=== reservation_station ===
[src/rtl/reservation_station.sv]
// reservation_station: ALU issue buffer that captures operands from the ALU and LSB CDBs and issues the lowest ready entry.
// Define RS_DISPATCH_BYPASS_EN to also snoop both CDBs for the instruction being dispatched.
module reservation_station #(
  parameter int RS_SIZE = 8,
  parameter int OP_WIDTH = 6,
  parameter int TAG_WIDTH = 4,
  parameter logic [OP_WIDTH-1:0] NOP_OP = '0
) (
  input  logic                 clk_in,
  input  logic                 rst_in,
  input  logic                 rdy_in,
  input  logic                 dispatch_valid_in,
  input  logic [OP_WIDTH-1:0]  dispatch_op_in,
  input  logic [31:0]          dispatch_imm_in,
  input  logic [31:0]          dispatch_pc_in,
  input  logic [TAG_WIDTH-1:0] dispatch_dest_in,
  input  logic                 dispatch_qj_valid_in,
  input  logic [TAG_WIDTH-1:0] dispatch_qj_in,
  input  logic [31:0]          dispatch_vj_in,
  input  logic                 dispatch_qk_valid_in,
  input  logic [TAG_WIDTH-1:0] dispatch_qk_in,
  input  logic [31:0]          dispatch_vk_in,
  output logic                 full_out,
  input  logic                 alu_broadcast_in,
  input  logic [31:0]          alu_result_in,
  input  logic [TAG_WIDTH-1:0] alu_dest_in,
  input  logic                 lsb_broadcast_in,
  input  logic [31:0]          lsb_result_in,
  input  logic [TAG_WIDTH-1:0] lsb_dest_in,
  input  logic                 rob_clear_in,
  output logic [OP_WIDTH-1:0]  alu_op_out,
  output logic [31:0]          alu_imm_out,
  output logic [31:0]          alu_pc_out,
  output logic [31:0]          alu_lhs_out,
  output logic [31:0]          alu_rhs_out,
  output logic [TAG_WIDTH-1:0] alu_dest_out
);
  localparam int IW = $clog2(RS_SIZE);
  typedef struct packed {
    logic                 busy;
    logic [OP_WIDTH-1:0]  op;
    logic [31:0]          imm;
    logic [31:0]          pc;
    logic [TAG_WIDTH-1:0] dest;
    logic                 qjv;
    logic [TAG_WIDTH-1:0] qj;
    logic [31:0]          vj;
    logic                 qkv;
    logic [TAG_WIDTH-1:0] qk;
    logic [31:0]          vk;
  } entry_t;
  entry_t ent_q [RS_SIZE];
  entry_t ent_d [RS_SIZE];
  entry_t new_e;
  logic iss_v, free_v;
  logic [IW-1:0] iss_idx, free_idx;

  // Returns {still_pending, value}; the ALU bus wins when both buses carry the tag.
  function automatic logic [32:0] snoop(input logic qv, input logic [TAG_WIDTH-1:0] q, input logic [31:0] v,
                                        input logic ab, input logic [TAG_WIDTH-1:0] ad, input logic [31:0] ar,
                                        input logic lb, input logic [TAG_WIDTH-1:0] ld, input logic [31:0] lr);
    return (qv && ab && ad == q) ? {1'b0, ar} : (qv && lb && ld == q) ? {1'b0, lr} : {qv, v};
  endfunction

  always_comb begin
    iss_v = 1'b0;
    iss_idx = '0;
    free_v = 1'b0;
    free_idx = '0;
    for (int i = RS_SIZE - 1; i >= 0; i--) begin
      if (ent_q[i].busy && !ent_q[i].qjv && !ent_q[i].qkv) begin
        iss_v = 1'b1;
        iss_idx = IW'(i);
      end
      if (!ent_q[i].busy) begin
        free_v = 1'b1;
        free_idx = IW'(i);
      end
    end
  end

  assign full_out = !free_v;

  always_comb begin
    new_e = '{busy: 1'b1, op: dispatch_op_in, imm: dispatch_imm_in, pc: dispatch_pc_in, dest: dispatch_dest_in,
              qjv: dispatch_qj_valid_in, qj: dispatch_qj_in, vj: dispatch_vj_in,
              qkv: dispatch_qk_valid_in, qk: dispatch_qk_in, vk: dispatch_vk_in};
`ifdef RS_DISPATCH_BYPASS_EN
    {new_e.qjv, new_e.vj} = snoop(dispatch_qj_valid_in, dispatch_qj_in, dispatch_vj_in, alu_broadcast_in,
                                  alu_dest_in, alu_result_in, lsb_broadcast_in, lsb_dest_in, lsb_result_in);
    {new_e.qkv, new_e.vk} = snoop(dispatch_qk_valid_in, dispatch_qk_in, dispatch_vk_in, alu_broadcast_in,
                                  alu_dest_in, alu_result_in, lsb_broadcast_in, lsb_dest_in, lsb_result_in);
`endif
  end

  // Issue and dispatch never touch the same slot: one needs a busy entry, the other a free one.
  always_comb begin
    for (int i = 0; i < RS_SIZE; i++) begin
      ent_d[i] = ent_q[i];
      {ent_d[i].qjv, ent_d[i].vj} = snoop(ent_q[i].qjv, ent_q[i].qj, ent_q[i].vj, alu_broadcast_in,
                                          alu_dest_in, alu_result_in, lsb_broadcast_in, lsb_dest_in, lsb_result_in);
      {ent_d[i].qkv, ent_d[i].vk} = snoop(ent_q[i].qkv, ent_q[i].qk, ent_q[i].vk, alu_broadcast_in,
                                          alu_dest_in, alu_result_in, lsb_broadcast_in, lsb_dest_in, lsb_result_in);
      if (iss_v && iss_idx == IW'(i)) ent_d[i].busy = 1'b0;
      if (dispatch_valid_in && free_v && free_idx == IW'(i)) ent_d[i] = new_e;
    end
  end

  always_ff @(posedge clk_in) begin
    if (rst_in || (rdy_in && rob_clear_in)) begin
      for (int i = 0; i < RS_SIZE; i++) ent_q[i] <= '0;
      alu_op_out <= NOP_OP;
      alu_imm_out <= '0;
      alu_pc_out <= '0;
      alu_lhs_out <= '0;
      alu_rhs_out <= '0;
      alu_dest_out <= '0;
    end else if (rdy_in) begin
      for (int i = 0; i < RS_SIZE; i++) ent_q[i] <= ent_d[i];
      alu_op_out <= iss_v ? ent_q[iss_idx].op : NOP_OP;
      alu_imm_out <= iss_v ? ent_q[iss_idx].imm : '0;
      alu_pc_out <= iss_v ? ent_q[iss_idx].pc : '0;
      alu_lhs_out <= iss_v ? ent_q[iss_idx].vj : '0;
      alu_rhs_out <= iss_v ? ent_q[iss_idx].vk : '0;
      alu_dest_out <= iss_v ? ent_q[iss_idx].dest : '0;
    end
  end
endmodule

[config.mk]
export PLATFORM = sky130hd
export DESIGN_NAME = reservation_station
export DESIGN_NICKNAME = d
export VERILOG_FILES = /design/src/rtl/reservation_station.sv
export SDC_FILE = /design/constraint.sdc
export NUM_CORES = 2
export LEC_CHECK = 0
export CAP_MARGIN = 20
export CORE_ASPECT_RATIO = 1.1
export CORE_MARGIN = 2
export CORE_UTILIZATION = 50
export CTS_CLUSTER_SIZE = 30
export DETAILED_ROUTE_END_ITERATION = 7
export GPL_TIMING_DRIVEN = 1
export PLACE_DENSITY = 0.77
export SYNTH_ARGS = -nofsm -noshare
export SYNTH_HDL_FRONTEND = slang
export SYNTH_SLANG_ARGS = --single-unit
[constraint.sdc]
create_clock -name clk_in -period 14.1 [get_ports clk_in]
set_clock_uncertainty 0.05 [all_clocks]
set_input_delay 2.82 -clock clk_in [delete_from_list [all_inputs] [get_ports clk_in]]
set_output_delay 2.82 -clock clk_in [all_outputs]
set_load 0.02 [all_outputs]
=== regs_wb_sched ===
## src/rtl/regs_wb_sched.sv

```systemverilog
// regs_wb_sched: writeback port scheduler with aging and per-register pending-write scoreboard
module regs_wb_sched #(
  parameter int DW = 64,
  parameter int AGE_LIMIT = 4,
  parameter int CNT_W = 2
) (
  input  logic                clk_i,
  input  logic                rst_i,
  input  logic [2:0]          req_valid_i,
  input  logic [2:0][3:0]     req_reg_i,
  input  logic [2:0][DW-1:0]  req_data_i,
  output logic [2:0]          req_ready_o,
  input  logic                rsv_valid_i,
  input  logic [3:0]          rsv_reg_i,
  output logic                rsv_ready_o,
  input  logic [3:0]          qry_a_i,
  input  logic [3:0]          qry_b_i,
  output logic                busy_a_o,
  output logic                busy_b_o,
  output logic [3:0]          dstA,
  output logic [DW-1:0]       dstA_data,
  output logic [3:0]          dstB,
  output logic [DW-1:0]       dstB_data
);
  localparam int AW = $clog2(AGE_LIMIT + 1);
  logic [AW-1:0] age;
  logic [CNT_W-1:0] cnt [16];
  logic [2:0] ready;
  logic [3:0] na, nb;
  logic [DW-1:0] da, db;
  logic [1:0] n, sel;
  logic promote;
  assign promote = age == AW'(AGE_LIMIT);
  // Walk requesters in priority order; register 4'hf needs no port, and a
  // second write to the register already on port A waits for a later cycle.
  always_comb begin
    ready = '0;
    na = 4'hf;
    nb = 4'hf;
    da = '0;
    db = '0;
    n = '0;
    sel = '0;
    for (int k = 0; k < 3; k++) begin
      sel = promote ? (k == 0 ? 2'd2 : 2'(k - 1)) : 2'(k);
      if (req_valid_i[sel] && !rst_i) begin
        if (req_reg_i[sel] == 4'hf) ready[sel] = 1'b1;
        else if (n == 2'd0) begin
          na = req_reg_i[sel];
          da = req_data_i[sel];
          n = 2'd1;
          ready[sel] = 1'b1;
        end else if (n == 2'd1 && req_reg_i[sel] != na) begin
          nb = req_reg_i[sel];
          db = req_data_i[sel];
          n = 2'd2;
          ready[sel] = 1'b1;
        end
      end
    end
  end
  assign req_ready_o = ready;
  // Entry 15 is never updated after reset, so "no register" is never busy and never full.
  assign rsv_ready_o = !rst_i && (cnt[rsv_reg_i] != '1);
  assign busy_a_o = cnt[qry_a_i] != '0;
  assign busy_b_o = cnt[qry_b_i] != '0;
  always_ff @(posedge clk_i) begin
    if (rst_i) begin
      dstA <= 4'hf;
      dstB <= 4'hf;
      dstA_data <= '0;
      dstB_data <= '0;
      age <= '0;
      for (int r = 0; r < 16; r++) cnt[r] <= '0;
    end else begin
      dstA <= na;
      dstB <= nb;
      dstA_data <= da;
      dstB_data <= db;
      age <= (req_valid_i[2] && !ready[2]) ? (promote ? age : age + 1'b1) : '0;
      for (int r = 0; r < 15; r++) begin
        if (rsv_valid_i && rsv_ready_o && rsv_reg_i == 4'(r) && dstA != 4'(r) && dstB != 4'(r))
          cnt[r] <= cnt[r] + 1'b1;
        else if (!(rsv_valid_i && rsv_ready_o && rsv_reg_i == 4'(r)) && (dstA == 4'(r) || dstB == 4'(r)) && cnt[r] != '0)
          cnt[r] <= cnt[r] - 1'b1;
      end
    end
  end
endmodule

```

## config.mk

```make
export PLATFORM = sky130hd
export DESIGN_NAME = regs_wb_sched
export DESIGN_NICKNAME = d
export VERILOG_FILES = /design/src/rtl/regs_wb_sched.sv
export SDC_FILE = /design/constraint.sdc
export NUM_CORES = 1
export LEC_CHECK = 0
export CAP_MARGIN = 20
export CORE_AREA = 2 2 143 145
export CTS_CLUSTER_SIZE = 10
export DETAILED_ROUTE_END_ITERATION = 8
export DIE_AREA = 0 0 145 147
export GPL_TIMING_DRIVEN = 1
export HOLD_SLACK_MARGIN = 0.15
export MAX_ROUTING_LAYER = met4
export PLACE_DENSITY_LB_ADDON = 0.05
export SETUP_SLACK_MARGIN = 0.2
export SLEW_MARGIN = 0
export SYNTH_ARGS = -nofsm -noshare
export SYNTH_HDL_FRONTEND = slang
export SYNTH_SLANG_ARGS = --single-unit
```

## constraint.sdc

```tcl
create_clock -name clk_i -period 6.6 [get_ports clk_i]
set_clock_uncertainty 0.2 [all_clocks]
set_input_delay 0.66 -clock clk_i [delete_from_list [all_inputs] [get_ports clk_i]]
set_output_delay 0.66 -clock clk_i [all_outputs]
set_load 0.05 [all_outputs]
```


==> notes/layouts.md <==
Pictures saved along the way, in no particular order.

Clock wires, drivers and flops.
shot_01.png
Scale: 4 px per micron.
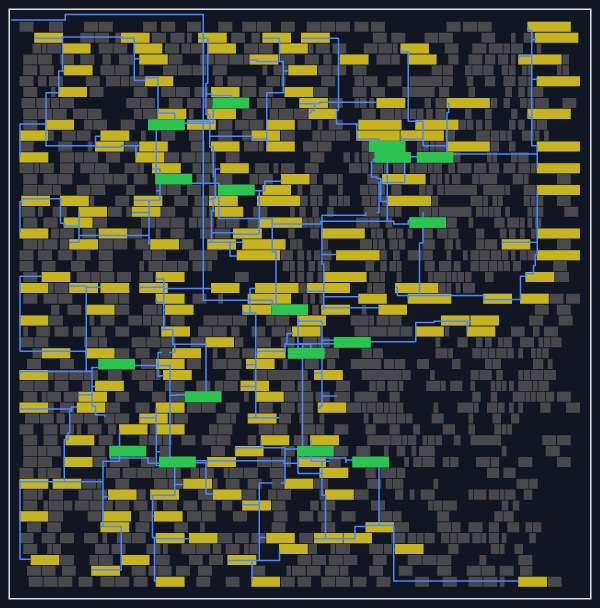
shot_02.png
Scale: 1.5 px per micron.
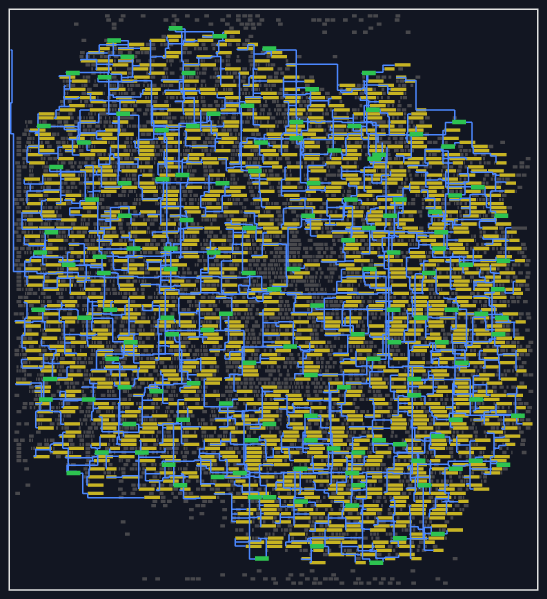
shot_01.png: regs_wb_sched
shot_02.png: reservation_station

Fig. 1: reservation_station, cell classes on the final placement
Scale: 1 px per micron. Fill, decap, tap and diode cells in grey.
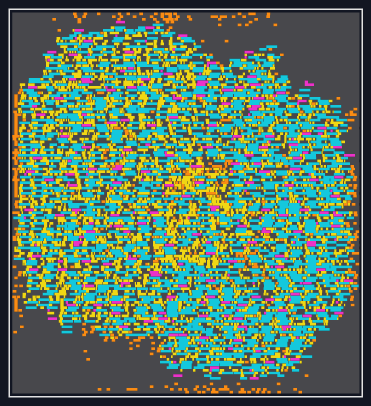
legend:
  cyan:
    class: registers
    cells: 1330
  magenta:
    class: clock drivers and dummy loads
    cells: 262
  yellow:
    class: remaining logic cells
    cells: 3717
  orange:
    class: remaining buffers and delay cells
    cells: 469

==> results_slide.txt, reservation_station <==
Physical Implementation Snapshot

CTS
  • H-tree lvl count: 4
  • CTS Hold Buffers Added: 0
  • Postcts setup bufs: 0
  • Clk slew on worst S/H paths: 60 ps

Global routing
  • Met1 Track Usage GR: 0.404
  • Grt ovf: 0

Floorplanning
  • Die X: 351 microns
  • FP Util: 0.503
  • Die Span Y: 386 microns

Synthesis
  • Synth unique cells: 57
  • Post-synth EDFFs: 1192
  • YS chip area: 0.0664 sq mm
  • Synthesized netlist cell count: 5672
  • Syn Std Cell Area: 0.0664 sq mm
  • Syn_area_per_cell: 11.7 sq um

Status
  • Status: finished, final reports clean

Finish
  • Final core utilization: 0.571
  • Top cells excl fill/tap: 1192 x edfxtp_1, 719 x mux2i_1, 660 x o21ai_0
  • Non-filler cells in the finished layout: 7571

Detailed routing
  • Number of remaining DRC errors: 0
  • Routed wl met2: 105 mm
  • M1 WL: roughly 78 mm
  • Antenna Violating Nets Remaining: 0

Place
  • Port bufs: 365
  • Pre-CTS WS: 6620 ps

Final timing
  • Pins Over Slew Limit: 0
  • Crit share post-route: 0.480

Setup path
  • Critical path class: in -> reg

Worst hold path
  • Hold EP: alu_imm_out[17]
[reservation_station: worst max-delay path, stage by stage]
cell,delay (ps)
clkdlybuf4s50_1,550
nor2_1,210
and2_4,880
buf_4,820
nand2_1,300
nand2_4,580
buf_4,760
[reservation_station: power breakdown]
group	switching (mW)	leakage, nW	total (mW)	internal (mW)
registers	0.0983	13.8	4.66	4.56
logic	0.794	14.8	1.15	0.353
clock network	1.64	2.22	3.72	2.08
total	2.53	30.8	9.53	7.00
[reservation_station: logic make-up after synthesis]
family / count (synthesis) / share of synthesized area
flops: 1330 / 0.581
compound gates: 1263 / 0.128
xor+xnor: 122 / 0.0161
buf+inv: 705 / 0.0460
simple gates: 1533 / 0.121
mux: 719 / 0.108
[reservation_station: area by class of cell]
cell class / instances / area [sq um]
fillers: 10600 / 56600
flip-flops and latches: 1330 / 38600
multi-input cells: 3637 / 25200
repair buffers: 469 / 4500
clock buffers: 205 / 3940
well taps: 1775 / 2220
clock inverters: 57 / 641
inverters: 80 / 305
diodes: 18 / 45.0
[reservation_station: state kept, by name, summed over array words and instances, names as in the netlist]
name	count
alu_dest_out	4
alu_imm_out	32
alu_lhs_out	32
alu_rhs_out	32
alu_pc_out	32
ent_q	1192
alu_op_out	6
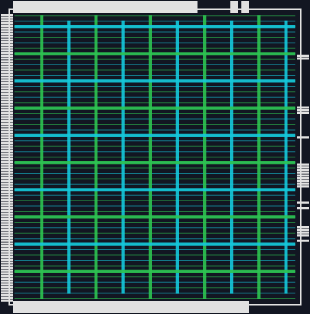
Fig. 2. Floorplan with the power grid (regs_wb_sched).
Scale: 2 px per micron. Pins as bars on the die edge.
legend:
  green:
    net: VSS
  cyan:
    net: VDD
rows: 52
met1 rails: 53
signal pins: 364
met4 straps: 10
met5 straps: 10

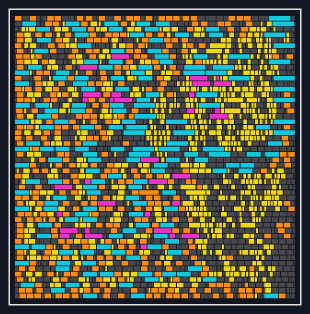
Fig. 3. Cell classes on the final placement (regs_wb_sched).
Scale: 2 px per micron. Fill, decap, tap and diode cells in grey.
legend:
  orange:
    class: remaining buffers and delay cells
    cells: 374
  yellow:
    class: remaining logic cells
    cells: 691
  magenta:
    class: clock drivers and dummy loads
    cells: 32
  cyan:
    class: registers
    cells: 169
core area: 0.0198 sq mm
Rows: 52
final core utilization: 0.652

==> results_slide.txt, regs_wb_sched <==
Physical Implementation Snapshot

Floorplanning
  • FP Util: 0.434

Status
  • Failing checks: DRC
  • Status: finished with violations

CTS
  • Latest clock arrival within the worst-skew pair: 420 ps

Detailed routing
  • Final wirelength: between 30 and 40 mm
  • Number of remaining DRC errors: 7

Synthesis
  • Syn Std Cell Area: roughly 0.0086 sq mm

Setup path
  • Crit end category: primary output
  • CP most frequent cell: nand2_1
  • CP max FO: 19

Pwr
  • Top power group: registers
  • P_leak: 5.12 nW
  • Seq pwr share: 0.405
  • Internal Power: just under 2 mW

Flow run
  • Maxcap violations: 0

Final timing
  • Period minus WS final: between 5000 and 6000 ps
[regs_wb_sched: registers in the layout (all words and copies together) (netlist names)]
signal     cells
age            3
dstB_data     64
dstA           4
dstB           4
cnt           30
dstA_data     64
[regs_wb_sched: area by class of cell]
type / count / area [sq um] / area share
Sequential cell: 169 / 3680 / 0.285
Inverter: 81 / 304 / 0.0235
Tap cell: 270 / 338 / 0.0261
Antenna cell: 9 / 22.5 / 0.00174
Clock buffer: 19 / 453 / 0.0350
Multi-Input combinational cell: 610 / 4290 / 0.332
Clock inverter: 13 / 109 / 0.00842
Timing Repair Buffer: 374 / 3730 / 0.289
[regs_wb_sched: final timing paths]
kind / startpoint / end / slack, ps / depth (start not counted)
max: age[0] / req_ready_o[2] / 1010 / 11
min: age[0] / age[0] / 370 / 2
max reg2reg: age[0] / dstB_data[7] / 2100 / 11
min reg2reg: age[0] / age[0] / 370 / 2
[regs_wb_sched: metal layers]
layer	routed length [microns]	vias up	global-route usage
met2	16600	439	0.518
met3	3190	67	0.104
li1	-	4234	-
met5	0	-	-
met1	13000	4383	0.366
met4	1340	0	0.136

=== text_console ===
[config.mk]
export PLATFORM = sky130hd
export DESIGN_NAME = text_console
export DESIGN_NICKNAME = d
export VERILOG_FILES = /design/src/rtl/text_console_pkg.sv /design/src/rtl/text_console_char_fifo.sv /design/src/rtl/text_console.sv
export SDC_FILE = /design/constraint.sdc
export NUM_CORES = 1
export LEC_CHECK = 0
export CORE_MARGIN = 8
export CORE_UTILIZATION = 25
export DETAILED_ROUTE_END_ITERATION = 10
export PLACE_DENSITY_LB_ADDON = 0.2
export RECOVER_POWER = 50
export SYNTH_ARGS = -nofsm -noshare
export SYNTH_HDL_FRONTEND = slang
export SYNTH_HIERARCHICAL = 1
export SYNTH_SLANG_ARGS = --single-unit
[constraint.sdc]
create_clock -name clk50 -period 6.3 [get_ports clk50]
set_clock_uncertainty 0.15 [all_clocks]
set_input_delay 1.26 -clock clk50 [delete_from_list [all_inputs] [get_ports clk50]]
set_output_delay 1.26 -clock clk50 [all_outputs]
set_load 0.05 [all_outputs]
[src/rtl/text_console_pkg.sv]
`default_nettype none
// ============================================================================
//  Module      : text_console_pkg
//  Description : Shared types and constants for the text_console block.
//                Holds the FSM state encoding, the post-decode action
//                encoding, the ASCII control codes, the printable range
//                and the FIFO word width.
//  Revision    : 1.0 - initial release
// ============================================================================
package text_console_pkg;

    typedef enum logic [2:0] {
        ST_IDLE      = 3'd0,
        ST_DECODE    = 3'd1,
        ST_ISSUE     = 3'd2,
        ST_WAIT_BUSY = 3'd3,
        ST_WAIT_DONE = 3'd4,
        ST_ADVANCE   = 3'd5
    } state_t;

    // What ADVANCE should do with the cursor once the current byte is handled
    typedef enum logic [1:0] {
        ACT_DRAW = 2'd0,
        ACT_CR   = 2'd1,
        ACT_LF   = 2'd2,
        ACT_BS   = 2'd3
    } act_t;

    localparam logic [7:0] CHR_CR        = 8'h0D;
    localparam logic [7:0] CHR_LF        = 8'h0A;
    localparam logic [7:0] CHR_BS        = 8'h08;
    localparam logic [7:0] CHR_ERASE     = 8'h7F;  // solid block glyph
    localparam logic [7:0] CHR_PRINT_MIN = 8'h20;
    localparam logic [7:0] CHR_PRINT_MAX = 8'h7E;

    // FIFO word: {char[7:0], colour[2:0]}
    localparam int FIFO_W = 11;

endpackage : text_console_pkg
`default_nettype wire

[src/rtl/text_console_char_fifo.sv]
`default_nettype none
// ============================================================================
//  Module      : char_fifo
//  Description : Synchronous FIFO, DEPTH entries of WIDTH bits, with
//                full/empty flags and a zero-latency head output.
//  Ports       : clk50, reset (async, active-high)
//                i_push/i_din  - write side (ignored when full)
//                i_pop         - read side (ignored when empty)
//                o_dout        - current head entry
//                o_full/o_empty
//  Revision    : 1.0 - initial release
// ============================================================================
module char_fifo #(
    parameter int DEPTH = 8,
    parameter int WIDTH = 11
) (
    input  logic             clk50,
    input  logic             reset,
    input  logic             i_push,
    input  logic [WIDTH-1:0] i_din,
    input  logic             i_pop,
    output logic [WIDTH-1:0] o_dout,
    output logic             o_full,
    output logic             o_empty
);

    localparam int c_AW = $clog2(DEPTH);

    logic [WIDTH-1:0] r_mem [DEPTH];
    // One extra pointer bit distinguishes full from empty
    logic [c_AW:0]    r_wr_ptr;
    logic [c_AW:0]    r_rd_ptr;
    logic             w_wr_en;
    logic             w_rd_en;

    assign o_empty = (r_wr_ptr == r_rd_ptr);
    assign o_full  = (r_wr_ptr[c_AW] != r_rd_ptr[c_AW]) &&
                     (r_wr_ptr[c_AW-1:0] == r_rd_ptr[c_AW-1:0]);
    assign o_dout  = r_mem[r_rd_ptr[c_AW-1:0]];

    assign w_wr_en = i_push & ~o_full;
    assign w_rd_en = i_pop  & ~o_empty;

    always_ff @(posedge clk50 or posedge reset) begin
        if (reset) begin
            r_wr_ptr <= '0;
            r_rd_ptr <= '0;
        end else begin
            if (w_wr_en) r_wr_ptr <= r_wr_ptr + 1'b1;
            if (w_rd_en) r_rd_ptr <= r_rd_ptr + 1'b1;
        end
    end

    // Storage needs no reset: emptiness is defined by the pointers alone
    always_ff @(posedge clk50) begin
        if (w_wr_en) r_mem[r_wr_ptr[c_AW-1:0]] <= i_din;
    end

endmodule : char_fifo
`default_nettype wire

[src/rtl/text_console.sv]
`default_nettype none
// ============================================================================
//  Module      : text_console
//  Description : Character-stream front end for the text GPU. Buffers
//                ASCII bytes, tracks a text cursor and issues one drawChar
//                command per printable byte, handling CR, LF and line/screen
//                wrap. Optional macro TEXT_CONSOLE_BS_EN enables destructive
//                backspace (0x08); without it 0x08 is discarded.
//  Ports       : clk50, reset (async, active-high)
//                in_valid/in_char/in_color/in_ready - byte input port
//                gpu_done                            - GPU idle handshake
//                gpu_draw_char, gpu_x, gpu_y, gpu_char, gpu_color - command
//                gpu_draw_box, gpu_x_max, gpu_y_max  - tied to 0
//                cursor_col/cursor_row, busy         - status
//  Revision    : 1.0 - initial release
// ============================================================================
module text_console
    import text_console_pkg::*;
#(
    parameter int COLS       = 26,
    parameter int ROWS       = 13,
    parameter int CELL_W     = 6,
    parameter int CELL_H     = 9,
    parameter int X_ORIGIN   = 0,
    parameter int Y_ORIGIN   = 0,
    parameter int FIFO_DEPTH = 8
) (
    input  logic       clk50,
    input  logic       reset,
    input  logic       in_valid,
    input  logic [7:0] in_char,
    input  logic [2:0] in_color,
    output logic       in_ready,
    input  logic       gpu_done,
    output logic       gpu_draw_char,
    output logic       gpu_draw_box,
    output logic [7:0] gpu_x,
    output logic [8:0] gpu_y,
    output logic [7:0] gpu_x_max,
    output logic [8:0] gpu_y_max,
    output logic [6:0] gpu_char,
    output logic [2:0] gpu_color,
    output logic [4:0] cursor_col,
    output logic [3:0] cursor_row,
    output logic       busy
);

`ifdef TEXT_CONSOLE_BS_EN
    localparam bit c_BS_EN = 1'b1;
`else
    localparam bit c_BS_EN = 1'b0;
`endif

    localparam logic [7:0] c_X0       = 8'(X_ORIGIN);
    localparam logic [8:0] c_Y0       = 9'(Y_ORIGIN);
    localparam logic [7:0] c_CELL_W   = 8'(CELL_W);
    localparam logic [8:0] c_CELL_H   = 9'(CELL_H);
    localparam logic [4:0] c_COL_LAST = 5'(COLS - 1);
    localparam logic [3:0] c_ROW_LAST = 4'(ROWS - 1);

    state_t            r_state;
    state_t            w_next;
    act_t              r_act;
    logic [7:0]        r_cur_char;
    logic [2:0]        r_cur_color;
    logic [4:0]        r_col;
    logic [3:0]        r_row;
    logic [7:0]        r_x;
    logic [8:0]        r_y;
    logic [6:0]        r_gchar;
    logic [2:0]        r_gcolor;

    logic              w_full;
    logic              w_empty;
    logic              w_push;
    logic              w_pop;
    logic [FIFO_W-1:0] w_head;
    logic              w_printable;
    logic              w_is_crlf;
    logic              w_bs_ok;

    assign w_push = in_valid & ~w_full;

    char_fifo #(
        .DEPTH (FIFO_DEPTH),
        .WIDTH (FIFO_W)
    ) u_fifo (
        .clk50   (clk50),
        .reset   (reset),
        .i_push  (w_push),
        .i_din   ({in_char, in_color}),
        .i_pop   (w_pop),
        .o_dout  (w_head),
        .o_full  (w_full),
        .o_empty (w_empty)
    );

    assign w_printable = (r_cur_char >= CHR_PRINT_MIN) && (r_cur_char <= CHR_PRINT_MAX);
    assign w_is_crlf   = (r_cur_char == CHR_CR) || (r_cur_char == CHR_LF);
    // Backspace at column 0 has nothing to erase and is dropped
    assign w_bs_ok     = c_BS_EN && (r_cur_char == CHR_BS) && (r_col != 5'd0);

    // State register
    always_ff @(posedge clk50 or posedge reset) begin
        if (reset) r_state <= ST_IDLE;
        else       r_state <= w_next;
    end

    // Next-state logic
    always_comb begin
        w_next = r_state;
        case (r_state)
            ST_IDLE:      if (!w_empty) w_next = ST_DECODE;
            ST_DECODE: begin
                if (w_printable || w_bs_ok) w_next = ST_ISSUE;
                else if (w_is_crlf)         w_next = ST_ADVANCE;
                else                        w_next = ST_IDLE;
            end
            ST_ISSUE:     if (gpu_done)  w_next = ST_WAIT_BUSY;
            ST_WAIT_BUSY: if (!gpu_done) w_next = ST_WAIT_DONE;
            ST_WAIT_DONE: if (gpu_done)  w_next = ST_ADVANCE;
            ST_ADVANCE:   w_next = ST_IDLE;
            default:      w_next = ST_IDLE;
        endcase
    end

    // Output logic
    always_comb begin
        w_pop         = (r_state == ST_IDLE) && !w_empty;
        gpu_draw_char = (r_state == ST_ISSUE) && gpu_done;
        busy          = (r_state != ST_IDLE) || !w_empty;
    end

    // Datapath: popped byte, draw command registers and running cursor.
    // gpu_x/gpu_y track the cursor cell by stepping, so no multiply is needed.
    always_ff @(posedge clk50 or posedge reset) begin
        if (reset) begin
            r_cur_char  <= 8'h00;
            r_cur_color <= 3'b000;
            r_act       <= ACT_DRAW;
            r_col       <= 5'd0;
            r_row       <= 4'd0;
            r_x         <= c_X0;
            r_y         <= c_Y0;
            r_gchar     <= 7'h00;
            r_gcolor    <= 3'b000;
        end else begin
            case (r_state)
                ST_IDLE: begin
                    if (w_pop) {r_cur_char, r_cur_color} <= w_head;
                end
                ST_DECODE: begin
                    if (w_printable) begin
                        r_gchar  <= r_cur_char[6:0];
                        r_gcolor <= r_cur_color;
                        r_act    <= ACT_DRAW;
                    end else if (w_bs_ok) begin
                        // Step back first so the erase block lands on the
                        // previous cell, which then stays the cursor cell
                        r_col    <= r_col - 5'd1;
                        r_x      <= r_x - c_CELL_W;
                        r_gchar  <= CHR_ERASE[6:0];
                        r_gcolor <= 3'b000;
                        r_act    <= ACT_BS;
                    end else if (r_cur_char == CHR_CR) begin
                        r_act    <= ACT_CR;
                    end else if (r_cur_char == CHR_LF) begin
                        r_act    <= ACT_LF;
                    end
                end
                ST_ADVANCE: begin
                    if ((r_act == ACT_CR) || (r_act == ACT_LF) ||
                        ((r_act == ACT_DRAW) && (r_col == c_COL_LAST))) begin
                        r_col <= 5'd0;
                        r_x   <= c_X0;
                    end else if (r_act == ACT_DRAW) begin
                        r_col <= r_col + 5'd1;
                        r_x   <= r_x + c_CELL_W;
                    end
                    // New line: LF, or a draw in the last column; no scrolling
                    if ((r_act == ACT_LF) ||
                        ((r_act == ACT_DRAW) && (r_col == c_COL_LAST))) begin
                        if (r_row == c_ROW_LAST) begin
                            r_row <= 4'd0;
                            r_y   <= c_Y0;
                        end else begin
                            r_row <= r_row + 4'd1;
                            r_y   <= r_y + c_CELL_H;
                        end
                    end
                end
                default: ;
            endcase
        end
    end

    assign in_ready     = ~w_full;
    assign gpu_draw_box = 1'b0;
    assign gpu_x_max    = 8'd0;
    assign gpu_y_max    = 9'd0;
    assign gpu_x        = r_x;
    assign gpu_y        = r_y;
    assign gpu_char     = r_gchar;
    assign gpu_color    = r_gcolor;
    assign cursor_col   = r_col;
    assign cursor_row   = r_row;

endmodule : text_console
`default_nettype wire
=== grf_wb_arbiter ===
**src/rtl/grf_wb_arbiter_pkg.sv**
```systemverilog
// ---------------------------------------------------------------------------
// grf_wb_arbiter_pkg
//   Shared width macros and types for the GRF write-side front end.
//   Macros:  `REG_ZERO  register $0 encoding
//            `REG_W     register number width
//            `DATA_W    register data width
//   Package: reg_num_t / reg_data_t scalar types and grf_wr_t, the bundle
//            that is driven onto the GRF write port.
// ---------------------------------------------------------------------------
`ifndef GRF_WB_ARBITER_MACROS
`define GRF_WB_ARBITER_MACROS
`define REG_ZERO 5'd0
`define REG_W 5
`define DATA_W 32
`endif

package grf_wb_arbiter_pkg;

  typedef logic [`REG_W-1:0]  reg_num_t;
  typedef logic [`DATA_W-1:0] reg_data_t;

  // One GRF write-port transaction.
  typedef struct packed {
    logic      we;
    reg_num_t  wn;
    reg_data_t wd;
  } grf_wr_t;

  localparam grf_wr_t GRF_WR_IDLE = '{we: 1'b0, wn: `REG_ZERO, wd: 32'd0};

endpackage

```
**src/rtl/grf_wb_arbiter_wb_queue.sv**
```systemverilog
// ---------------------------------------------------------------------------
// wb_queue
//   In-order circular buffer holding late MDU results until the GRF write
//   port is free. Each slot carries a valid bit so a pending write can be
//   cancelled in place (leaving a hole that still occupies its slot).
//   Ports:
//     clk, reset_n                clock, async active-low reset
//     push_i, push_num_i/data_i   write a new entry at the tail
//     pop_i                       retire the head slot (valid or hole)
//     kill_en_i, kill_num_i       invalidate every valid entry with that num
//     head_valid/num/data_o       head slot contents
//     full_o, empty_o, count_o    occupancy (holes included)
//     ent_valid_o, ent_num_o      per-slot valid/num for hazard matching
//   The parent must never push when full or pop when empty.
// ---------------------------------------------------------------------------
module wb_queue
  import grf_wb_arbiter_pkg::*;
#(
  parameter int DEPTH = 2,
  parameter int AW    = 1
) (
  input  logic                         clk,
  input  logic                         reset_n,
  input  logic                         push_i,
  input  reg_num_t                     push_num_i,
  input  reg_data_t                    push_data_i,
  input  logic                         pop_i,
  input  logic                         kill_en_i,
  input  reg_num_t                     kill_num_i,
  output logic                         head_valid_o,
  output reg_num_t                     head_num_o,
  output reg_data_t                    head_data_o,
  output logic                         full_o,
  output logic                         empty_o,
  output logic [AW:0]                  count_o,
  output logic [DEPTH-1:0]             ent_valid_o,
  output logic [DEPTH-1:0][`REG_W-1:0] ent_num_o
);

  logic [DEPTH-1:0]              valid_q, valid_d;
  logic [DEPTH-1:0][`REG_W-1:0]  num_q;
  logic [DEPTH-1:0][`DATA_W-1:0] data_q;
  logic [AW-1:0]                 head_q, head_d;
  logic [AW-1:0]                 tail_q, tail_d;
  logic [AW:0]                   count_q, count_d;

  // Next-state for valid bits, pointers and occupancy.
  always_comb begin
    valid_d = valid_q;
    head_d  = head_q;
    tail_d  = tail_q;
    count_d = count_q;
    // Cancel older writes to a register that the W stage just wrote.
    for (int i = 0; i < DEPTH; i++) begin
      if (kill_en_i && valid_q[i] && (num_q[i] == kill_num_i)) begin
        valid_d[i] = 1'b0;
      end else begin
        valid_d[i] = valid_d[i];
      end
    end
    if (pop_i) begin
      valid_d[head_q] = 1'b0;
      head_d          = head_q + AW'(1);
    end else begin
      head_d = head_q;
    end
    // The tail slot is always free when a push is allowed, so no conflict
    // with the kill/pop updates above.
    if (push_i) begin
      valid_d[tail_q] = 1'b1;
      tail_d          = tail_q + AW'(1);
    end else begin
      tail_d = tail_q;
    end
    case ({push_i, pop_i})
      2'b10:   count_d = count_q + (AW+1)'(1);
      2'b01:   count_d = count_q - (AW+1)'(1);
      default: count_d = count_q;
    endcase
  end

  // Slot storage and pointers; reset discards everything queued.
  always_ff @(posedge clk or negedge reset_n) begin
    if (!reset_n) begin
      valid_q <= '0;
      num_q   <= '0;
      data_q  <= '0;
      head_q  <= '0;
      tail_q  <= '0;
      count_q <= '0;
    end else begin
      valid_q <= valid_d;
      head_q  <= head_d;
      tail_q  <= tail_d;
      count_q <= count_d;
      if (push_i) begin
        num_q[tail_q]  <= push_num_i;
        data_q[tail_q] <= push_data_i;
      end
    end
  end

  assign head_valid_o = valid_q[head_q];
  assign head_num_o   = num_q[head_q];
  assign head_data_o  = data_q[head_q];
  assign full_o       = (count_q == (AW+1)'(DEPTH));
  assign empty_o      = (count_q == (AW+1)'(0));
  assign count_o      = count_q;
  assign ent_valid_o  = valid_q;
  assign ent_num_o    = num_q;

endmodule

```
**src/rtl/grf_wb_arbiter.sv**
```systemverilog
// ---------------------------------------------------------------------------
// grf_wb_arbiter
//   Merges W-stage writeback with late MDU results onto the single GRF write
//   port. W writes always win; MDU results wait in wb_queue and drain when
//   the port is idle. Also reports registers with pending MDU writes so the
//   D stage can stall on RAW/WAW hazards.
//   Ports:
//     clk, reset_n               clock, async active-low reset
//     wb_en/wb_num/wb_data       W-stage write (never back-pressured)
//     mdu_valid/num/data, mdu_ready   MDU result handshake
//     grf_we/grf_wn/grf_wd       GRF write port
//     q_num1..3 / q_busy1..3     D-stage busy queries
//     pend_cnt                   queue occupancy (holes included)
// ---------------------------------------------------------------------------
module grf_wb_arbiter
  import grf_wb_arbiter_pkg::*;
#(
  parameter int DEPTH = 2,
  parameter int AW    = 1
) (
  input  logic               clk,
  input  logic               reset_n,
  input  logic               wb_en,
  input  logic [`REG_W-1:0]  wb_num,
  input  logic [`DATA_W-1:0] wb_data,
  input  logic               mdu_valid,
  output logic               mdu_ready,
  input  logic [`REG_W-1:0]  mdu_num,
  input  logic [`DATA_W-1:0] mdu_data,
  output logic               grf_we,
  output logic [`REG_W-1:0]  grf_wn,
  output logic [`DATA_W-1:0] grf_wd,
  input  logic [`REG_W-1:0]  q_num1,
  input  logic [`REG_W-1:0]  q_num2,
  input  logic [`REG_W-1:0]  q_num3,
  output logic               q_busy1,
  output logic               q_busy2,
  output logic               q_busy3,
  output logic [AW:0]        pend_cnt
);

  logic                         wb_fire_s;
  logic                         push_s;
  logic                         push_store_s;
  logic                         pop_s;
  logic                         head_valid_s;
  reg_num_t                     head_num_s;
  reg_data_t                    head_data_s;
  logic                         full_s;
  logic                         empty_s;
  logic [DEPTH-1:0]             ent_valid_s;
  logic [DEPTH-1:0][`REG_W-1:0] ent_num_s;
  grf_wr_t                      grf_s;

  // True when q names a register with a queued write or the write being
  // accepted this cycle. $0 is never busy.
  function automatic logic reg_busy(
    input reg_num_t                     q,
    input logic [DEPTH-1:0]             v,
    input logic [DEPTH-1:0][`REG_W-1:0] n,
    input logic                         push_en,
    input reg_num_t                     push_num
  );
    logic hit;
    hit = push_en && (push_num == q);
    for (int i = 0; i < DEPTH; i++) begin
      hit = hit | (v[i] && (n[i] == q));
    end
    return (q != `REG_ZERO) && hit;
  endfunction

  // Readiness uses registered occupancy only: no credit for a same-cycle pop.
  assign mdu_ready    = reset_n && !full_s;
  assign wb_fire_s    = wb_en && (wb_num != `REG_ZERO);
  assign push_s       = mdu_valid && mdu_ready;
  // Results for $0 are acknowledged but never stored.
  assign push_store_s = push_s && (mdu_num != `REG_ZERO);
  // The head retires (write or silent hole) whenever the W stage leaves the
  // port free.
  assign pop_s        = !empty_s && !wb_fire_s;

  wb_queue #(
    .DEPTH (DEPTH),
    .AW    (AW)
  ) u_queue (
    .clk          (clk),
    .reset_n      (reset_n),
    .push_i       (push_store_s),
    .push_num_i   (mdu_num),
    .push_data_i  (mdu_data),
    .pop_i        (pop_s),
    .kill_en_i    (wb_fire_s),
    .kill_num_i   (wb_num),
    .head_valid_o (head_valid_s),
    .head_num_o   (head_num_s),
    .head_data_o  (head_data_s),
    .full_o       (full_s),
    .empty_o      (empty_s),
    .count_o      (pend_cnt),
    .ent_valid_o  (ent_valid_s),
    .ent_num_o    (ent_num_s)
  );

  // Write-port priority mux: W stage first, then a live queue head.
  always_comb begin
    grf_s = GRF_WR_IDLE;
    if (!reset_n) begin
      grf_s = GRF_WR_IDLE;
    end else if (wb_fire_s) begin
      grf_s = '{we: 1'b1, wn: wb_num, wd: wb_data};
    end else if (!empty_s && head_valid_s) begin
      grf_s = '{we: 1'b1, wn: head_num_s, wd: head_data_s};
    end else begin
      grf_s = GRF_WR_IDLE;
    end
  end

  assign grf_we = grf_s.we;
  assign grf_wn = grf_s.wn;
  assign grf_wd = grf_s.wd;

  // Push term is already suppressed in reset via mdu_ready.
  assign q_busy1 = reg_busy(q_num1, ent_valid_s, ent_num_s, push_store_s, mdu_num);
  assign q_busy2 = reg_busy(q_num2, ent_valid_s, ent_num_s, push_store_s, mdu_num);
  assign q_busy3 = reg_busy(q_num3, ent_valid_s, ent_num_s, push_store_s, mdu_num);

endmodule

```
**config.mk**
```make
export PLATFORM = sky130hd
export DESIGN_NAME = grf_wb_arbiter
export DESIGN_NICKNAME = d
export VERILOG_FILES = /design/src/rtl/grf_wb_arbiter_pkg.sv /design/src/rtl/grf_wb_arbiter_wb_queue.sv /design/src/rtl/grf_wb_arbiter.sv
export SDC_FILE = /design/constraint.sdc
export NUM_CORES = 1
export LEC_CHECK = 0
export CORE_ASPECT_RATIO = 0.8
export CORE_MARGIN = 4
export CORE_UTILIZATION = 50
export CTS_BUF_LIST = sky130_fd_sc_hd__clkbuf_8 sky130_fd_sc_hd__clkbuf_16
export DETAILED_ROUTE_END_ITERATION = 8
export HOLD_SLACK_MARGIN = 0.12
export PLACE_DENSITY_LB_ADDON = 0.3
export SYNTH_ARGS = -nofsm -noshare
export SYNTH_HDL_FRONTEND = slang
export SYNTH_SLANG_ARGS = --single-unit
```
**constraint.sdc**
```tcl
create_clock -name clk -period 2.6 [get_ports clk]
set_input_delay 0.26 -clock clk [delete_from_list [all_inputs] [get_ports clk]]
set_output_delay 0.26 -clock clk [all_outputs]
set_load 0.02 [all_outputs]
```
=== mul_div_unit ===
### src/rtl/mdu_pkg.sv
// Shared encodings for the iterative multiply/divide unit.
package mdu_pkg;

  typedef enum logic [1:0] {
    OP_MUL  = 2'b00,
    OP_MULH = 2'b01,
    OP_DIV  = 2'b10,
    OP_REM  = 2'b11
  } op_e;

  typedef enum logic [1:0] {
    S_IDLE = 2'b00,
    S_RUN  = 2'b01,
    S_WB   = 2'b10
  } state_e;

  // Quotient written on divide-by-zero; sliced down to the unit width.
  localparam int              MAX_W     = 64;
  localparam logic [MAX_W-1:0] DIV0_QUOT = '1;

endpackage

### src/rtl/mdu_datapath.sv
// Accumulator and single-step shift/add (MUL) or restoring-subtract (DIV) datapath.
module mdu_datapath #(
  parameter int WIDTH = 16
) (
  input  logic               clk_i,
  input  logic               rst_ni,
  input  logic               load_i,
  input  logic               step_i,
  input  logic               is_div_i,
  input  logic [WIDTH-1:0]   opa_i,
  input  logic [WIDTH-1:0]   opb_i,
  output logic [2*WIDTH-1:0] acc_nxt_o
);

  logic [2*WIDTH-1:0] acc_q, acc_d;
  logic [WIDTH-1:0]   opd_q, opd_d;
  logic               div_q, div_d;

  logic [WIDTH:0]     mul_sum;
  logic [2*WIDTH-1:0] mul_nxt;
  logic [WIDTH:0]     trial;
  logic [2*WIDTH-1:0] div_nxt;

  // MUL: acc = {hi, multiplier}; DIV: acc = {rem, quot}, quot starts as dividend.
  always_comb begin
    mul_sum = {1'b0, acc_q[2*WIDTH-1:WIDTH]} + (acc_q[0] ? {1'b0, opd_q} : '0);
    mul_nxt = {mul_sum, acc_q[WIDTH-1:1]};
    trial   = acc_q[2*WIDTH-1:WIDTH-1] - {1'b0, opd_q};
    div_nxt = trial[WIDTH] ? {acc_q[2*WIDTH-2:0], 1'b0}
                           : {trial[WIDTH-1:0], acc_q[WIDTH-2:0], 1'b1};
    acc_nxt_o = div_q ? div_nxt : mul_nxt;
  end

  always_comb begin
    acc_d = acc_q;
    opd_d = opd_q;
    div_d = div_q;
    if (load_i) begin
      div_d = is_div_i;
      acc_d = {{WIDTH{1'b0}}, (is_div_i ? opa_i : opb_i)};
      opd_d = is_div_i ? opb_i : opa_i;
    end else if (step_i) begin
      acc_d = acc_nxt_o;
    end
  end

  always_ff @(posedge clk_i or negedge rst_ni) begin
    if (!rst_ni) begin
      acc_q <= '0;
      opd_q <= '0;
      div_q <= 1'b0;
    end else begin
      acc_q <= acc_d;
      opd_q <= opd_d;
      div_q <= div_d;
    end
  end

endmodule

### src/rtl/mul_div_unit.sv
// Iterative unsigned MUL/MULH/DIV/REM execute stage with registered register-file writeback.
module mul_div_unit
  import mdu_pkg::*;
#(
  parameter int WIDTH    = 16,
  parameter int REG_ID_W = 3,
  parameter int CNT_W    = 5
) (
  input  logic                CLK,
  input  logic                RST_N,
  input  logic                START,
  input  logic [1:0]          OP,
  input  logic [WIDTH-1:0]    OPA,
  input  logic [WIDTH-1:0]    OPB,
  input  logic [REG_ID_W-1:0] DST_ID,
  output logic                BUSY,
  output logic                DONE,
  output logic                DIV_ZERO,
  output logic [REG_ID_W-1:0] REG_W_ID,
  output logic                Reg_WE,
  output logic [WIDTH-1:0]    Reg_WData
);

  state_e              state_q, state_d;
  logic [CNT_W-1:0]    cnt_q, cnt_d;
  op_e                 op_q, op_d;
  logic [REG_ID_W-1:0] dst_q, dst_d;
  logic                we_q, we_d;
  logic                done_q, done_d;
  logic                divz_q, divz_d;
  logic [REG_ID_W-1:0] wid_q, wid_d;
  logic [WIDTH-1:0]    wdata_q, wdata_d;
  logic                dp_load, dp_step;
  logic [2*WIDTH-1:0]  acc_nxt;

  mdu_datapath #(.WIDTH(WIDTH)) u_dp (
    .clk_i    (CLK),
    .rst_ni   (RST_N),
    .load_i   (dp_load),
    .step_i   (dp_step),
    .is_div_i (OP[1]),
    .opa_i    (OPA),
    .opb_i    (OPB),
    .acc_nxt_o(acc_nxt)
  );

  always_comb begin
    state_d = state_q;
    cnt_d   = cnt_q;
    op_d    = op_q;
    dst_d   = dst_q;
    we_d    = 1'b0;
    done_d  = 1'b0;
    divz_d  = divz_q;
    wid_d   = wid_q;
    wdata_d = wdata_q;
    dp_load = 1'b0;
    dp_step = 1'b0;
    unique case (state_q)
      S_IDLE: if (START) begin
        op_d    = op_e'(OP);
        dst_d   = DST_ID;
        dp_load = 1'b1;
        if (OP[1] && (OPB == '0)) begin
          // Divide by zero skips iteration and writes back next cycle.
          state_d = S_WB;
          we_d    = 1'b1;
          done_d  = 1'b1;
          wid_d   = DST_ID;
          wdata_d = OP[0] ? OPA : DIV0_QUOT[WIDTH-1:0];
          divz_d  = 1'b1;
        end else begin
          state_d = S_RUN;
          cnt_d   = CNT_W'(WIDTH);
        end
      end
      S_RUN: begin
        dp_step = 1'b1;
        cnt_d   = cnt_q - 1'b1;
        if (cnt_q == CNT_W'(1)) begin
          // Result is taken from the final step's next value so WB lands on the following cycle.
          state_d = S_WB;
          we_d    = 1'b1;
          done_d  = 1'b1;
          wid_d   = dst_q;
          if (op_q == OP_DIV || op_q == OP_REM) divz_d = 1'b0;
          case (op_q)
            OP_MUL:  wdata_d = acc_nxt[WIDTH-1:0];
            OP_MULH: wdata_d = acc_nxt[2*WIDTH-1:WIDTH];
            OP_DIV:  wdata_d = acc_nxt[WIDTH-1:0];
            OP_REM:  wdata_d = acc_nxt[2*WIDTH-1:WIDTH];
            default: wdata_d = '0;
          endcase
        end
      end
      S_WB:    state_d = S_IDLE;
      default: state_d = S_IDLE;
    endcase
  end

  always_ff @(posedge CLK or negedge RST_N) begin
    if (!RST_N) begin
      state_q <= S_IDLE;
      cnt_q   <= '0;
      op_q    <= OP_MUL;
      dst_q   <= '0;
      we_q    <= 1'b0;
      done_q  <= 1'b0;
      divz_q  <= 1'b0;
      wid_q   <= '0;
      wdata_q <= '0;
    end else begin
      state_q <= state_d;
      cnt_q   <= cnt_d;
      op_q    <= op_d;
      dst_q   <= dst_d;
      we_q    <= we_d;
      done_q  <= done_d;
      divz_q  <= divz_d;
      wid_q   <= wid_d;
      wdata_q <= wdata_d;
    end
  end

  assign BUSY      = (state_q != S_IDLE);
  assign DONE      = done_q;
  assign Reg_WE    = we_q;
  assign DIV_ZERO  = divz_q;
  assign REG_W_ID  = wid_q;
  assign Reg_WData = wdata_q;

endmodule

### config.mk
export PLATFORM = sky130hd
export DESIGN_NAME = mul_div_unit
export DESIGN_NICKNAME = d
export VERILOG_FILES = /design/src/rtl/mdu_pkg.sv /design/src/rtl/mdu_datapath.sv /design/src/rtl/mul_div_unit.sv
export SDC_FILE = /design/constraint.sdc
export NUM_CORES = 1
export LEC_CHECK = 0
export ABC_AREA = 1
export CAP_MARGIN = 20
export CORE_MARGIN = 2
export CORE_UTILIZATION = 30
export DETAILED_ROUTE_END_ITERATION = 12
export MAX_ROUTING_LAYER = met4
export PLACE_DENSITY = 0.44
export SYNTH_ARGS = -nofsm -noshare
export SYNTH_HDL_FRONTEND = slang
export SYNTH_SLANG_ARGS = --single-unit
### constraint.sdc
create_clock -name CLK -period 5.95 [get_ports CLK]
set_input_delay 1.19 -clock CLK [delete_from_list [all_inputs] [get_ports CLK]]
set_output_delay 1.19 -clock CLK [all_outputs]
set_load 0.005 [all_outputs]
Fig. 4: mul_div_unit, clock wires, drivers and flops
Scale: 4 px per micron.
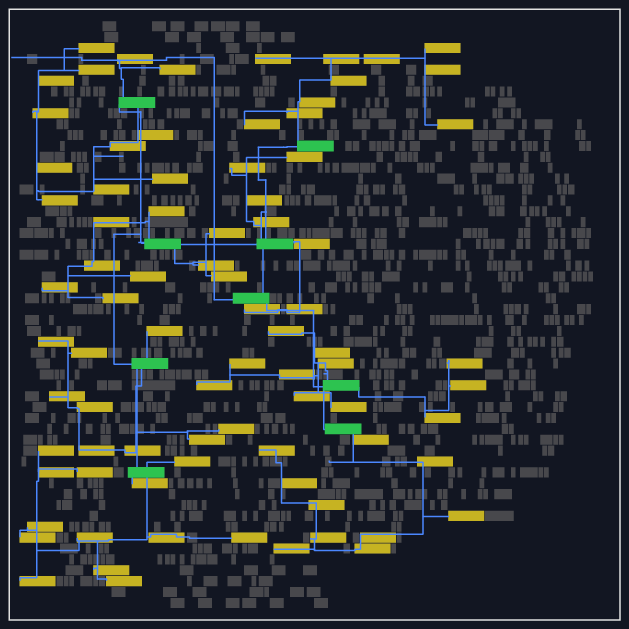
legend:
  green:
    item: clock-net drivers
    count: 9
  blue:
    item: clock wires
    length: 1390 microns
  yellow:
    item: flip-flops
    count: 81
routed clock nets: 10

==> results_slide.txt, mul_div_unit <==
Physical Implementation Snapshot

Status
  • Status: finished, final reports clean

Pwr
  • Internal Power: 2.34 mW
  • Seq power: around 1.1 mW
  • Fraction of power consumed by combinational cells: 0.660

Final timing
  • Pins Over Slew Limit: 0

Setup path
  • Crit end category: register
  • CP Buf/Inv Count: 2
  • Max incr delay on CP: 580 ps
  • CP max FO: 25
  • Delay-heaviest family, CP: simple AND/OR/NAND/NOR gates
  • Worst setup SP type: input pin

Place
  • Placed insts: 1340
  • Port bufs: 62
  • Routability Congestion: 0.854

Finish
  • Most numerous logic cell after layout: nand2_1
  • Top reg by flops: u_dp.acc_q
  • Max FFs per register: 32
  • # diodes: 0

Synthesis
  • Post-synth top cells: 379 x nand2_1, 153 x inv_1, 81 x dfrtp_1
  • Area contributors post-synth: dfrtp_1 31%, nand2_1 22%, inv_1 8.7%
  • Synth area leader: dfrtp_1
  • Seq share, synth: 0.307
  • Post-synth EDFFs: 0
  • Syn Std Cell Area: 0.00660 sq mm
  • Syn_area_per_cell: approximately 6.4 sq um
  • Synthesized netlist cell count: 1033

Detailed routing
  • Total number of vias: between 6000 and 7000

Floorplanning
  • Die X: 152 microns

Worst hold path
  • Hold Crit Class: reg -> reg

CTS
  • CTS resizes: 0
==> mul_div_unit: metal layers <==
layer / share of wire / vias to the layer above / wire length (microns) / GRT usage
met5: 0 / - / 0 / -
met4: 0.013 / 0 / 293 / 0.0547
met3: 0.032 / 21 / 712 / 0.0162
met2: 0.44 / 130 / 9930 / 0.307
met1: 0.51 / 3012 / 11400 / 0.289
li1: - / 3364 / - / -
==> mul_div_unit: cell families after synthesis <==
logic type	synth area share
xor gates and xnor gates	0.0146
buffers and inverters	0.118
DFF	0.307
AOI/OAI and AO/OA	0.164
adders and majority gates	0.0705
and+or+nand+nor	0.326
==> mul_div_unit: layout make-up <==
cell class              count  area [sq um]
clock inverters             5          78.8
fillers                  2436         13900
inverters                 155           582
clock buffers              11           243
flip-flops and latches     81          2030
multi-input cells         754          3800
well taps                 280           350
repair buffers             70           678
==> mul_div_unit: worst paths after layout <==
kind,slack (ps),to,depth (start not counted)
max in group asynchronous,4070,u_dp.acc_q[24],2
min in group asynchronous,720,u_dp.acc_q[11],1
worst max-delay path,2260,Reg_WData[8],8
worst min register to register,480,dst_q[0],2
worst min-delay path,480,dst_q[0],2
worst max register to register,2990,Reg_WData[12],17
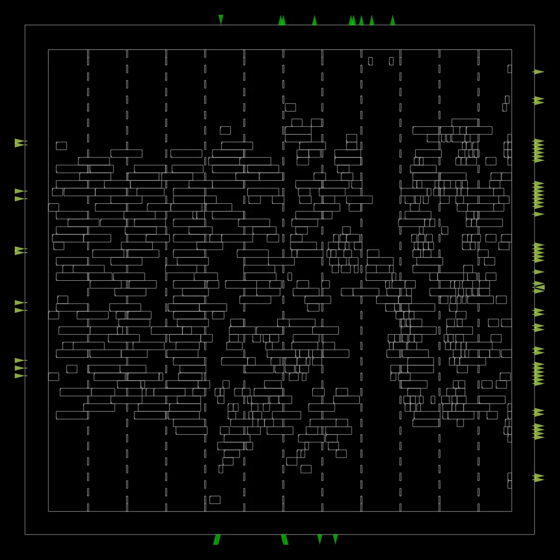
Fig. 5. Cell outlines without signal wires (text_console).
num tapcells: 341
non-filler cells in the finished layout: 860
core area: 0.0267 sq mm
final core utilization: 0.304
fill count: 2652

==> results_slide.txt, text_console <==
Physical Implementation Snapshot

Pwr
  • Top power group: combinational logic
  • Fraction of power consumed by combinational cells: 0.389

Flow run
  • Maxcap violations: 1
  • Count of tool warnings: 29

Floorplanning
  • FP Util: 0.252
  • Die X: 180 microns

Status
  • Status: finished with violations
  • Failing checks: capacitance limit, slew limit

Synthesis
  • Post-synth ARST share: 0.401
  • Synth top cell by count: edfxtp_1

Finish
  • Comb gates: 263

Detailed routing
  • Drt first pass iters: 4

CTS
  • CTS Hold Buffers Added: 0
  • CTS tree: done

Final timing
  • Pins Over Slew Limit: around 52

Global routing
  • Initial antenna violation count: 0
-- text_console: cell usage in the layout, fill, tap and decap left out, types with 6 or more instances in the layout --
| master | n |
|---|---|
| edfxtp_1 | 88 |
| dfrtp_1 | 59 |
| clkdlybuf4s50_1 | 39 |
| o21ai_0 | 25 |
| mux2_2 | 25 |
| conb_1 | 19 |
| nand3_1 | 17 |
| nand2_1 | 17 |
| clkbuf_16 | 17 |
| mux4_2 | 17 |
| inv_1 | 16 |
| nor2_1 | 15 |
| dlygate4sd3_1 | 13 |
| a21oi_1 | 10 |
| ha_1 | 10 |
| mux2_1 | 9 |
| buf_4 | 7 |
| nand2b_1 | 6 |
-- text_console: stage by stage --
step,std cells,utilization,hold WS [ps],area [sq um],total power [mW]
floorplan,464,-,310,6800,2.74
global placement,828,0.283,313,7550,3.17
detailed placement,828,0.283,335,7550,3.19
CTS,860,0.305,349,8150,4.23
global route,860,0.304,371,8130,4.40
finish,860,0.304,344,8130,4.15
-- text_console: routing by layer --
metal	GRT usage	wire length (microns)	up-vias
li1	-	-	1798
met1	0.117	6720	1962
met2	0.136	6440	116
met3	0.0315	857	16
met4	0.0327	204	0
met5	0	0	-
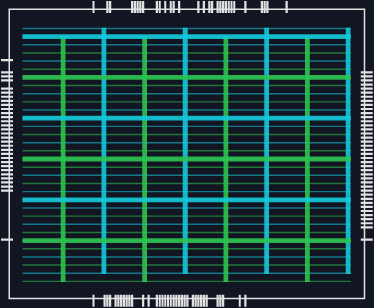
Fig. 6. Floorplan with the power grid (grf_wb_arbiter).
Scale: 3 px per micron. Pins as bars on the die edge.
legend:
  green:
    net: VSS
  cyan:
    net: VDD
met4 straps: 8
met5 straps: 6

==> results_slide.txt, grf_wb_arbiter <==
Physical Implementation Snapshot

Setup path
  • Crit end category: primary output
  • Setup crit end: grf_wd[19]
  • CP max FO: 6

Synthesis
  • Syn Std Cell Area: 0.00483 sq mm
  • Synth top cell by count: dfrtp_1

Finish
  • # diodes: 0
  • Top class by area: combinational gates
  • Comb gates: 299
  • NumNets Final: ~660
  • FF/Latch Area: 0.00200 sq mm

Pwr
  • Final Power: 6.87 mW
  • Sw frac: 0.350
  • Seq pwr share: 0.363

Final timing
  • Rel. slew slack: 0.342

Floorplanning
  • Die X: 118 microns
  • # IOs: 137

Status
  • Status: finished, final reports clean

Global routing
  • Largest net degree at the start of global routing: between 80 and 90

Place
  • Routability Congestion: 0.905
  • Pre-CTS WS: -421 ps
[grf_wb_arbiter: per-layer routing]
layer	vias to the layer above	global-route usage	routed length [microns]
li1	1778	-	-
met1	1902	0.281	5620
met2	129	0.418	6580
met3	21	0.0664	844
met4	0	0.0585	153
met5	-	0	0
[grf_wb_arbiter: worst max-delay path, delay by kind of cell]
family / cells / cell delay (ps)
buf+inv: 7 / 990
simple gates: 2 / 590
compound gates: 2 / 410
[grf_wb_arbiter: cell families after synthesis]
| group | after synthesis | synth area share |
|---|---|---|
| simple gates | 73 | 0.0661 |
| xor+xnor | 59 | 0.107 |
| flops | 80 | 0.415 |
| fa+ha+maj | 1 | 0.00259 |
| buf+inv | 43 | 0.0472 |
| mux | 112 | 0.281 |
| compound gates | 54 | 0.0819 |
[grf_wb_arbiter: state kept, by name, indices dropped and copies added, names as in the netlist]
register,flops
u_queue.data_q,64
u_queue.tail_q,1
u_queue.count_o,2
u_queue.ent_valid_o,2
u_queue.head_q,1
u_queue.ent_num_o,10
[grf_wb_arbiter: timing repair]
item | in CTS | in global routing
resized | 93 | 15
endpoints found under the setup margin | 39 | 23
pin swaps | 4 | 3
endpoints found under the hold margin | 0 | 0
buffers inserted | 5 | 0
cloned | 3 | 0

=== spmv_csr_engine_flat ===
Fig. 7: spmv_csr_engine_flat, floorplan with the power grid
Scale: 1 px per micron. Pins as bars on the die edge.
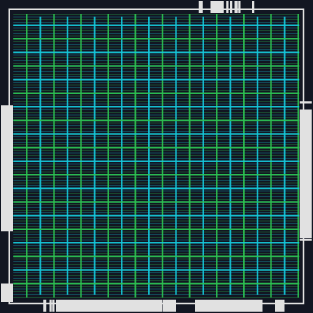

`config.mk`:
```
export PLATFORM = sky130hd
export DESIGN_NAME = spmv_csr_engine_flat
export DESIGN_NICKNAME = d
export VERILOG_FILES = /design/src/rtl/spmv_pkg.sv /design/src/rtl/spmv_csr_engine_if.sv /design/src/rtl/spmv_csr_engine_fp16_mac.sv /design/src/rtl/spmv_csr_engine.sv /design/src/flat_wrapper.sv
export SDC_FILE = /design/constraint.sdc
export NUM_CORES = 2
export LEC_CHECK = 0
export CORE_MARGIN = 3
export CORE_UTILIZATION = 42
export CTS_BUF_LIST = sky130_fd_sc_hd__clkbuf_4 sky130_fd_sc_hd__clkbuf_8 sky130_fd_sc_hd__clkbuf_16
export DETAILED_ROUTE_END_ITERATION = 6
export PLACE_DENSITY = 0.66
export SLEW_MARGIN = 15
export SYNTH_ARGS = -nofsm -noshare
export SYNTH_HDL_FRONTEND = slang
export SYNTH_SLANG_ARGS = --single-unit
```
`constraint.sdc`:
```
create_clock -name i_clk -period 19.25 [get_ports i_clk]
set_input_delay 5.775 -clock i_clk [delete_from_list [all_inputs] [get_ports i_clk]]
set_output_delay 5.775 -clock i_clk [all_outputs]
set_load 0.005 [all_outputs]
```
`src/rtl/spmv_pkg.sv`:
```
// Shared types and FP16 constants for the CSR SpMV engine.
//   FP16 encodings, exponent bias, engine state enum and the A/B pair payload.
package spmv_pkg;

  localparam int unsigned FP16_W   = 16;
  localparam int unsigned EXP_BIAS = 15;

  localparam logic [FP16_W-1:0] FP16_ZERO = 16'h0000;
  localparam logic [FP16_W-1:0] FP16_PINF = 16'h7C00;
  localparam logic [FP16_W-1:0] FP16_NINF = 16'hFC00;
  localparam logic [FP16_W-1:0] FP16_QNAN = 16'h7E00;

  typedef enum logic [1:0] {
    ST_IDLE = 2'd0,
    ST_RUN  = 2'd1,
    ST_DONE = 2'd2
  } state_t;

  // One streamed nonzero: matrix value and its gathered vector element.
  typedef struct packed {
    logic [FP16_W-1:0] a;
    logic [FP16_W-1:0] b;
  } pair_t;

endpackage

```
`src/rtl/spmv_csr_engine_if.sv`:
```
// Control, pair stream and result bus of the CSR SpMV engine.
//   master: drives start / row pointers / pair stream, observes status and sums.
//   slave : the engine side.
interface spmv_csr_engine_if #(
  parameter int unsigned N_ROWS = 16,
  parameter int unsigned PTR_W  = 8
);
  logic                        i_start;
  logic [(N_ROWS+1)*PTR_W-1:0] i_row_ptr;
  logic                        i_valid;
  logic [15:0]                 i_read_data_A;
  logic [15:0]                 i_read_data_B;
  logic                        o_ready;
  logic                        o_busy;
  logic                        o_done;
  logic [N_ROWS*16-1:0]        o_register;

  modport master (
    output i_start, i_row_ptr, i_valid, i_read_data_A, i_read_data_B,
    input  o_ready, o_busy, o_done, o_register
  );

  modport slave (
    input  i_start, i_row_ptr, i_valid, i_read_data_A, i_read_data_B,
    output o_ready, o_busy, o_done, o_register
  );
endinterface

```
`src/rtl/spmv_csr_engine_fp16_mac.sv`:
```
// Combinational FP16 multiply-accumulate: o_sum_c = trunc_add(i_acc, trunc_mul(i_a, i_b)).
//   Subnormals flush to zero, truncating rounding, saturating overflow, canonical qNaN.
//   i_acc, i_a, i_b : FP16 operands     o_sum_c : FP16 result
module fp16_mac
  import spmv_pkg::*;
(
  input  logic [15:0] i_acc,
  input  logic [15:0] i_a,
  input  logic [15:0] i_b,
  output logic [15:0] o_sum_c
);

  function automatic logic [15:0] fp16_mul(input logic [15:0] a, input logic [15:0] b);
    logic        s;
    logic [21:0] prod;
    logic [9:0]  m;
    int          e;
    logic [15:0] r;
    s = a[15] ^ b[15];
    if ((a[14:10] == 5'h1F && a[9:0] != 10'd0) || (b[14:10] == 5'h1F && b[9:0] != 10'd0)) begin
      r = FP16_QNAN;
    end else if (a[14:10] == 5'h1F || b[14:10] == 5'h1F) begin
      // Inf times a (flushed) zero is invalid.
      r = (a[14:10] == 5'd0 || b[14:10] == 5'd0) ? FP16_QNAN : {s, FP16_PINF[14:0]};
    end else if (a[14:10] == 5'd0 || b[14:10] == 5'd0) begin
      r = {s, 15'd0};
    end else begin
      prod = 22'({1'b1, a[9:0]}) * 22'({1'b1, b[9:0]});
      e    = int'(a[14:10]) + int'(b[14:10]) - int'(EXP_BIAS);
      if (prod[21]) begin
        m = 10'(prod >> 11);
        e = e + 1;
      end else begin
        m = 10'(prod >> 10);
      end
      if (e >= 31)     r = {s, FP16_PINF[14:0]};
      else if (e <= 0) r = {s, 15'd0};
      else             r = {s, 5'(e), m};
    end
    return r;
  endfunction

  function automatic logic [15:0] fp16_add(input logic [15:0] a, input logic [15:0] b);
    logic [15:0] big;
    logic [15:0] sml;
    logic [24:0] big_m;
    logic [24:0] sml_m;
    logic [24:0] sml_sh;
    logic [4:0]  d;
    logic        sticky;
    logic [25:0] sum;
    logic [9:0]  m;
    int          p;
    int          e;
    logic [15:0] r;
    if ((a[14:10] == 5'h1F && a[9:0] != 10'd0) || (b[14:10] == 5'h1F && b[9:0] != 10'd0)) begin
      r = FP16_QNAN;
    end else if (a[14:10] == 5'h1F && b[14:10] == 5'h1F) begin
      r = (a[15] != b[15]) ? FP16_QNAN : a;
    end else if (a[14:10] == 5'h1F) begin
      r = a;
    end else if (b[14:10] == 5'h1F) begin
      r = b;
    end else if (a[14:10] == 5'd0 && b[14:10] == 5'd0) begin
      r = FP16_ZERO;
    end else if (a[14:10] == 5'd0) begin
      r = b;
    end else if (b[14:10] == 5'd0) begin
      r = a;
    end else begin
      if (a[14:0] >= b[14:0]) begin
        big = a;
        sml = b;
      end else begin
        big = b;
        sml = a;
      end
      d      = big[14:10] - sml[14:10];
      big_m  = {1'b1, big[9:0], 14'd0};
      sml_m  = {1'b1, sml[9:0], 14'd0};
      sml_sh = sml_m >> d;
      // Bits shifted out only matter for subtraction, where they pull the
      // exact result just below the truncated difference.
      sticky = ((sml_sh << d) != sml_m);
      if (big[15] != sml[15]) sum = {1'b0, big_m} - {1'b0, sml_sh} - 26'(sticky);
      else                    sum = {1'b0, big_m} + {1'b0, sml_sh};
      if (sum == 26'd0) begin
        r = FP16_ZERO;
      end else begin
        p = 0;
        for (int i = 0; i < 26; i++) begin
          if (sum[i]) p = i;
        end
        m = (p >= 10) ? 10'(sum >> (p - 10)) : 10'(sum << (10 - p));
        e = int'(big[14:10]) + p - 24;
        if (e >= 31)     r = {big[15], FP16_PINF[14:0]};
        else if (e <= 0) r = {big[15], 15'd0};
        else             r = {big[15], 5'(e), m};
      end
    end
    return r;
  endfunction

  always_comb begin
    o_sum_c = fp16_add(i_acc, fp16_mul(i_a, i_b));
  end

endmodule

```
`src/rtl/spmv_csr_engine.sv`:
```
// CSR sparse-matrix x dense-vector engine: streams (A, B) pairs and accumulates A*B into
// the row selected by the latched row pointers.
//   i_clk, i_rstn : clock, async active-low reset
//   bus (slave)   : start/row pointers, valid/ready pair stream, busy/done status, row sums
module spmv_csr_engine
  import spmv_pkg::*;
#(
  parameter int unsigned N_ROWS = 16,
  parameter int unsigned PTR_W  = 8
) (
  input  logic                i_clk,
  input  logic                i_rstn,
  spmv_csr_engine_if.slave    bus
);

  localparam int unsigned ROW_W = (N_ROWS > 1) ? $clog2(N_ROWS) : 1;

  state_t                 r_state;
  state_t                 w_state_d;
  logic                   r_ready, r_busy, r_done;
  logic                   w_ready_d, w_busy_d, w_done_d;
  logic [PTR_W-1:0]       r_ptr    [N_ROWS+1];
  logic [PTR_W-1:0]       w_ptr_in [N_ROWS+1];
  logic [PTR_W-1:0]       r_k;
  logic [PTR_W-1:0]       r_end;
  logic [PTR_W-1:0]       w_k_next;
  logic [15:0]            r_acc    [N_ROWS];
  logic [ROW_W-1:0]       w_row;
  logic                   w_start_acc;
  logic                   w_accept;
  logic [15:0]            w_mac_sum;
  pair_t                  w_pair;

  // Unpack the flat pointer vector.
  always_comb begin
    for (int r = 0; r <= int'(N_ROWS); r++) begin
      w_ptr_in[r] = bus.i_row_ptr[r*PTR_W +: PTR_W];
    end
  end

  assign w_start_acc = (r_state == ST_IDLE) && bus.i_start;
  assign w_accept    = bus.i_valid && r_ready;
  assign w_k_next    = r_k + PTR_W'(1);
  assign w_pair      = {bus.i_read_data_A, bus.i_read_data_B};

  // Row owning element k; later matches win so the largest qualifying row is chosen.
  always_comb begin
    w_row = '0;
    for (int r = 0; r < int'(N_ROWS); r++) begin
      if (r_ptr[r] <= r_k && r_k < r_ptr[r+1]) w_row = ROW_W'(r);
    end
  end

  fp16_mac u_mac (
    .i_acc   (r_acc[w_row]),
    .i_a     (w_pair.a),
    .i_b     (w_pair.b),
    .o_sum_c (w_mac_sum)
  );

  // Next state and registered status outputs.
  always_comb begin
    w_state_d = r_state;
    w_ready_d = 1'b0;
    w_busy_d  = 1'b0;
    w_done_d  = 1'b0;
    case (r_state)
      ST_IDLE: begin
        if (bus.i_start) begin
          w_state_d = (w_ptr_in[N_ROWS] <= w_ptr_in[0]) ? ST_DONE : ST_RUN;
        end
      end
      ST_RUN: begin
        if (w_accept && (w_k_next == r_end)) w_state_d = ST_DONE;
      end
      ST_DONE: w_state_d = ST_IDLE;
      default: w_state_d = ST_IDLE;
    endcase
    w_ready_d = (w_state_d == ST_RUN);
    w_busy_d  = (w_state_d != ST_IDLE);
    w_done_d  = (w_state_d == ST_DONE);
  end

  always_ff @(posedge i_clk or negedge i_rstn) begin
    if (!i_rstn) begin
      r_state <= ST_IDLE;
      r_ready <= 1'b0;
      r_busy  <= 1'b0;
      r_done  <= 1'b0;
    end else begin
      r_state <= w_state_d;
      r_ready <= w_ready_d;
      r_busy  <= w_busy_d;
      r_done  <= w_done_d;
    end
  end

  // Pointer latch, element counter and accumulator array.
  always_ff @(posedge i_clk or negedge i_rstn) begin
    if (!i_rstn) begin
      for (int r = 0; r <= int'(N_ROWS); r++) r_ptr[r] <= '0;
      for (int r = 0; r < int'(N_ROWS); r++)  r_acc[r] <= FP16_ZERO;
      r_k   <= '0;
      r_end <= '0;
    end else if (w_start_acc) begin
      for (int r = 0; r <= int'(N_ROWS); r++) r_ptr[r] <= w_ptr_in[r];
      for (int r = 0; r < int'(N_ROWS); r++)  r_acc[r] <= FP16_ZERO;
      r_k   <= w_ptr_in[0];
      r_end <= w_ptr_in[N_ROWS];
    end else if (w_accept) begin
      r_acc[w_row] <= w_mac_sum;
      r_k          <= w_k_next;
    end
  end

  always_comb begin
    for (int r = 0; r < int'(N_ROWS); r++) begin
      bus.o_register[r*16 +: 16] = r_acc[r];
    end
  end

  assign bus.o_ready = r_ready;
  assign bus.o_busy  = r_busy;
  assign bus.o_done  = r_done;

endmodule

```
`src/flat_wrapper.sv`:
```
// flat-port wrapper written by rule: the top's interface ports become plain ports
module spmv_csr_engine_flat import spmv_pkg::*;
#(
  parameter int unsigned N_ROWS = 16,
  parameter int unsigned PTR_W  = 8
)
  (i_clk, i_rstn, bus_i_start, bus_i_row_ptr, bus_i_valid, bus_i_read_data_A, bus_i_read_data_B, bus_o_ready, bus_o_busy, bus_o_done, bus_o_register);
  spmv_csr_engine_if #(.N_ROWS(N_ROWS), .PTR_W(PTR_W)) bus_i ();
  input  logic i_clk;
  input  logic i_rstn;
  input wire logic [$bits(bus_i.i_start)-1:0] bus_i_start;
  input wire logic [$bits(bus_i.i_row_ptr)-1:0] bus_i_row_ptr;
  input wire logic [$bits(bus_i.i_valid)-1:0] bus_i_valid;
  input wire logic [$bits(bus_i.i_read_data_A)-1:0] bus_i_read_data_A;
  input wire logic [$bits(bus_i.i_read_data_B)-1:0] bus_i_read_data_B;
  output wire logic [$bits(bus_i.o_ready)-1:0] bus_o_ready;
  output wire logic [$bits(bus_i.o_busy)-1:0] bus_o_busy;
  output wire logic [$bits(bus_i.o_done)-1:0] bus_o_done;
  output wire logic [$bits(bus_i.o_register)-1:0] bus_o_register;
  assign bus_i.i_start = bus_i_start;
  assign bus_i.i_row_ptr = bus_i_row_ptr;
  assign bus_i.i_valid = bus_i_valid;
  assign bus_i.i_read_data_A = bus_i_read_data_A;
  assign bus_i.i_read_data_B = bus_i_read_data_B;
  assign bus_o_ready = bus_i.o_ready;
  assign bus_o_busy = bus_i.o_busy;
  assign bus_o_done = bus_i.o_done;
  assign bus_o_register = bus_i.o_register;
  spmv_csr_engine #(.N_ROWS(N_ROWS), .PTR_W(PTR_W)) u_core (.i_clk(i_clk), .i_rstn(i_rstn), .bus(bus_i));
endmodule
```
=== buffer_rr_scheduler ===
<file path="src/rtl/buffer_sched_pkg.sv">
// Shared definitions for the buffer round-robin scheduler: FSM state codes and default widths.
package buffer_sched_pkg;

  localparam int N_DEF  = 32;
  localparam int CW_DEF = 16;

  typedef enum logic [1:0] {
    ST_IDLE  = 2'd0,
    ST_RUN   = 2'd1,
    ST_FLUSH = 2'd2,
    ST_RSVD  = 2'd3
  } sched_state_e;

endpackage

</file>
<file path="src/rtl/rr_arbiter.sv">
// Combinational round-robin arbiter: first set request at or after Ptr (mod R) wins.
module rr_arbiter #(
  parameter int R  = 4,
  parameter int RW = 2
) (
  input  logic [R-1:0]  Req,
  input  logic [RW-1:0] Ptr,
  output logic [R-1:0]  Gnt,
  output logic [RW-1:0] GntIdx,
  output logic          Any
);

  logic [RW-1:0] idx;

  // R is a power of two, so the RW-bit add wraps modulo R for free
  always_comb begin
    Gnt    = '0;
    GntIdx = '0;
    Any    = 1'b0;
    idx    = '0;
    for (int k = 0; k < R; k++) begin
      idx = Ptr + RW'(k);
      if (!Any && Req[idx]) begin
        Any      = 1'b1;
        Gnt[idx] = 1'b1;
        GntIdx   = idx;
      end
    end
  end

endmodule

</file>
<file path="src/rtl/buffer_rr_scheduler.sv">
// Shares one Buffer FIFO between R producers and one consumer; sequences idle, run and flush.
module buffer_rr_scheduler
  import buffer_sched_pkg::*;
#(
  parameter int N  = N_DEF,
  parameter int R  = 4,
  parameter int RW = 2,
  parameter int CW = CW_DEF
) (
  input  logic           Clk,
  input  logic           Rst,
  input  logic           Pwr_off,
  input  logic           En,
  input  logic           Flush,
  input  logic [R-1:0]   ReqVal,
  input  logic [R*N-1:0] ReqData,
  output logic [R-1:0]   ReqGnt,
  output logic           BufPushEn,
  output logic [N-1:0]   BufPushVal,
  output logic           BufPullEn,
  input  logic           BufIsFull,
  input  logic           BufIsEmpty,
  input  logic           PopReq,
  output logic           PopAck,
  output logic [1:0]     State,
  output logic           FlushDone,
  output logic [CW-1:0]  PushCount
);

  sched_state_e  state_q, state_d;
  logic [RW-1:0] ptr_q, ptr_d;
  logic [CW-1:0] cnt_q, cnt_d;
  logic          flush_done_q, flush_done_d;

  logic          rst_all;
  logic          is_run, is_flush;
  logic [R-1:0]  req_masked;
  logic [R-1:0]  gnt;
  logic [RW-1:0] gnt_idx;
  logic          any_gnt;

  assign rst_all  = Rst | Pwr_off;
  assign is_run   = (state_q == ST_RUN);
  assign is_flush = (state_q == ST_FLUSH);

  // Pushes are refused on full even if a pop frees a slot this cycle
  assign req_masked = (is_run && !BufIsFull) ? ReqVal : '0;

  rr_arbiter #(.R(R), .RW(RW)) u_arb (
    .Req    (req_masked),
    .Ptr    (ptr_q),
    .Gnt    (gnt),
    .GntIdx (gnt_idx),
    .Any    (any_gnt)
  );

  assign ReqGnt     = gnt;
  assign BufPushEn  = any_gnt;
  assign BufPushVal = any_gnt ? ReqData[int'(gnt_idx)*N +: N] : '0;
  assign PopAck     = is_run & PopReq & ~BufIsEmpty;
  assign BufPullEn  = PopAck | (is_flush & ~BufIsEmpty);
  assign State      = state_q;
  assign FlushDone  = flush_done_q;
  assign PushCount  = cnt_q;

  always_comb begin
    state_d      = ST_IDLE;
    flush_done_d = 1'b0;
    ptr_d        = any_gnt ? gnt_idx + RW'(1) : ptr_q;
    cnt_d        = any_gnt ? cnt_q + CW'(1) : cnt_q;
    case (state_q)
      ST_IDLE:  state_d = En ? ST_RUN : ST_IDLE;
      ST_RUN: begin
        if (Flush)    state_d = ST_FLUSH;
        else if (!En) state_d = ST_IDLE;
        else          state_d = ST_RUN;
      end
      ST_FLUSH: begin
        state_d      = BufIsEmpty ? ST_IDLE : ST_FLUSH;
        flush_done_d = BufIsEmpty;
      end
      default:  state_d = ST_IDLE;
    endcase
  end

  always_ff @(posedge Clk) begin
    if (rst_all) begin
      state_q      <= ST_IDLE;
      ptr_q        <= '0;
      cnt_q        <= '0;
      flush_done_q <= 1'b0;
    end else begin
      state_q      <= state_d;
      ptr_q        <= ptr_d;
      cnt_q        <= cnt_d;
      flush_done_q <= flush_done_d;
    end
  end

endmodule

</file>
<file path="config.mk">
export PLATFORM = sky130hd
export DESIGN_NAME = buffer_rr_scheduler
export DESIGN_NICKNAME = d
export VERILOG_FILES = /design/src/rtl/buffer_sched_pkg.sv /design/src/rtl/rr_arbiter.sv /design/src/rtl/buffer_rr_scheduler.sv
export SDC_FILE = /design/constraint.sdc
export NUM_CORES = 1
export LEC_CHECK = 0
export CORE_UTILIZATION = 35
export CTS_CLUSTER_DIAMETER = 150
export CTS_CLUSTER_SIZE = 16
export DETAILED_ROUTE_END_ITERATION = 6
export PLACE_DENSITY = 0.82
export SYNTH_ARGS = -nofsm -noshare
export SYNTH_HDL_FRONTEND = slang
export SYNTH_SLANG_ARGS = --single-unit
</file>
<file path="constraint.sdc">
create_clock -name Clk -period 6.15 [get_ports Clk]
set_input_delay 0.9225 -clock Clk [delete_from_list [all_inputs] [get_ports Clk]]
set_output_delay 0.9225 -clock Clk [all_outputs]
set_load 0.005 [all_outputs]
</file>
=== fetch_unit_flat ===
==> src/rtl/fetch_unit_pkg.sv <==
// Shared widths, entry layout and PC alignment helper for the fetch stage.
package fetch_unit_pkg;

   localparam int XLEN          = 32;
   localparam int INST_W        = 32;
   localparam int FETCH_ENTRY_W = 64;
   localparam logic [XLEN-1:0] FETCH_ALIGN_MASK = 32'hFFFF_FFFC;

   typedef struct packed {
      logic [XLEN-1:0]   pc;
      logic [INST_W-1:0] inst;
   } fetch_entry_t;

   function automatic logic [XLEN-1:0] align_pc(input logic [XLEN-1:0] pc);
      return pc & FETCH_ALIGN_MASK;
   endfunction

endpackage

==> src/rtl/fetch_unit_if.sv <==
// Fetch-stage bus bundle: imem request/response, redirect and datapath handshake.
// Carries perf_fetched/perf_dropped only when FETCH_PERF_CNT_EN is defined.
interface fetch_unit_if;
   import fetch_unit_pkg::*;

   logic              imem_req_valid;
   logic              imem_req_ready;
   logic [XLEN-1:0]   imem_req_addr;
   logic              imem_rsp_valid;
   logic [INST_W-1:0] imem_rsp_data;
   logic              redirect_valid;
   logic [XLEN-1:0]   redirect_pc;
   logic              inst_valid;
   logic              inst_ready;
   logic [INST_W-1:0] inst_out;
   logic [XLEN-1:0]   inst_pc;
`ifdef FETCH_PERF_CNT_EN
   logic [31:0]       perf_fetched;
   logic [31:0]       perf_dropped;
`endif

   modport master (
      output imem_req_valid, imem_req_addr, inst_valid, inst_out, inst_pc,
`ifdef FETCH_PERF_CNT_EN
      output perf_fetched, perf_dropped,
`endif
      input  imem_req_ready, imem_rsp_valid, imem_rsp_data, redirect_valid, redirect_pc, inst_ready
   );

   modport slave (
      input  imem_req_valid, imem_req_addr, inst_valid, inst_out, inst_pc,
`ifdef FETCH_PERF_CNT_EN
      input  perf_fetched, perf_dropped,
`endif
      output imem_req_ready, imem_rsp_valid, imem_rsp_data, redirect_valid, redirect_pc, inst_ready
   );

endinterface

==> src/rtl/fetch_fifo.sv <==
// Synchronous FIFO with flush; flush wins over push/pop, simultaneous push/pop both honoured.
module fetch_fifo #(
   parameter int DEPTH = 4,
   parameter int WIDTH = 64
) (
   input  logic                         clk,
   input  logic                         rst,
   input  logic                         push,
   input  logic [WIDTH-1:0]             push_data,
   input  logic                         pop,
   input  logic                         flush,
   output logic [WIDTH-1:0]             head_data,
   output logic [$clog2(DEPTH+1)-1:0]   count,
   output logic                         empty,
   output logic                         full
);

   localparam int AW = $clog2(DEPTH);
   localparam int CW = $clog2(DEPTH+1);

   logic [WIDTH-1:0] mem [DEPTH];
   logic [AW-1:0]    rd_ptr;
   logic [AW-1:0]    wr_ptr;
   logic             do_push;
   logic             do_pop;

   assign empty     = (count == '0);
   assign full      = (count == CW'(DEPTH));
   assign do_pop    = pop && !empty;
   assign do_push   = push && (!full || do_pop);
   assign head_data = mem[rd_ptr];

   always_ff @(posedge clk or posedge rst) begin
      if (rst) begin
         rd_ptr <= '0;
         wr_ptr <= '0;
         count  <= '0;
      end else if (flush) begin
         rd_ptr <= '0;
         wr_ptr <= '0;
         count  <= '0;
      end else begin
         if (do_push) wr_ptr <= wr_ptr + AW'(1);
         if (do_pop)  rd_ptr <= rd_ptr + AW'(1);
         count <= count + CW'(do_push) - CW'(do_pop);
      end
   end

   // storage needs no reset: count gates visibility of every slot
   always_ff @(posedge clk) begin
      if (do_push && !flush) mem[wr_ptr] <= push_data;
   end

endmodule

==> src/rtl/fetch_unit.sv <==
// Instruction fetch stage: credit-limited imem issue, in-order response queue, redirect flush.
// Optional perf counters enabled by defining FETCH_PERF_CNT_EN.
module fetch_unit import fetch_unit_pkg::*; #(
   parameter int              DEPTH           = 4,
   parameter int              MAX_OUTSTANDING = 2,
   parameter logic [XLEN-1:0] RESET_PC        = 32'h0000_0000
) (
   input logic          clk,
   input logic          rst,
   fetch_unit_if.master bus
);

   localparam int CW = $clog2(DEPTH+1);
   localparam int OW = $clog2(MAX_OUTSTANDING+1);
   localparam int SW = CW + 1;

   logic [XLEN-1:0] fetch_pc;
   logic [XLEN-1:0] rsp_pc;
   logic [OW-1:0]   outstanding;
   logic [OW-1:0]   drop_cnt;
   logic [CW-1:0]   count;
   logic            fifo_empty;
   logic            fifo_full;
   logic            fifo_push;
   logic            fifo_pop;
   logic            credit_ok;
   logic            req_fire;
   logic            rsp_drop;
   fetch_entry_t    push_entry;
   fetch_entry_t    head_entry;

   // every issued request already owns a queue slot, so responses never stall
   assign credit_ok = (outstanding < OW'(MAX_OUTSTANDING)) &&
                      ((SW'(outstanding) + SW'(count)) < SW'(DEPTH));

   assign bus.imem_req_valid = !rst && !bus.redirect_valid && credit_ok;
   assign bus.imem_req_addr  = fetch_pc;
   assign req_fire           = bus.imem_req_valid && bus.imem_req_ready;

   assign rsp_drop   = bus.imem_rsp_valid && ((drop_cnt != '0) || bus.redirect_valid);
   assign fifo_push  = bus.imem_rsp_valid && !rsp_drop;
   assign fifo_pop   = bus.inst_valid && bus.inst_ready;
   assign push_entry = '{pc: rsp_pc, inst: bus.imem_rsp_data};

   fetch_fifo #(
      .DEPTH (DEPTH),
      .WIDTH (FETCH_ENTRY_W)
   ) u_fifo (
      .clk       (clk),
      .rst       (rst),
      .push      (fifo_push),
      .push_data (push_entry),
      .pop       (fifo_pop),
      .flush     (bus.redirect_valid),
      .head_data (head_entry),
      .count     (count),
      .empty     (fifo_empty),
      .full      (fifo_full)
   );

   assign bus.inst_valid = !fifo_empty;
   assign bus.inst_out   = head_entry.inst;
   assign bus.inst_pc    = head_entry.pc;

   always_ff @(posedge clk or posedge rst) begin
      if (rst) begin
         fetch_pc    <= RESET_PC;
         rsp_pc      <= RESET_PC;
         outstanding <= '0;
         drop_cnt    <= '0;
      end else begin
         outstanding <= outstanding + OW'(req_fire) - OW'(bus.imem_rsp_valid);
         if (bus.redirect_valid) begin
            fetch_pc <= align_pc(bus.redirect_pc);
            rsp_pc   <= align_pc(bus.redirect_pc);
            drop_cnt <= outstanding - OW'(bus.imem_rsp_valid);
         end else begin
            if (req_fire)  fetch_pc <= fetch_pc + 32'd4;
            if (fifo_push) rsp_pc   <= rsp_pc + 32'd4;
            if (rsp_drop)  drop_cnt <= drop_cnt - OW'(1);
         end
      end
   end

`ifdef FETCH_PERF_CNT_EN
   logic [31:0] perf_fetched;
   logic [31:0] perf_dropped;

   always_ff @(posedge clk or posedge rst) begin
      if (rst) begin
         perf_fetched <= '0;
         perf_dropped <= '0;
      end else begin
         perf_fetched <= perf_fetched + 32'(fifo_push);
         perf_dropped <= perf_dropped + 32'(rsp_drop) +
                         (bus.redirect_valid ? 32'(count) : 32'd0);
      end
   end

   assign bus.perf_fetched = perf_fetched;
   assign bus.perf_dropped = perf_dropped;
`endif

   a_no_overflow: assert property (@(posedge clk) disable iff (rst) !(fifo_push && fifo_full));
   a_drop_le_out: assert property (@(posedge clk) disable iff (rst) drop_cnt <= outstanding);
   a_out_le_max:  assert property (@(posedge clk) disable iff (rst) outstanding <= OW'(MAX_OUTSTANDING));
   a_credit:      assert property (@(posedge clk) disable iff (rst)
                                   (SW'(outstanding) + SW'(count)) <= SW'(DEPTH));

endmodule
==> src/flat_wrapper.sv <==
// flat-port wrapper written by rule: the top's interface ports become plain ports
module fetch_unit_flat import fetch_unit_pkg::*;
#(
   parameter int              DEPTH           = 4,
   parameter int              MAX_OUTSTANDING = 2,
   parameter logic [XLEN-1:0] RESET_PC        = 32'h0000_0000
)
  (clk, rst, bus_imem_req_valid, bus_imem_req_addr, bus_inst_valid, bus_inst_out, bus_inst_pc, bus_imem_req_ready, bus_imem_rsp_valid, bus_imem_rsp_data, bus_redirect_valid, bus_redirect_pc, bus_inst_ready);
  fetch_unit_if bus_i ();
  input logic clk;
  input logic rst;
  output wire logic [$bits(bus_i.imem_req_valid)-1:0] bus_imem_req_valid;
  output wire logic [$bits(bus_i.imem_req_addr)-1:0] bus_imem_req_addr;
  output wire logic [$bits(bus_i.inst_valid)-1:0] bus_inst_valid;
  output wire logic [$bits(bus_i.inst_out)-1:0] bus_inst_out;
  output wire logic [$bits(bus_i.inst_pc)-1:0] bus_inst_pc;
  input wire logic [$bits(bus_i.imem_req_ready)-1:0] bus_imem_req_ready;
  input wire logic [$bits(bus_i.imem_rsp_valid)-1:0] bus_imem_rsp_valid;
  input wire logic [$bits(bus_i.imem_rsp_data)-1:0] bus_imem_rsp_data;
  input wire logic [$bits(bus_i.redirect_valid)-1:0] bus_redirect_valid;
  input wire logic [$bits(bus_i.redirect_pc)-1:0] bus_redirect_pc;
  input wire logic [$bits(bus_i.inst_ready)-1:0] bus_inst_ready;
  assign bus_imem_req_valid = bus_i.imem_req_valid;
  assign bus_imem_req_addr = bus_i.imem_req_addr;
  assign bus_inst_valid = bus_i.inst_valid;
  assign bus_inst_out = bus_i.inst_out;
  assign bus_inst_pc = bus_i.inst_pc;
  assign bus_i.imem_req_ready = bus_imem_req_ready;
  assign bus_i.imem_rsp_valid = bus_imem_rsp_valid;
  assign bus_i.imem_rsp_data = bus_imem_rsp_data;
  assign bus_i.redirect_valid = bus_redirect_valid;
  assign bus_i.redirect_pc = bus_redirect_pc;
  assign bus_i.inst_ready = bus_inst_ready;
  fetch_unit #(.DEPTH(DEPTH), .MAX_OUTSTANDING(MAX_OUTSTANDING), .RESET_PC(RESET_PC)) u_core (.clk(clk), .rst(rst), .bus(bus_i));
endmodule
==> config.mk <==
export PLATFORM = sky130hd
export DESIGN_NAME = fetch_unit_flat
export DESIGN_NICKNAME = d
export VERILOG_FILES = /design/src/rtl/fetch_unit_pkg.sv /design/src/rtl/fetch_unit_if.sv /design/src/rtl/fetch_fifo.sv /design/src/rtl/fetch_unit.sv /design/src/flat_wrapper.sv
export SDC_FILE = /design/constraint.sdc
export NUM_CORES = 1
export LEC_CHECK = 0
export CORE_MARGIN = 5
export CORE_UTILIZATION = 40
export CTS_CLUSTER_DIAMETER = 200
export DETAILED_ROUTE_END_ITERATION = 16
export GPL_TIMING_DRIVEN = 0
export PLACE_DENSITY = 0.71
export SYNTH_ARGS = -nofsm -noshare
export SYNTH_HDL_FRONTEND = slang
export SYNTH_SLANG_ARGS = --single-unit
==> constraint.sdc <==
create_clock -name clk -period 4.7 [get_ports clk]
set_input_delay 0.705 -clock clk [delete_from_list [all_inputs] [get_ports clk]]
set_output_delay 0.705 -clock clk [all_outputs]
set_load 0.005 [all_outputs]
=== swap_evt_buf ===
File: src/rtl/swap_pkg.sv
// Shared types and constants for the swap-register checker.
package swap_pkg;

  // Checker FSM states
  typedef enum logic [1:0] {
    ST_IDLE  = 2'b00,
    ST_ACQ   = 2'b01,
    ST_TRACK = 2'b10
  } state_t;

  // Event codes carried by the single-entry event buffer
  typedef logic [1:0] evt_code_t;

  localparam evt_code_t EVT_NONE   = 2'b00;
  localparam evt_code_t EVT_LOCK   = 2'b01;
  localparam evt_code_t EVT_FAULT  = 2'b10;
  localparam evt_code_t EVT_RELOCK = 2'b11;

  // Match-run counter width; LOCK_CYC is limited to 1..15
  localparam int RUN_W = 4;

endpackage

File: src/rtl/swap_evt_buf.sv
// Single-entry event register with valid/ready handshake. A push while the
// entry is occupied and not being drained is dropped and flagged sticky.
module swap_evt_buf
  import swap_pkg::*;
(
  input  logic      clk,
  input  logic      rst_n,
  input  logic      clr,
  input  logic      push,
  input  evt_code_t push_code,
  input  logic      ready,
  output logic      valid,
  output evt_code_t code,
  output logic      ovf
);

  logic accept;

  assign accept = valid && ready;

  // Entry register: load on push when empty or draining, drop otherwise
  always_ff @(posedge clk or negedge rst_n) begin
    if (!rst_n) begin
      valid <= 1'b0;
      code  <= EVT_NONE;
      ovf   <= 1'b0;
    end else if (clr) begin
      valid <= 1'b0;
      code  <= EVT_NONE;
      ovf   <= 1'b0;
    end else if (push && (!valid || accept)) begin
      valid <= 1'b1;
      code  <= push_code;
    end else if (push) begin
      ovf   <= 1'b1;
    end else if (accept) begin
      valid <= 1'b0;
      code  <= EVT_NONE;
    end
  end

endmodule

File: config.mk
export PLATFORM = sky130hd
export DESIGN_NAME = swap_evt_buf
export DESIGN_NICKNAME = d
export VERILOG_FILES = /design/src/rtl/swap_pkg.sv /design/src/rtl/swap_evt_buf.sv
export SDC_FILE = /design/constraint.sdc
export NUM_CORES = 1
export LEC_CHECK = 0
export CORE_AREA = 2 2 39 41
export CTS_CLUSTER_SIZE = 20
export DETAILED_ROUTE_END_ITERATION = 16
export DIE_AREA = 0 0 41 43
export GPL_TIMING_DRIVEN = 0
export SKIP_CTS_REPAIR_TIMING = 1
export SLEW_MARGIN = 20
export SYNTH_ARGS = -nofsm -noshare
export SYNTH_HDL_FRONTEND = slang
export SYNTH_SLANG_ARGS = --single-unit
File: constraint.sdc
create_clock -name clk -period 2.49 [get_ports clk]
set_clock_uncertainty 0.2 [all_clocks]
set_input_delay 0.249 -clock clk [delete_from_list [all_inputs] [get_ports clk]]
set_output_delay 0.249 -clock clk [all_outputs]
set_load 0.01 [all_outputs]

## Gallery

Wiring by layer.
Plate I
Scale: 1 px per micron. Only two layers are drawn.
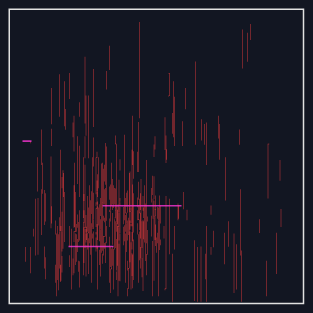
Plate II
Scale: 8 px per micron. Only two layers are drawn.
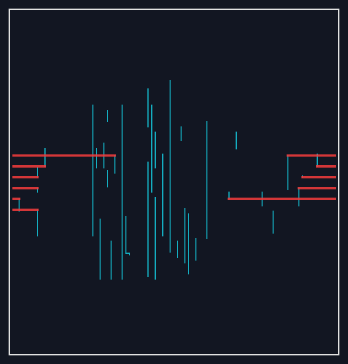
Plate III
Scale: 2 px per micron. Only two layers are drawn.
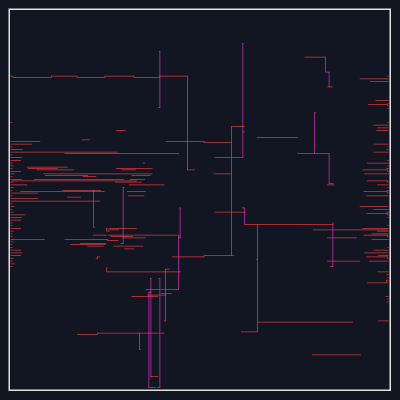
Plate IV
Scale: 4 px per micron. Only two layers are drawn.
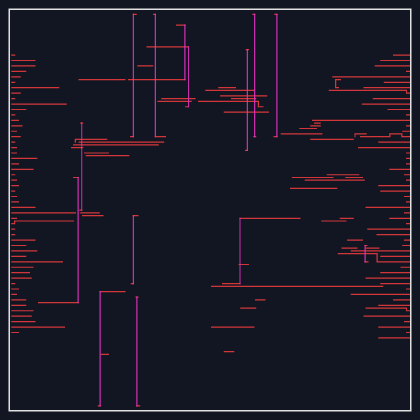
Plate I: spmv_csr_engine_flat
Plate III: fetch_unit_flat
Plate II: swap_evt_buf
Plate IV: buffer_rr_scheduler

Key to Plate III:
legend:
  magenta:
    layer: M4
    wire_length: 605 microns
  red:
    layer: M3
    wire_length: 1800 microns

Fig. 8: swap_evt_buf, cell classes on the final placement
Scale: 6 px per micron. Fill, decap, tap and diode cells in grey.
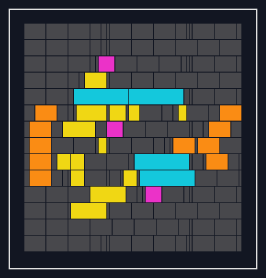
legend:
  orange:
    class: remaining buffers and delay cells
    cells: 10
  magenta:
    class: clock-net drivers
    cells: 3
  yellow:
    class: remaining logic cells
    cells: 13
  cyan:
    class: registers
    cells: 4

==> results_slide.txt, swap_evt_buf <==
Physical Implementation Snapshot

Status
  • Status: finished, final reports clean

Global routing
  • Met1 Track Usage GR: 0.0971
  • Initial antenna violation count: 0

Setup path
  • Crit-path cells: clkdlybuf4s50_1

Synthesis
  • Area contributors post-synth: dfrtp_1 46%, o32ai_2 15%, nand2b_1 12%
  • Post-synth top cells: 4 x dfrtp_1, 4 x nand2b_1, 2 x inv_1, 2 x o32ai_2
  • YS chip area: 216 sq um
  • Synthesized netlist cell count: 17
  • Post-synth ARST share: 1.00

CTS
  • Max clock buf depth: 2

Floorplanning
  • Num tapcells: 16

Finish
  • Clk tree area frac: 0.0627
  • NumNets Final: 39
  • # diodes: 0

Place
  • Routability Congestion: about 0.74

Detailed routing
  • Vias/cell: roughly 3.7
-- swap_evt_buf: cell families (layout without fill, tap and decap cells) --
| logic type | count (synthesis) | in the layout | share of synthesized area |
|---|---|---|---|
| AND-OR/OR-AND | 4 | 4 | 0.220 |
| buffers and inverters | 2 | 15 | 0.0347 |
| flip-flops | 4 | 4 | 0.462 |
| multiplexers | 1 | 1 | 0.0693 |
| AND/OR/NAND/NOR | 6 | 6 | 0.214 |
-- swap_evt_buf: through the flow --
step	utilization	area, sq um
6_report	0.259	359
3_3_place_gp	0.243	337
4_1_cts	0.259	359
5_1_grt	0.259	359
3_5_place_dp	0.243	337
2_1_floorplan	-	216
-- swap_evt_buf: placed cells by master, fill, tap and decap left out --
master and n:
mux2_4 1, nor2b_4 1, dfrtp_1 4, o21ba_2 1
a21oi_1 1, nand2b_1 4, clkbuf_4 3, o32ai_2 2
nand3b_1 1, inv_1 2, clkdlybuf4s50_1 10
-- swap_evt_buf: state kept, by name, indices dropped and copies added, names as in the netlist --
| register | cells |
|---|---|
| ovf | 1 |
| valid | 1 |
| code | 2 |
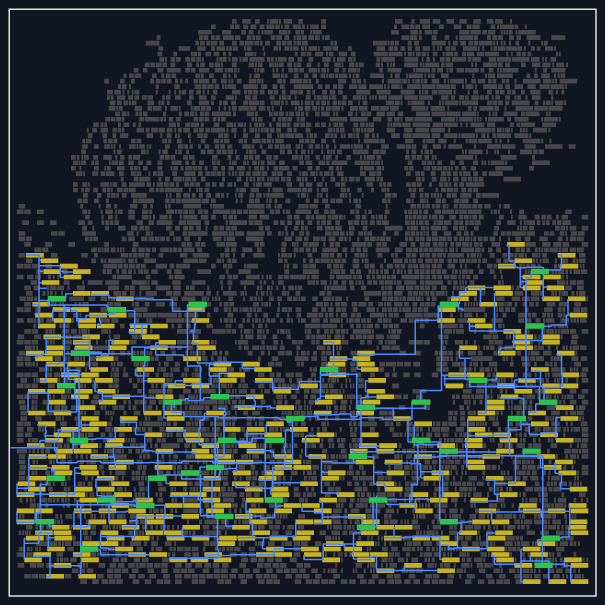
Fig. 9. Clock wires, drivers and flops (spmv_csr_engine_flat).
Scale: 2 px per micron.
legend:
  green:
    item: clock-net drivers
    count: 40
  yellow:
    item: flip-flops
    count: 397
  blue:
    item: clock wires
    length: 5360 microns
routed clock nets: 41

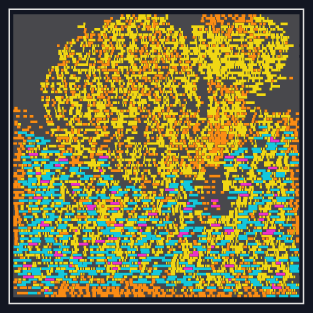
Fig. 10. Cell classes on the final placement (spmv_csr_engine_flat).
Scale: 1 px per micron. Fill, decap, tap and diode cells in grey.
legend:
  cyan:
    class: registers
    cells: 397
  orange:
    class: remaining buffers and delay cells
    cells: 1291
  yellow:
    class: remaining logic cells
    cells: 3565
  magenta:
    class: clock drivers and dummy loads
    cells: 73
fin area: 0.0496 sq mm
fraction of area in registers: 0.200

Notes on Fig. 7 above:
legend:
  green:
    net: VSS
  cyan:
    net: VDD
met5 straps: 20
rows: 104
met4 straps: 21
signal pins: 431
met1 rails: 105
Die Span Y: 293 microns
Die X: 293 microns
core area: 0.0809 sq mm

==> results_slide.txt, spmv_csr_engine_flat <==
Physical Implementation Snapshot

Place
  • Port bufs: 430
  • Post-DP Area: 0.0453 sq mm

Global routing
  • Initial antenna violation count: 2

Flow run
  • Maxcap violations: 0

Final timing
  • Worst Slack Setup Final: -3090 ps
  • Crit share post-route: 1.16
  • Setup repair after global routing missed its margin: true
  • Worst slew pin tran: about 1500 ps
  • WHS: 479 ps
  • Setup violations, final: 256

Setup path
  • Worst setup SP type: input pin
  • Worst-case reg-to-reg path depth: 82
  • Setup crit end: u_core.bus.o_register[153]
  • Crit end category: register
  • CP most frequent cell: buf_4

Synthesis
  • Top-area cell share: 0.288
  • FF+latch count, synth: 397
  • Post-Syn Nets: 4725
  • Syn_area_per_cell: 8.24 sq um
  • Seq share, synth: 0.288

CTS
  • # clock sinks: between 300 and 400
  • Latest clock arrival within the worst-skew pair: 570 ps

Status
  • Failing checks: DRC, setup timing
  • Status: finished with violations

Detailed routing
  • Number of remaining DRC errors: 215

Finish
  • Final core utilization: 0.613
## spmv_csr_engine_flat: final cells by class
type,instances,area [sq um]
diodes,3,7.51
clock buffers,59,1200
clock inverters,14,206
fillers,7025,31300
inverters,343,1310
multi-input cells,3222,24400
flip-flops and latches,397,9930
well taps,1060,1330
repair buffers,1291,11200
## spmv_csr_engine_flat: cells by family after synthesis
logic type | share of synthesized area
simple gates | 0.192
compound gates | 0.251
buf+inv | 0.0670
flops | 0.288
fa+ha+maj | 0.151
mux | 0.0346
xor+xnor | 0.0162
## spmv_csr_engine_flat: registers in the layout, summed over array words and instances, names as in the netlist
name / count
u_core.bus.o_register: 256
u_core.bus.o_ready: 1
u_core.bus.o_done: 1
u_core.bus.o_busy: 1
u_core.r_state: 2
u_core.r_k: 8
u_core.r_ptr: 128
## spmv_csr_engine_flat: per-layer routing
| metal | part of all wire | up-vias | GRT usage |
|---|---|---|---|
| li1 | - | 17300 | - |
| met1 | 0.40 | 19100 | 0.469 |
| met2 | 0.43 | 2367 | 0.555 |
| met3 | 0.11 | 613 | 0.106 |
| met4 | 0.055 | 6 | 0.148 |
| met5 | 0.00079 | - | 0.00942 |
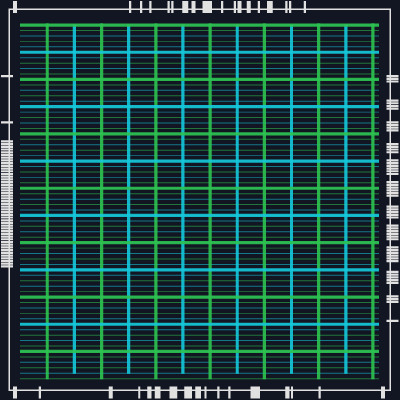
Fig. 11. Floorplan with the power grid (fetch_unit_flat).
Scale: 2 px per micron. Pins as bars on the die edge.
legend:
  cyan:
    net: VDD
  green:
    net: VSS
signal pins: 168
met4 straps: 13
met5 straps: 13
rows: 65
met1 rails: 66

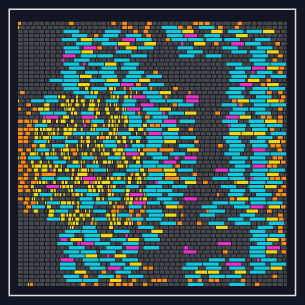
Fig. 12. Cell classes on the final placement (fetch_unit_flat).
Scale: 1.5 px per micron. Fill, decap, tap and diode cells in grey.
legend:
  orange:
    class: remaining buffers and delay cells
    cells: 200
  yellow:
    class: remaining logic cells
    cells: 406
  magenta:
    class: clock drivers and dummy loads
    cells: 60
  cyan:
    class: registers
    cells: 319
fin area: 0.0163 sq mm
Rows: 65
fraction of area in registers: 0.567

==> results_slide.txt, fetch_unit_flat <==
Physical Implementation Snapshot

Status
  • Status: finished, final reports clean

Detailed routing
  • Routed wl met2: 14.0 mm
  • Met3 WL: roughly 1.8 mm

Finish
  • Most numerous logic cell after layout: edfxtp_1
  • Top cells excl fill/tap: 248 x edfxtp_1, 160 x clkdlybuf4s50_1, 71 x dfrtp_1

Setup path
  • Worst setup SP type: register
  • Setup crit end: bus_inst_pc[19]

Final timing
  • Crit share post-route: 0.870
  • Endpoints failing hold: 0
  • Setup total negative slack: 0 ps
  • Setup violations, final: 0
  • Skew final: approximately 11 ps
  • Pins Over Slew Limit: 0

Floorplanning
  • # IOs: between 150 and 200
  • Die X: 190 microns
  • Die Span Y: 190 microns

CTS
  • CTS Hold Buffers Added: 0

Global routing
  • Grt met3 use: 0.0378
  • Top Usage Layer GRT: met2

Synthesis
  • Synthesized netlist cell count: 756
  • XOR Share, Synth: 0.0285
  • Post-synth EDFFs: 248
  • Comb area leader: multiplexers
  • Dominant flop cell: edfxtp_1

Worst hold path
  • Hold wc startpoint: u_core.bus.imem_req_addr[30]

Place
  • Routability Congestion: 0.820
-- fetch_unit_flat: per-stage QoR --
step	setup slack [ps]	util	hold slack, ps
2_1_floorplan	1430	-	494
6_report	609	0.513	553
3_5_place_dp	937	0.479	538
5_1_grt	357	0.513	562
3_3_place_gp	-576	0.474	535
4_1_cts	445	0.513	548
-- fetch_unit_flat: registers in the layout (all words and copies together) (netlist names) --
| register | flops |
|---|---|
| u_core.bus.imem_req_addr | 30 |
| u_core.drop_cnt | 2 |
| u_core.outstanding | 2 |
| u_core.rsp_pc | 30 |
| u_core.u_fifo.count | 3 |
| u_core.u_fifo.mem | 248 |
| u_core.u_fifo.rd_ptr | 2 |
| u_core.u_fifo.wr_ptr | 2 |
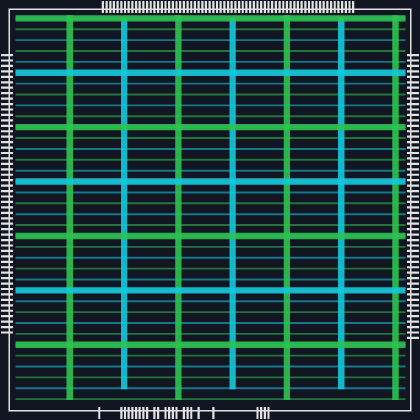
Fig. 13. Floorplan with the power grid (buffer_rr_scheduler).
Scale: 4 px per micron. Pins as bars on the die edge.
legend:
  green:
    net: VSS
  cyan:
    net: VDD
met4 straps: 7
rows: 35
met5 straps: 7
signal pins: 198
met1 rails: 36
core area: 0.00928 sq mm
Die X: 100 microns
Die Span Y: 100 microns

==> results_slide.txt, buffer_rr_scheduler <==
Physical Implementation Snapshot

Global routing
  • Vias in the first global route: 4130

Synthesis
  • Synthesized netlist cell count: about 470
  • Warnings from Yosys: 0
  • FF+latch count, synth: 21
  • Dominant flop cell: dfxtp_1
  • Complex Gates by Area: 0.357
  • Post-synth ARST share: 0
  • Top-area cell share: 0.202
  • YS chip area: about 0.0034 sq mm
  • XOR Share, Synth: 0.0391
  • Syn_area_per_cell: 7.20 sq um

Floorplanning
  • Die Size: 0.0100 sq mm

Place
  • Hpwl dp: approximately 9.9 mm
  • Post-DP Area: approximately 0.0054 sq mm

Worst hold path
  • Hold Crit Class: reg -> reg

Finish
  • Fill count: 836
  • Final core utilization: 0.584

Final timing
  • Pins Over Slew Limit: 0
  • Setup total negative slack: 0 ps

CTS
  • Cts bufs inserted: 3
  • Postcts setup bufs: 0

Setup path
  • Crit-path slowest cell: nor2_4
  • Worst setup SP type: register

Status
  • Status: finished, final reports clean

Detailed routing
  • Vias/cell: around 5.8
## buffer_rr_scheduler: area by class of cell
| cell class | count | area [sq um] | share of cell area |
|---|---|---|---|
| Clock buffer | 4 | 45.0 | 0.00830 |
| Inverter | 38 | 143 | 0.0263 |
| Multi-Input combinational cell | 355 | 2590 | 0.478 |
| Sequential cell | 21 | 420 | 0.0775 |
| Tap cell | 129 | 161 | 0.0298 |
| Timing Repair Buffer | 209 | 2060 | 0.380 |
## buffer_rr_scheduler: path summary, 6_finish.rpt
path              depth (start not counted)  slack (ps)         start            end
setup / recovery                          8         770      ptr_q[0]  BufPushVal[7]
setup reg to reg                          7        2970      ptr_q[0]       ptr_q[1]
hold / removal                            2         550  PushCount[1]   PushCount[1]
hold reg to reg                           2         550  PushCount[1]   PushCount[1]
## buffer_rr_scheduler: metal layers
metal | GRT usage | vias up | wire length [microns]
met5 | 0 | - | 0
met4 | 0.0758 | 0 | 322
met3 | 0.0306 | 28 | 988
met2 | 0.455 | 231 | 6730
met1 | 0.313 | 2030 | 5220
li1 | - | 2072 | -


## Gallery

Cell classes on the final placement.
picture 1
Scale: 2 px per micron. Fill, decap, tap and diode cells in grey.
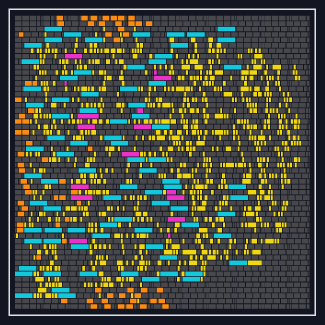
picture 2
Scale: 2 px per micron. Fill, decap, tap and diode cells in grey.
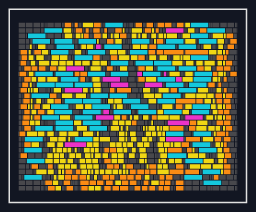
picture 3
Scale: 1.5 px per micron. Fill, decap, tap and diode cells in grey.
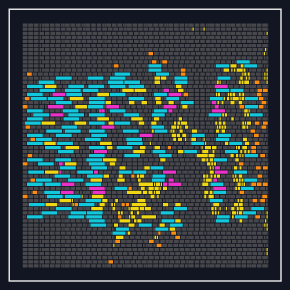
picture 4
Scale: 3 px per micron. Fill, decap, tap and diode cells in grey.
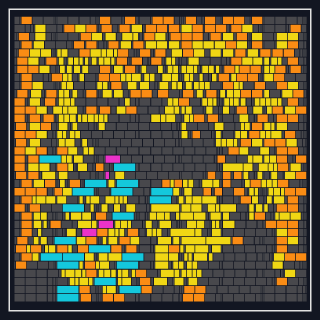
picture 1 -> mul_div_unit
picture 4 -> buffer_rr_scheduler
picture 3 -> text_console
picture 2 -> grf_wb_arbiter


==> screenshots <==
Floorplan with the power grid.
image #1
Scale: 8 px per micron. Pins as bars on the die edge.
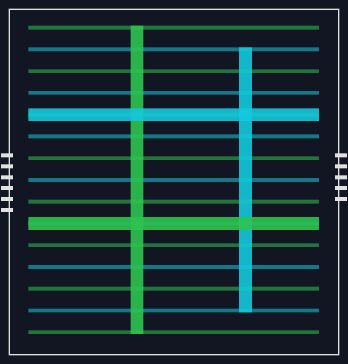
image #2
Scale: 1 px per micron. Pins as bars on the die edge.
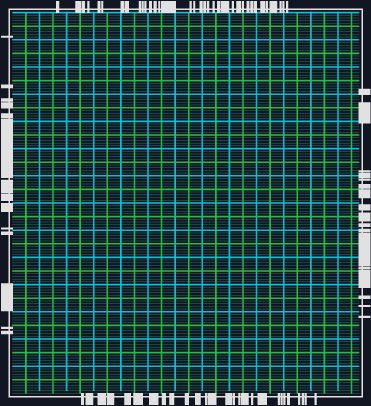
image #3
Scale: 2 px per micron. Pins as bars on the die edge.
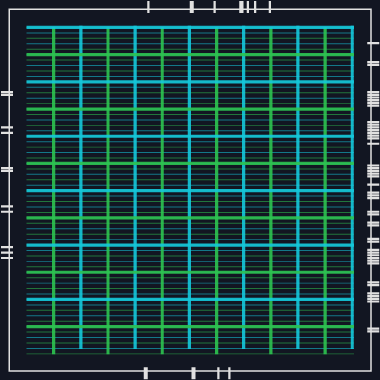
image #4
Scale: 2 px per micron. Pins as bars on the die edge.
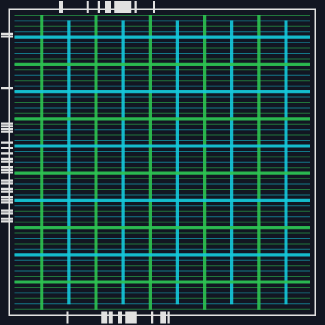
- reservation_station = image #2
- mul_div_unit = image #4
- swap_evt_buf = image #1
- text_console = image #3

No activity file was given, so power comes from the tool's default toggle rates.
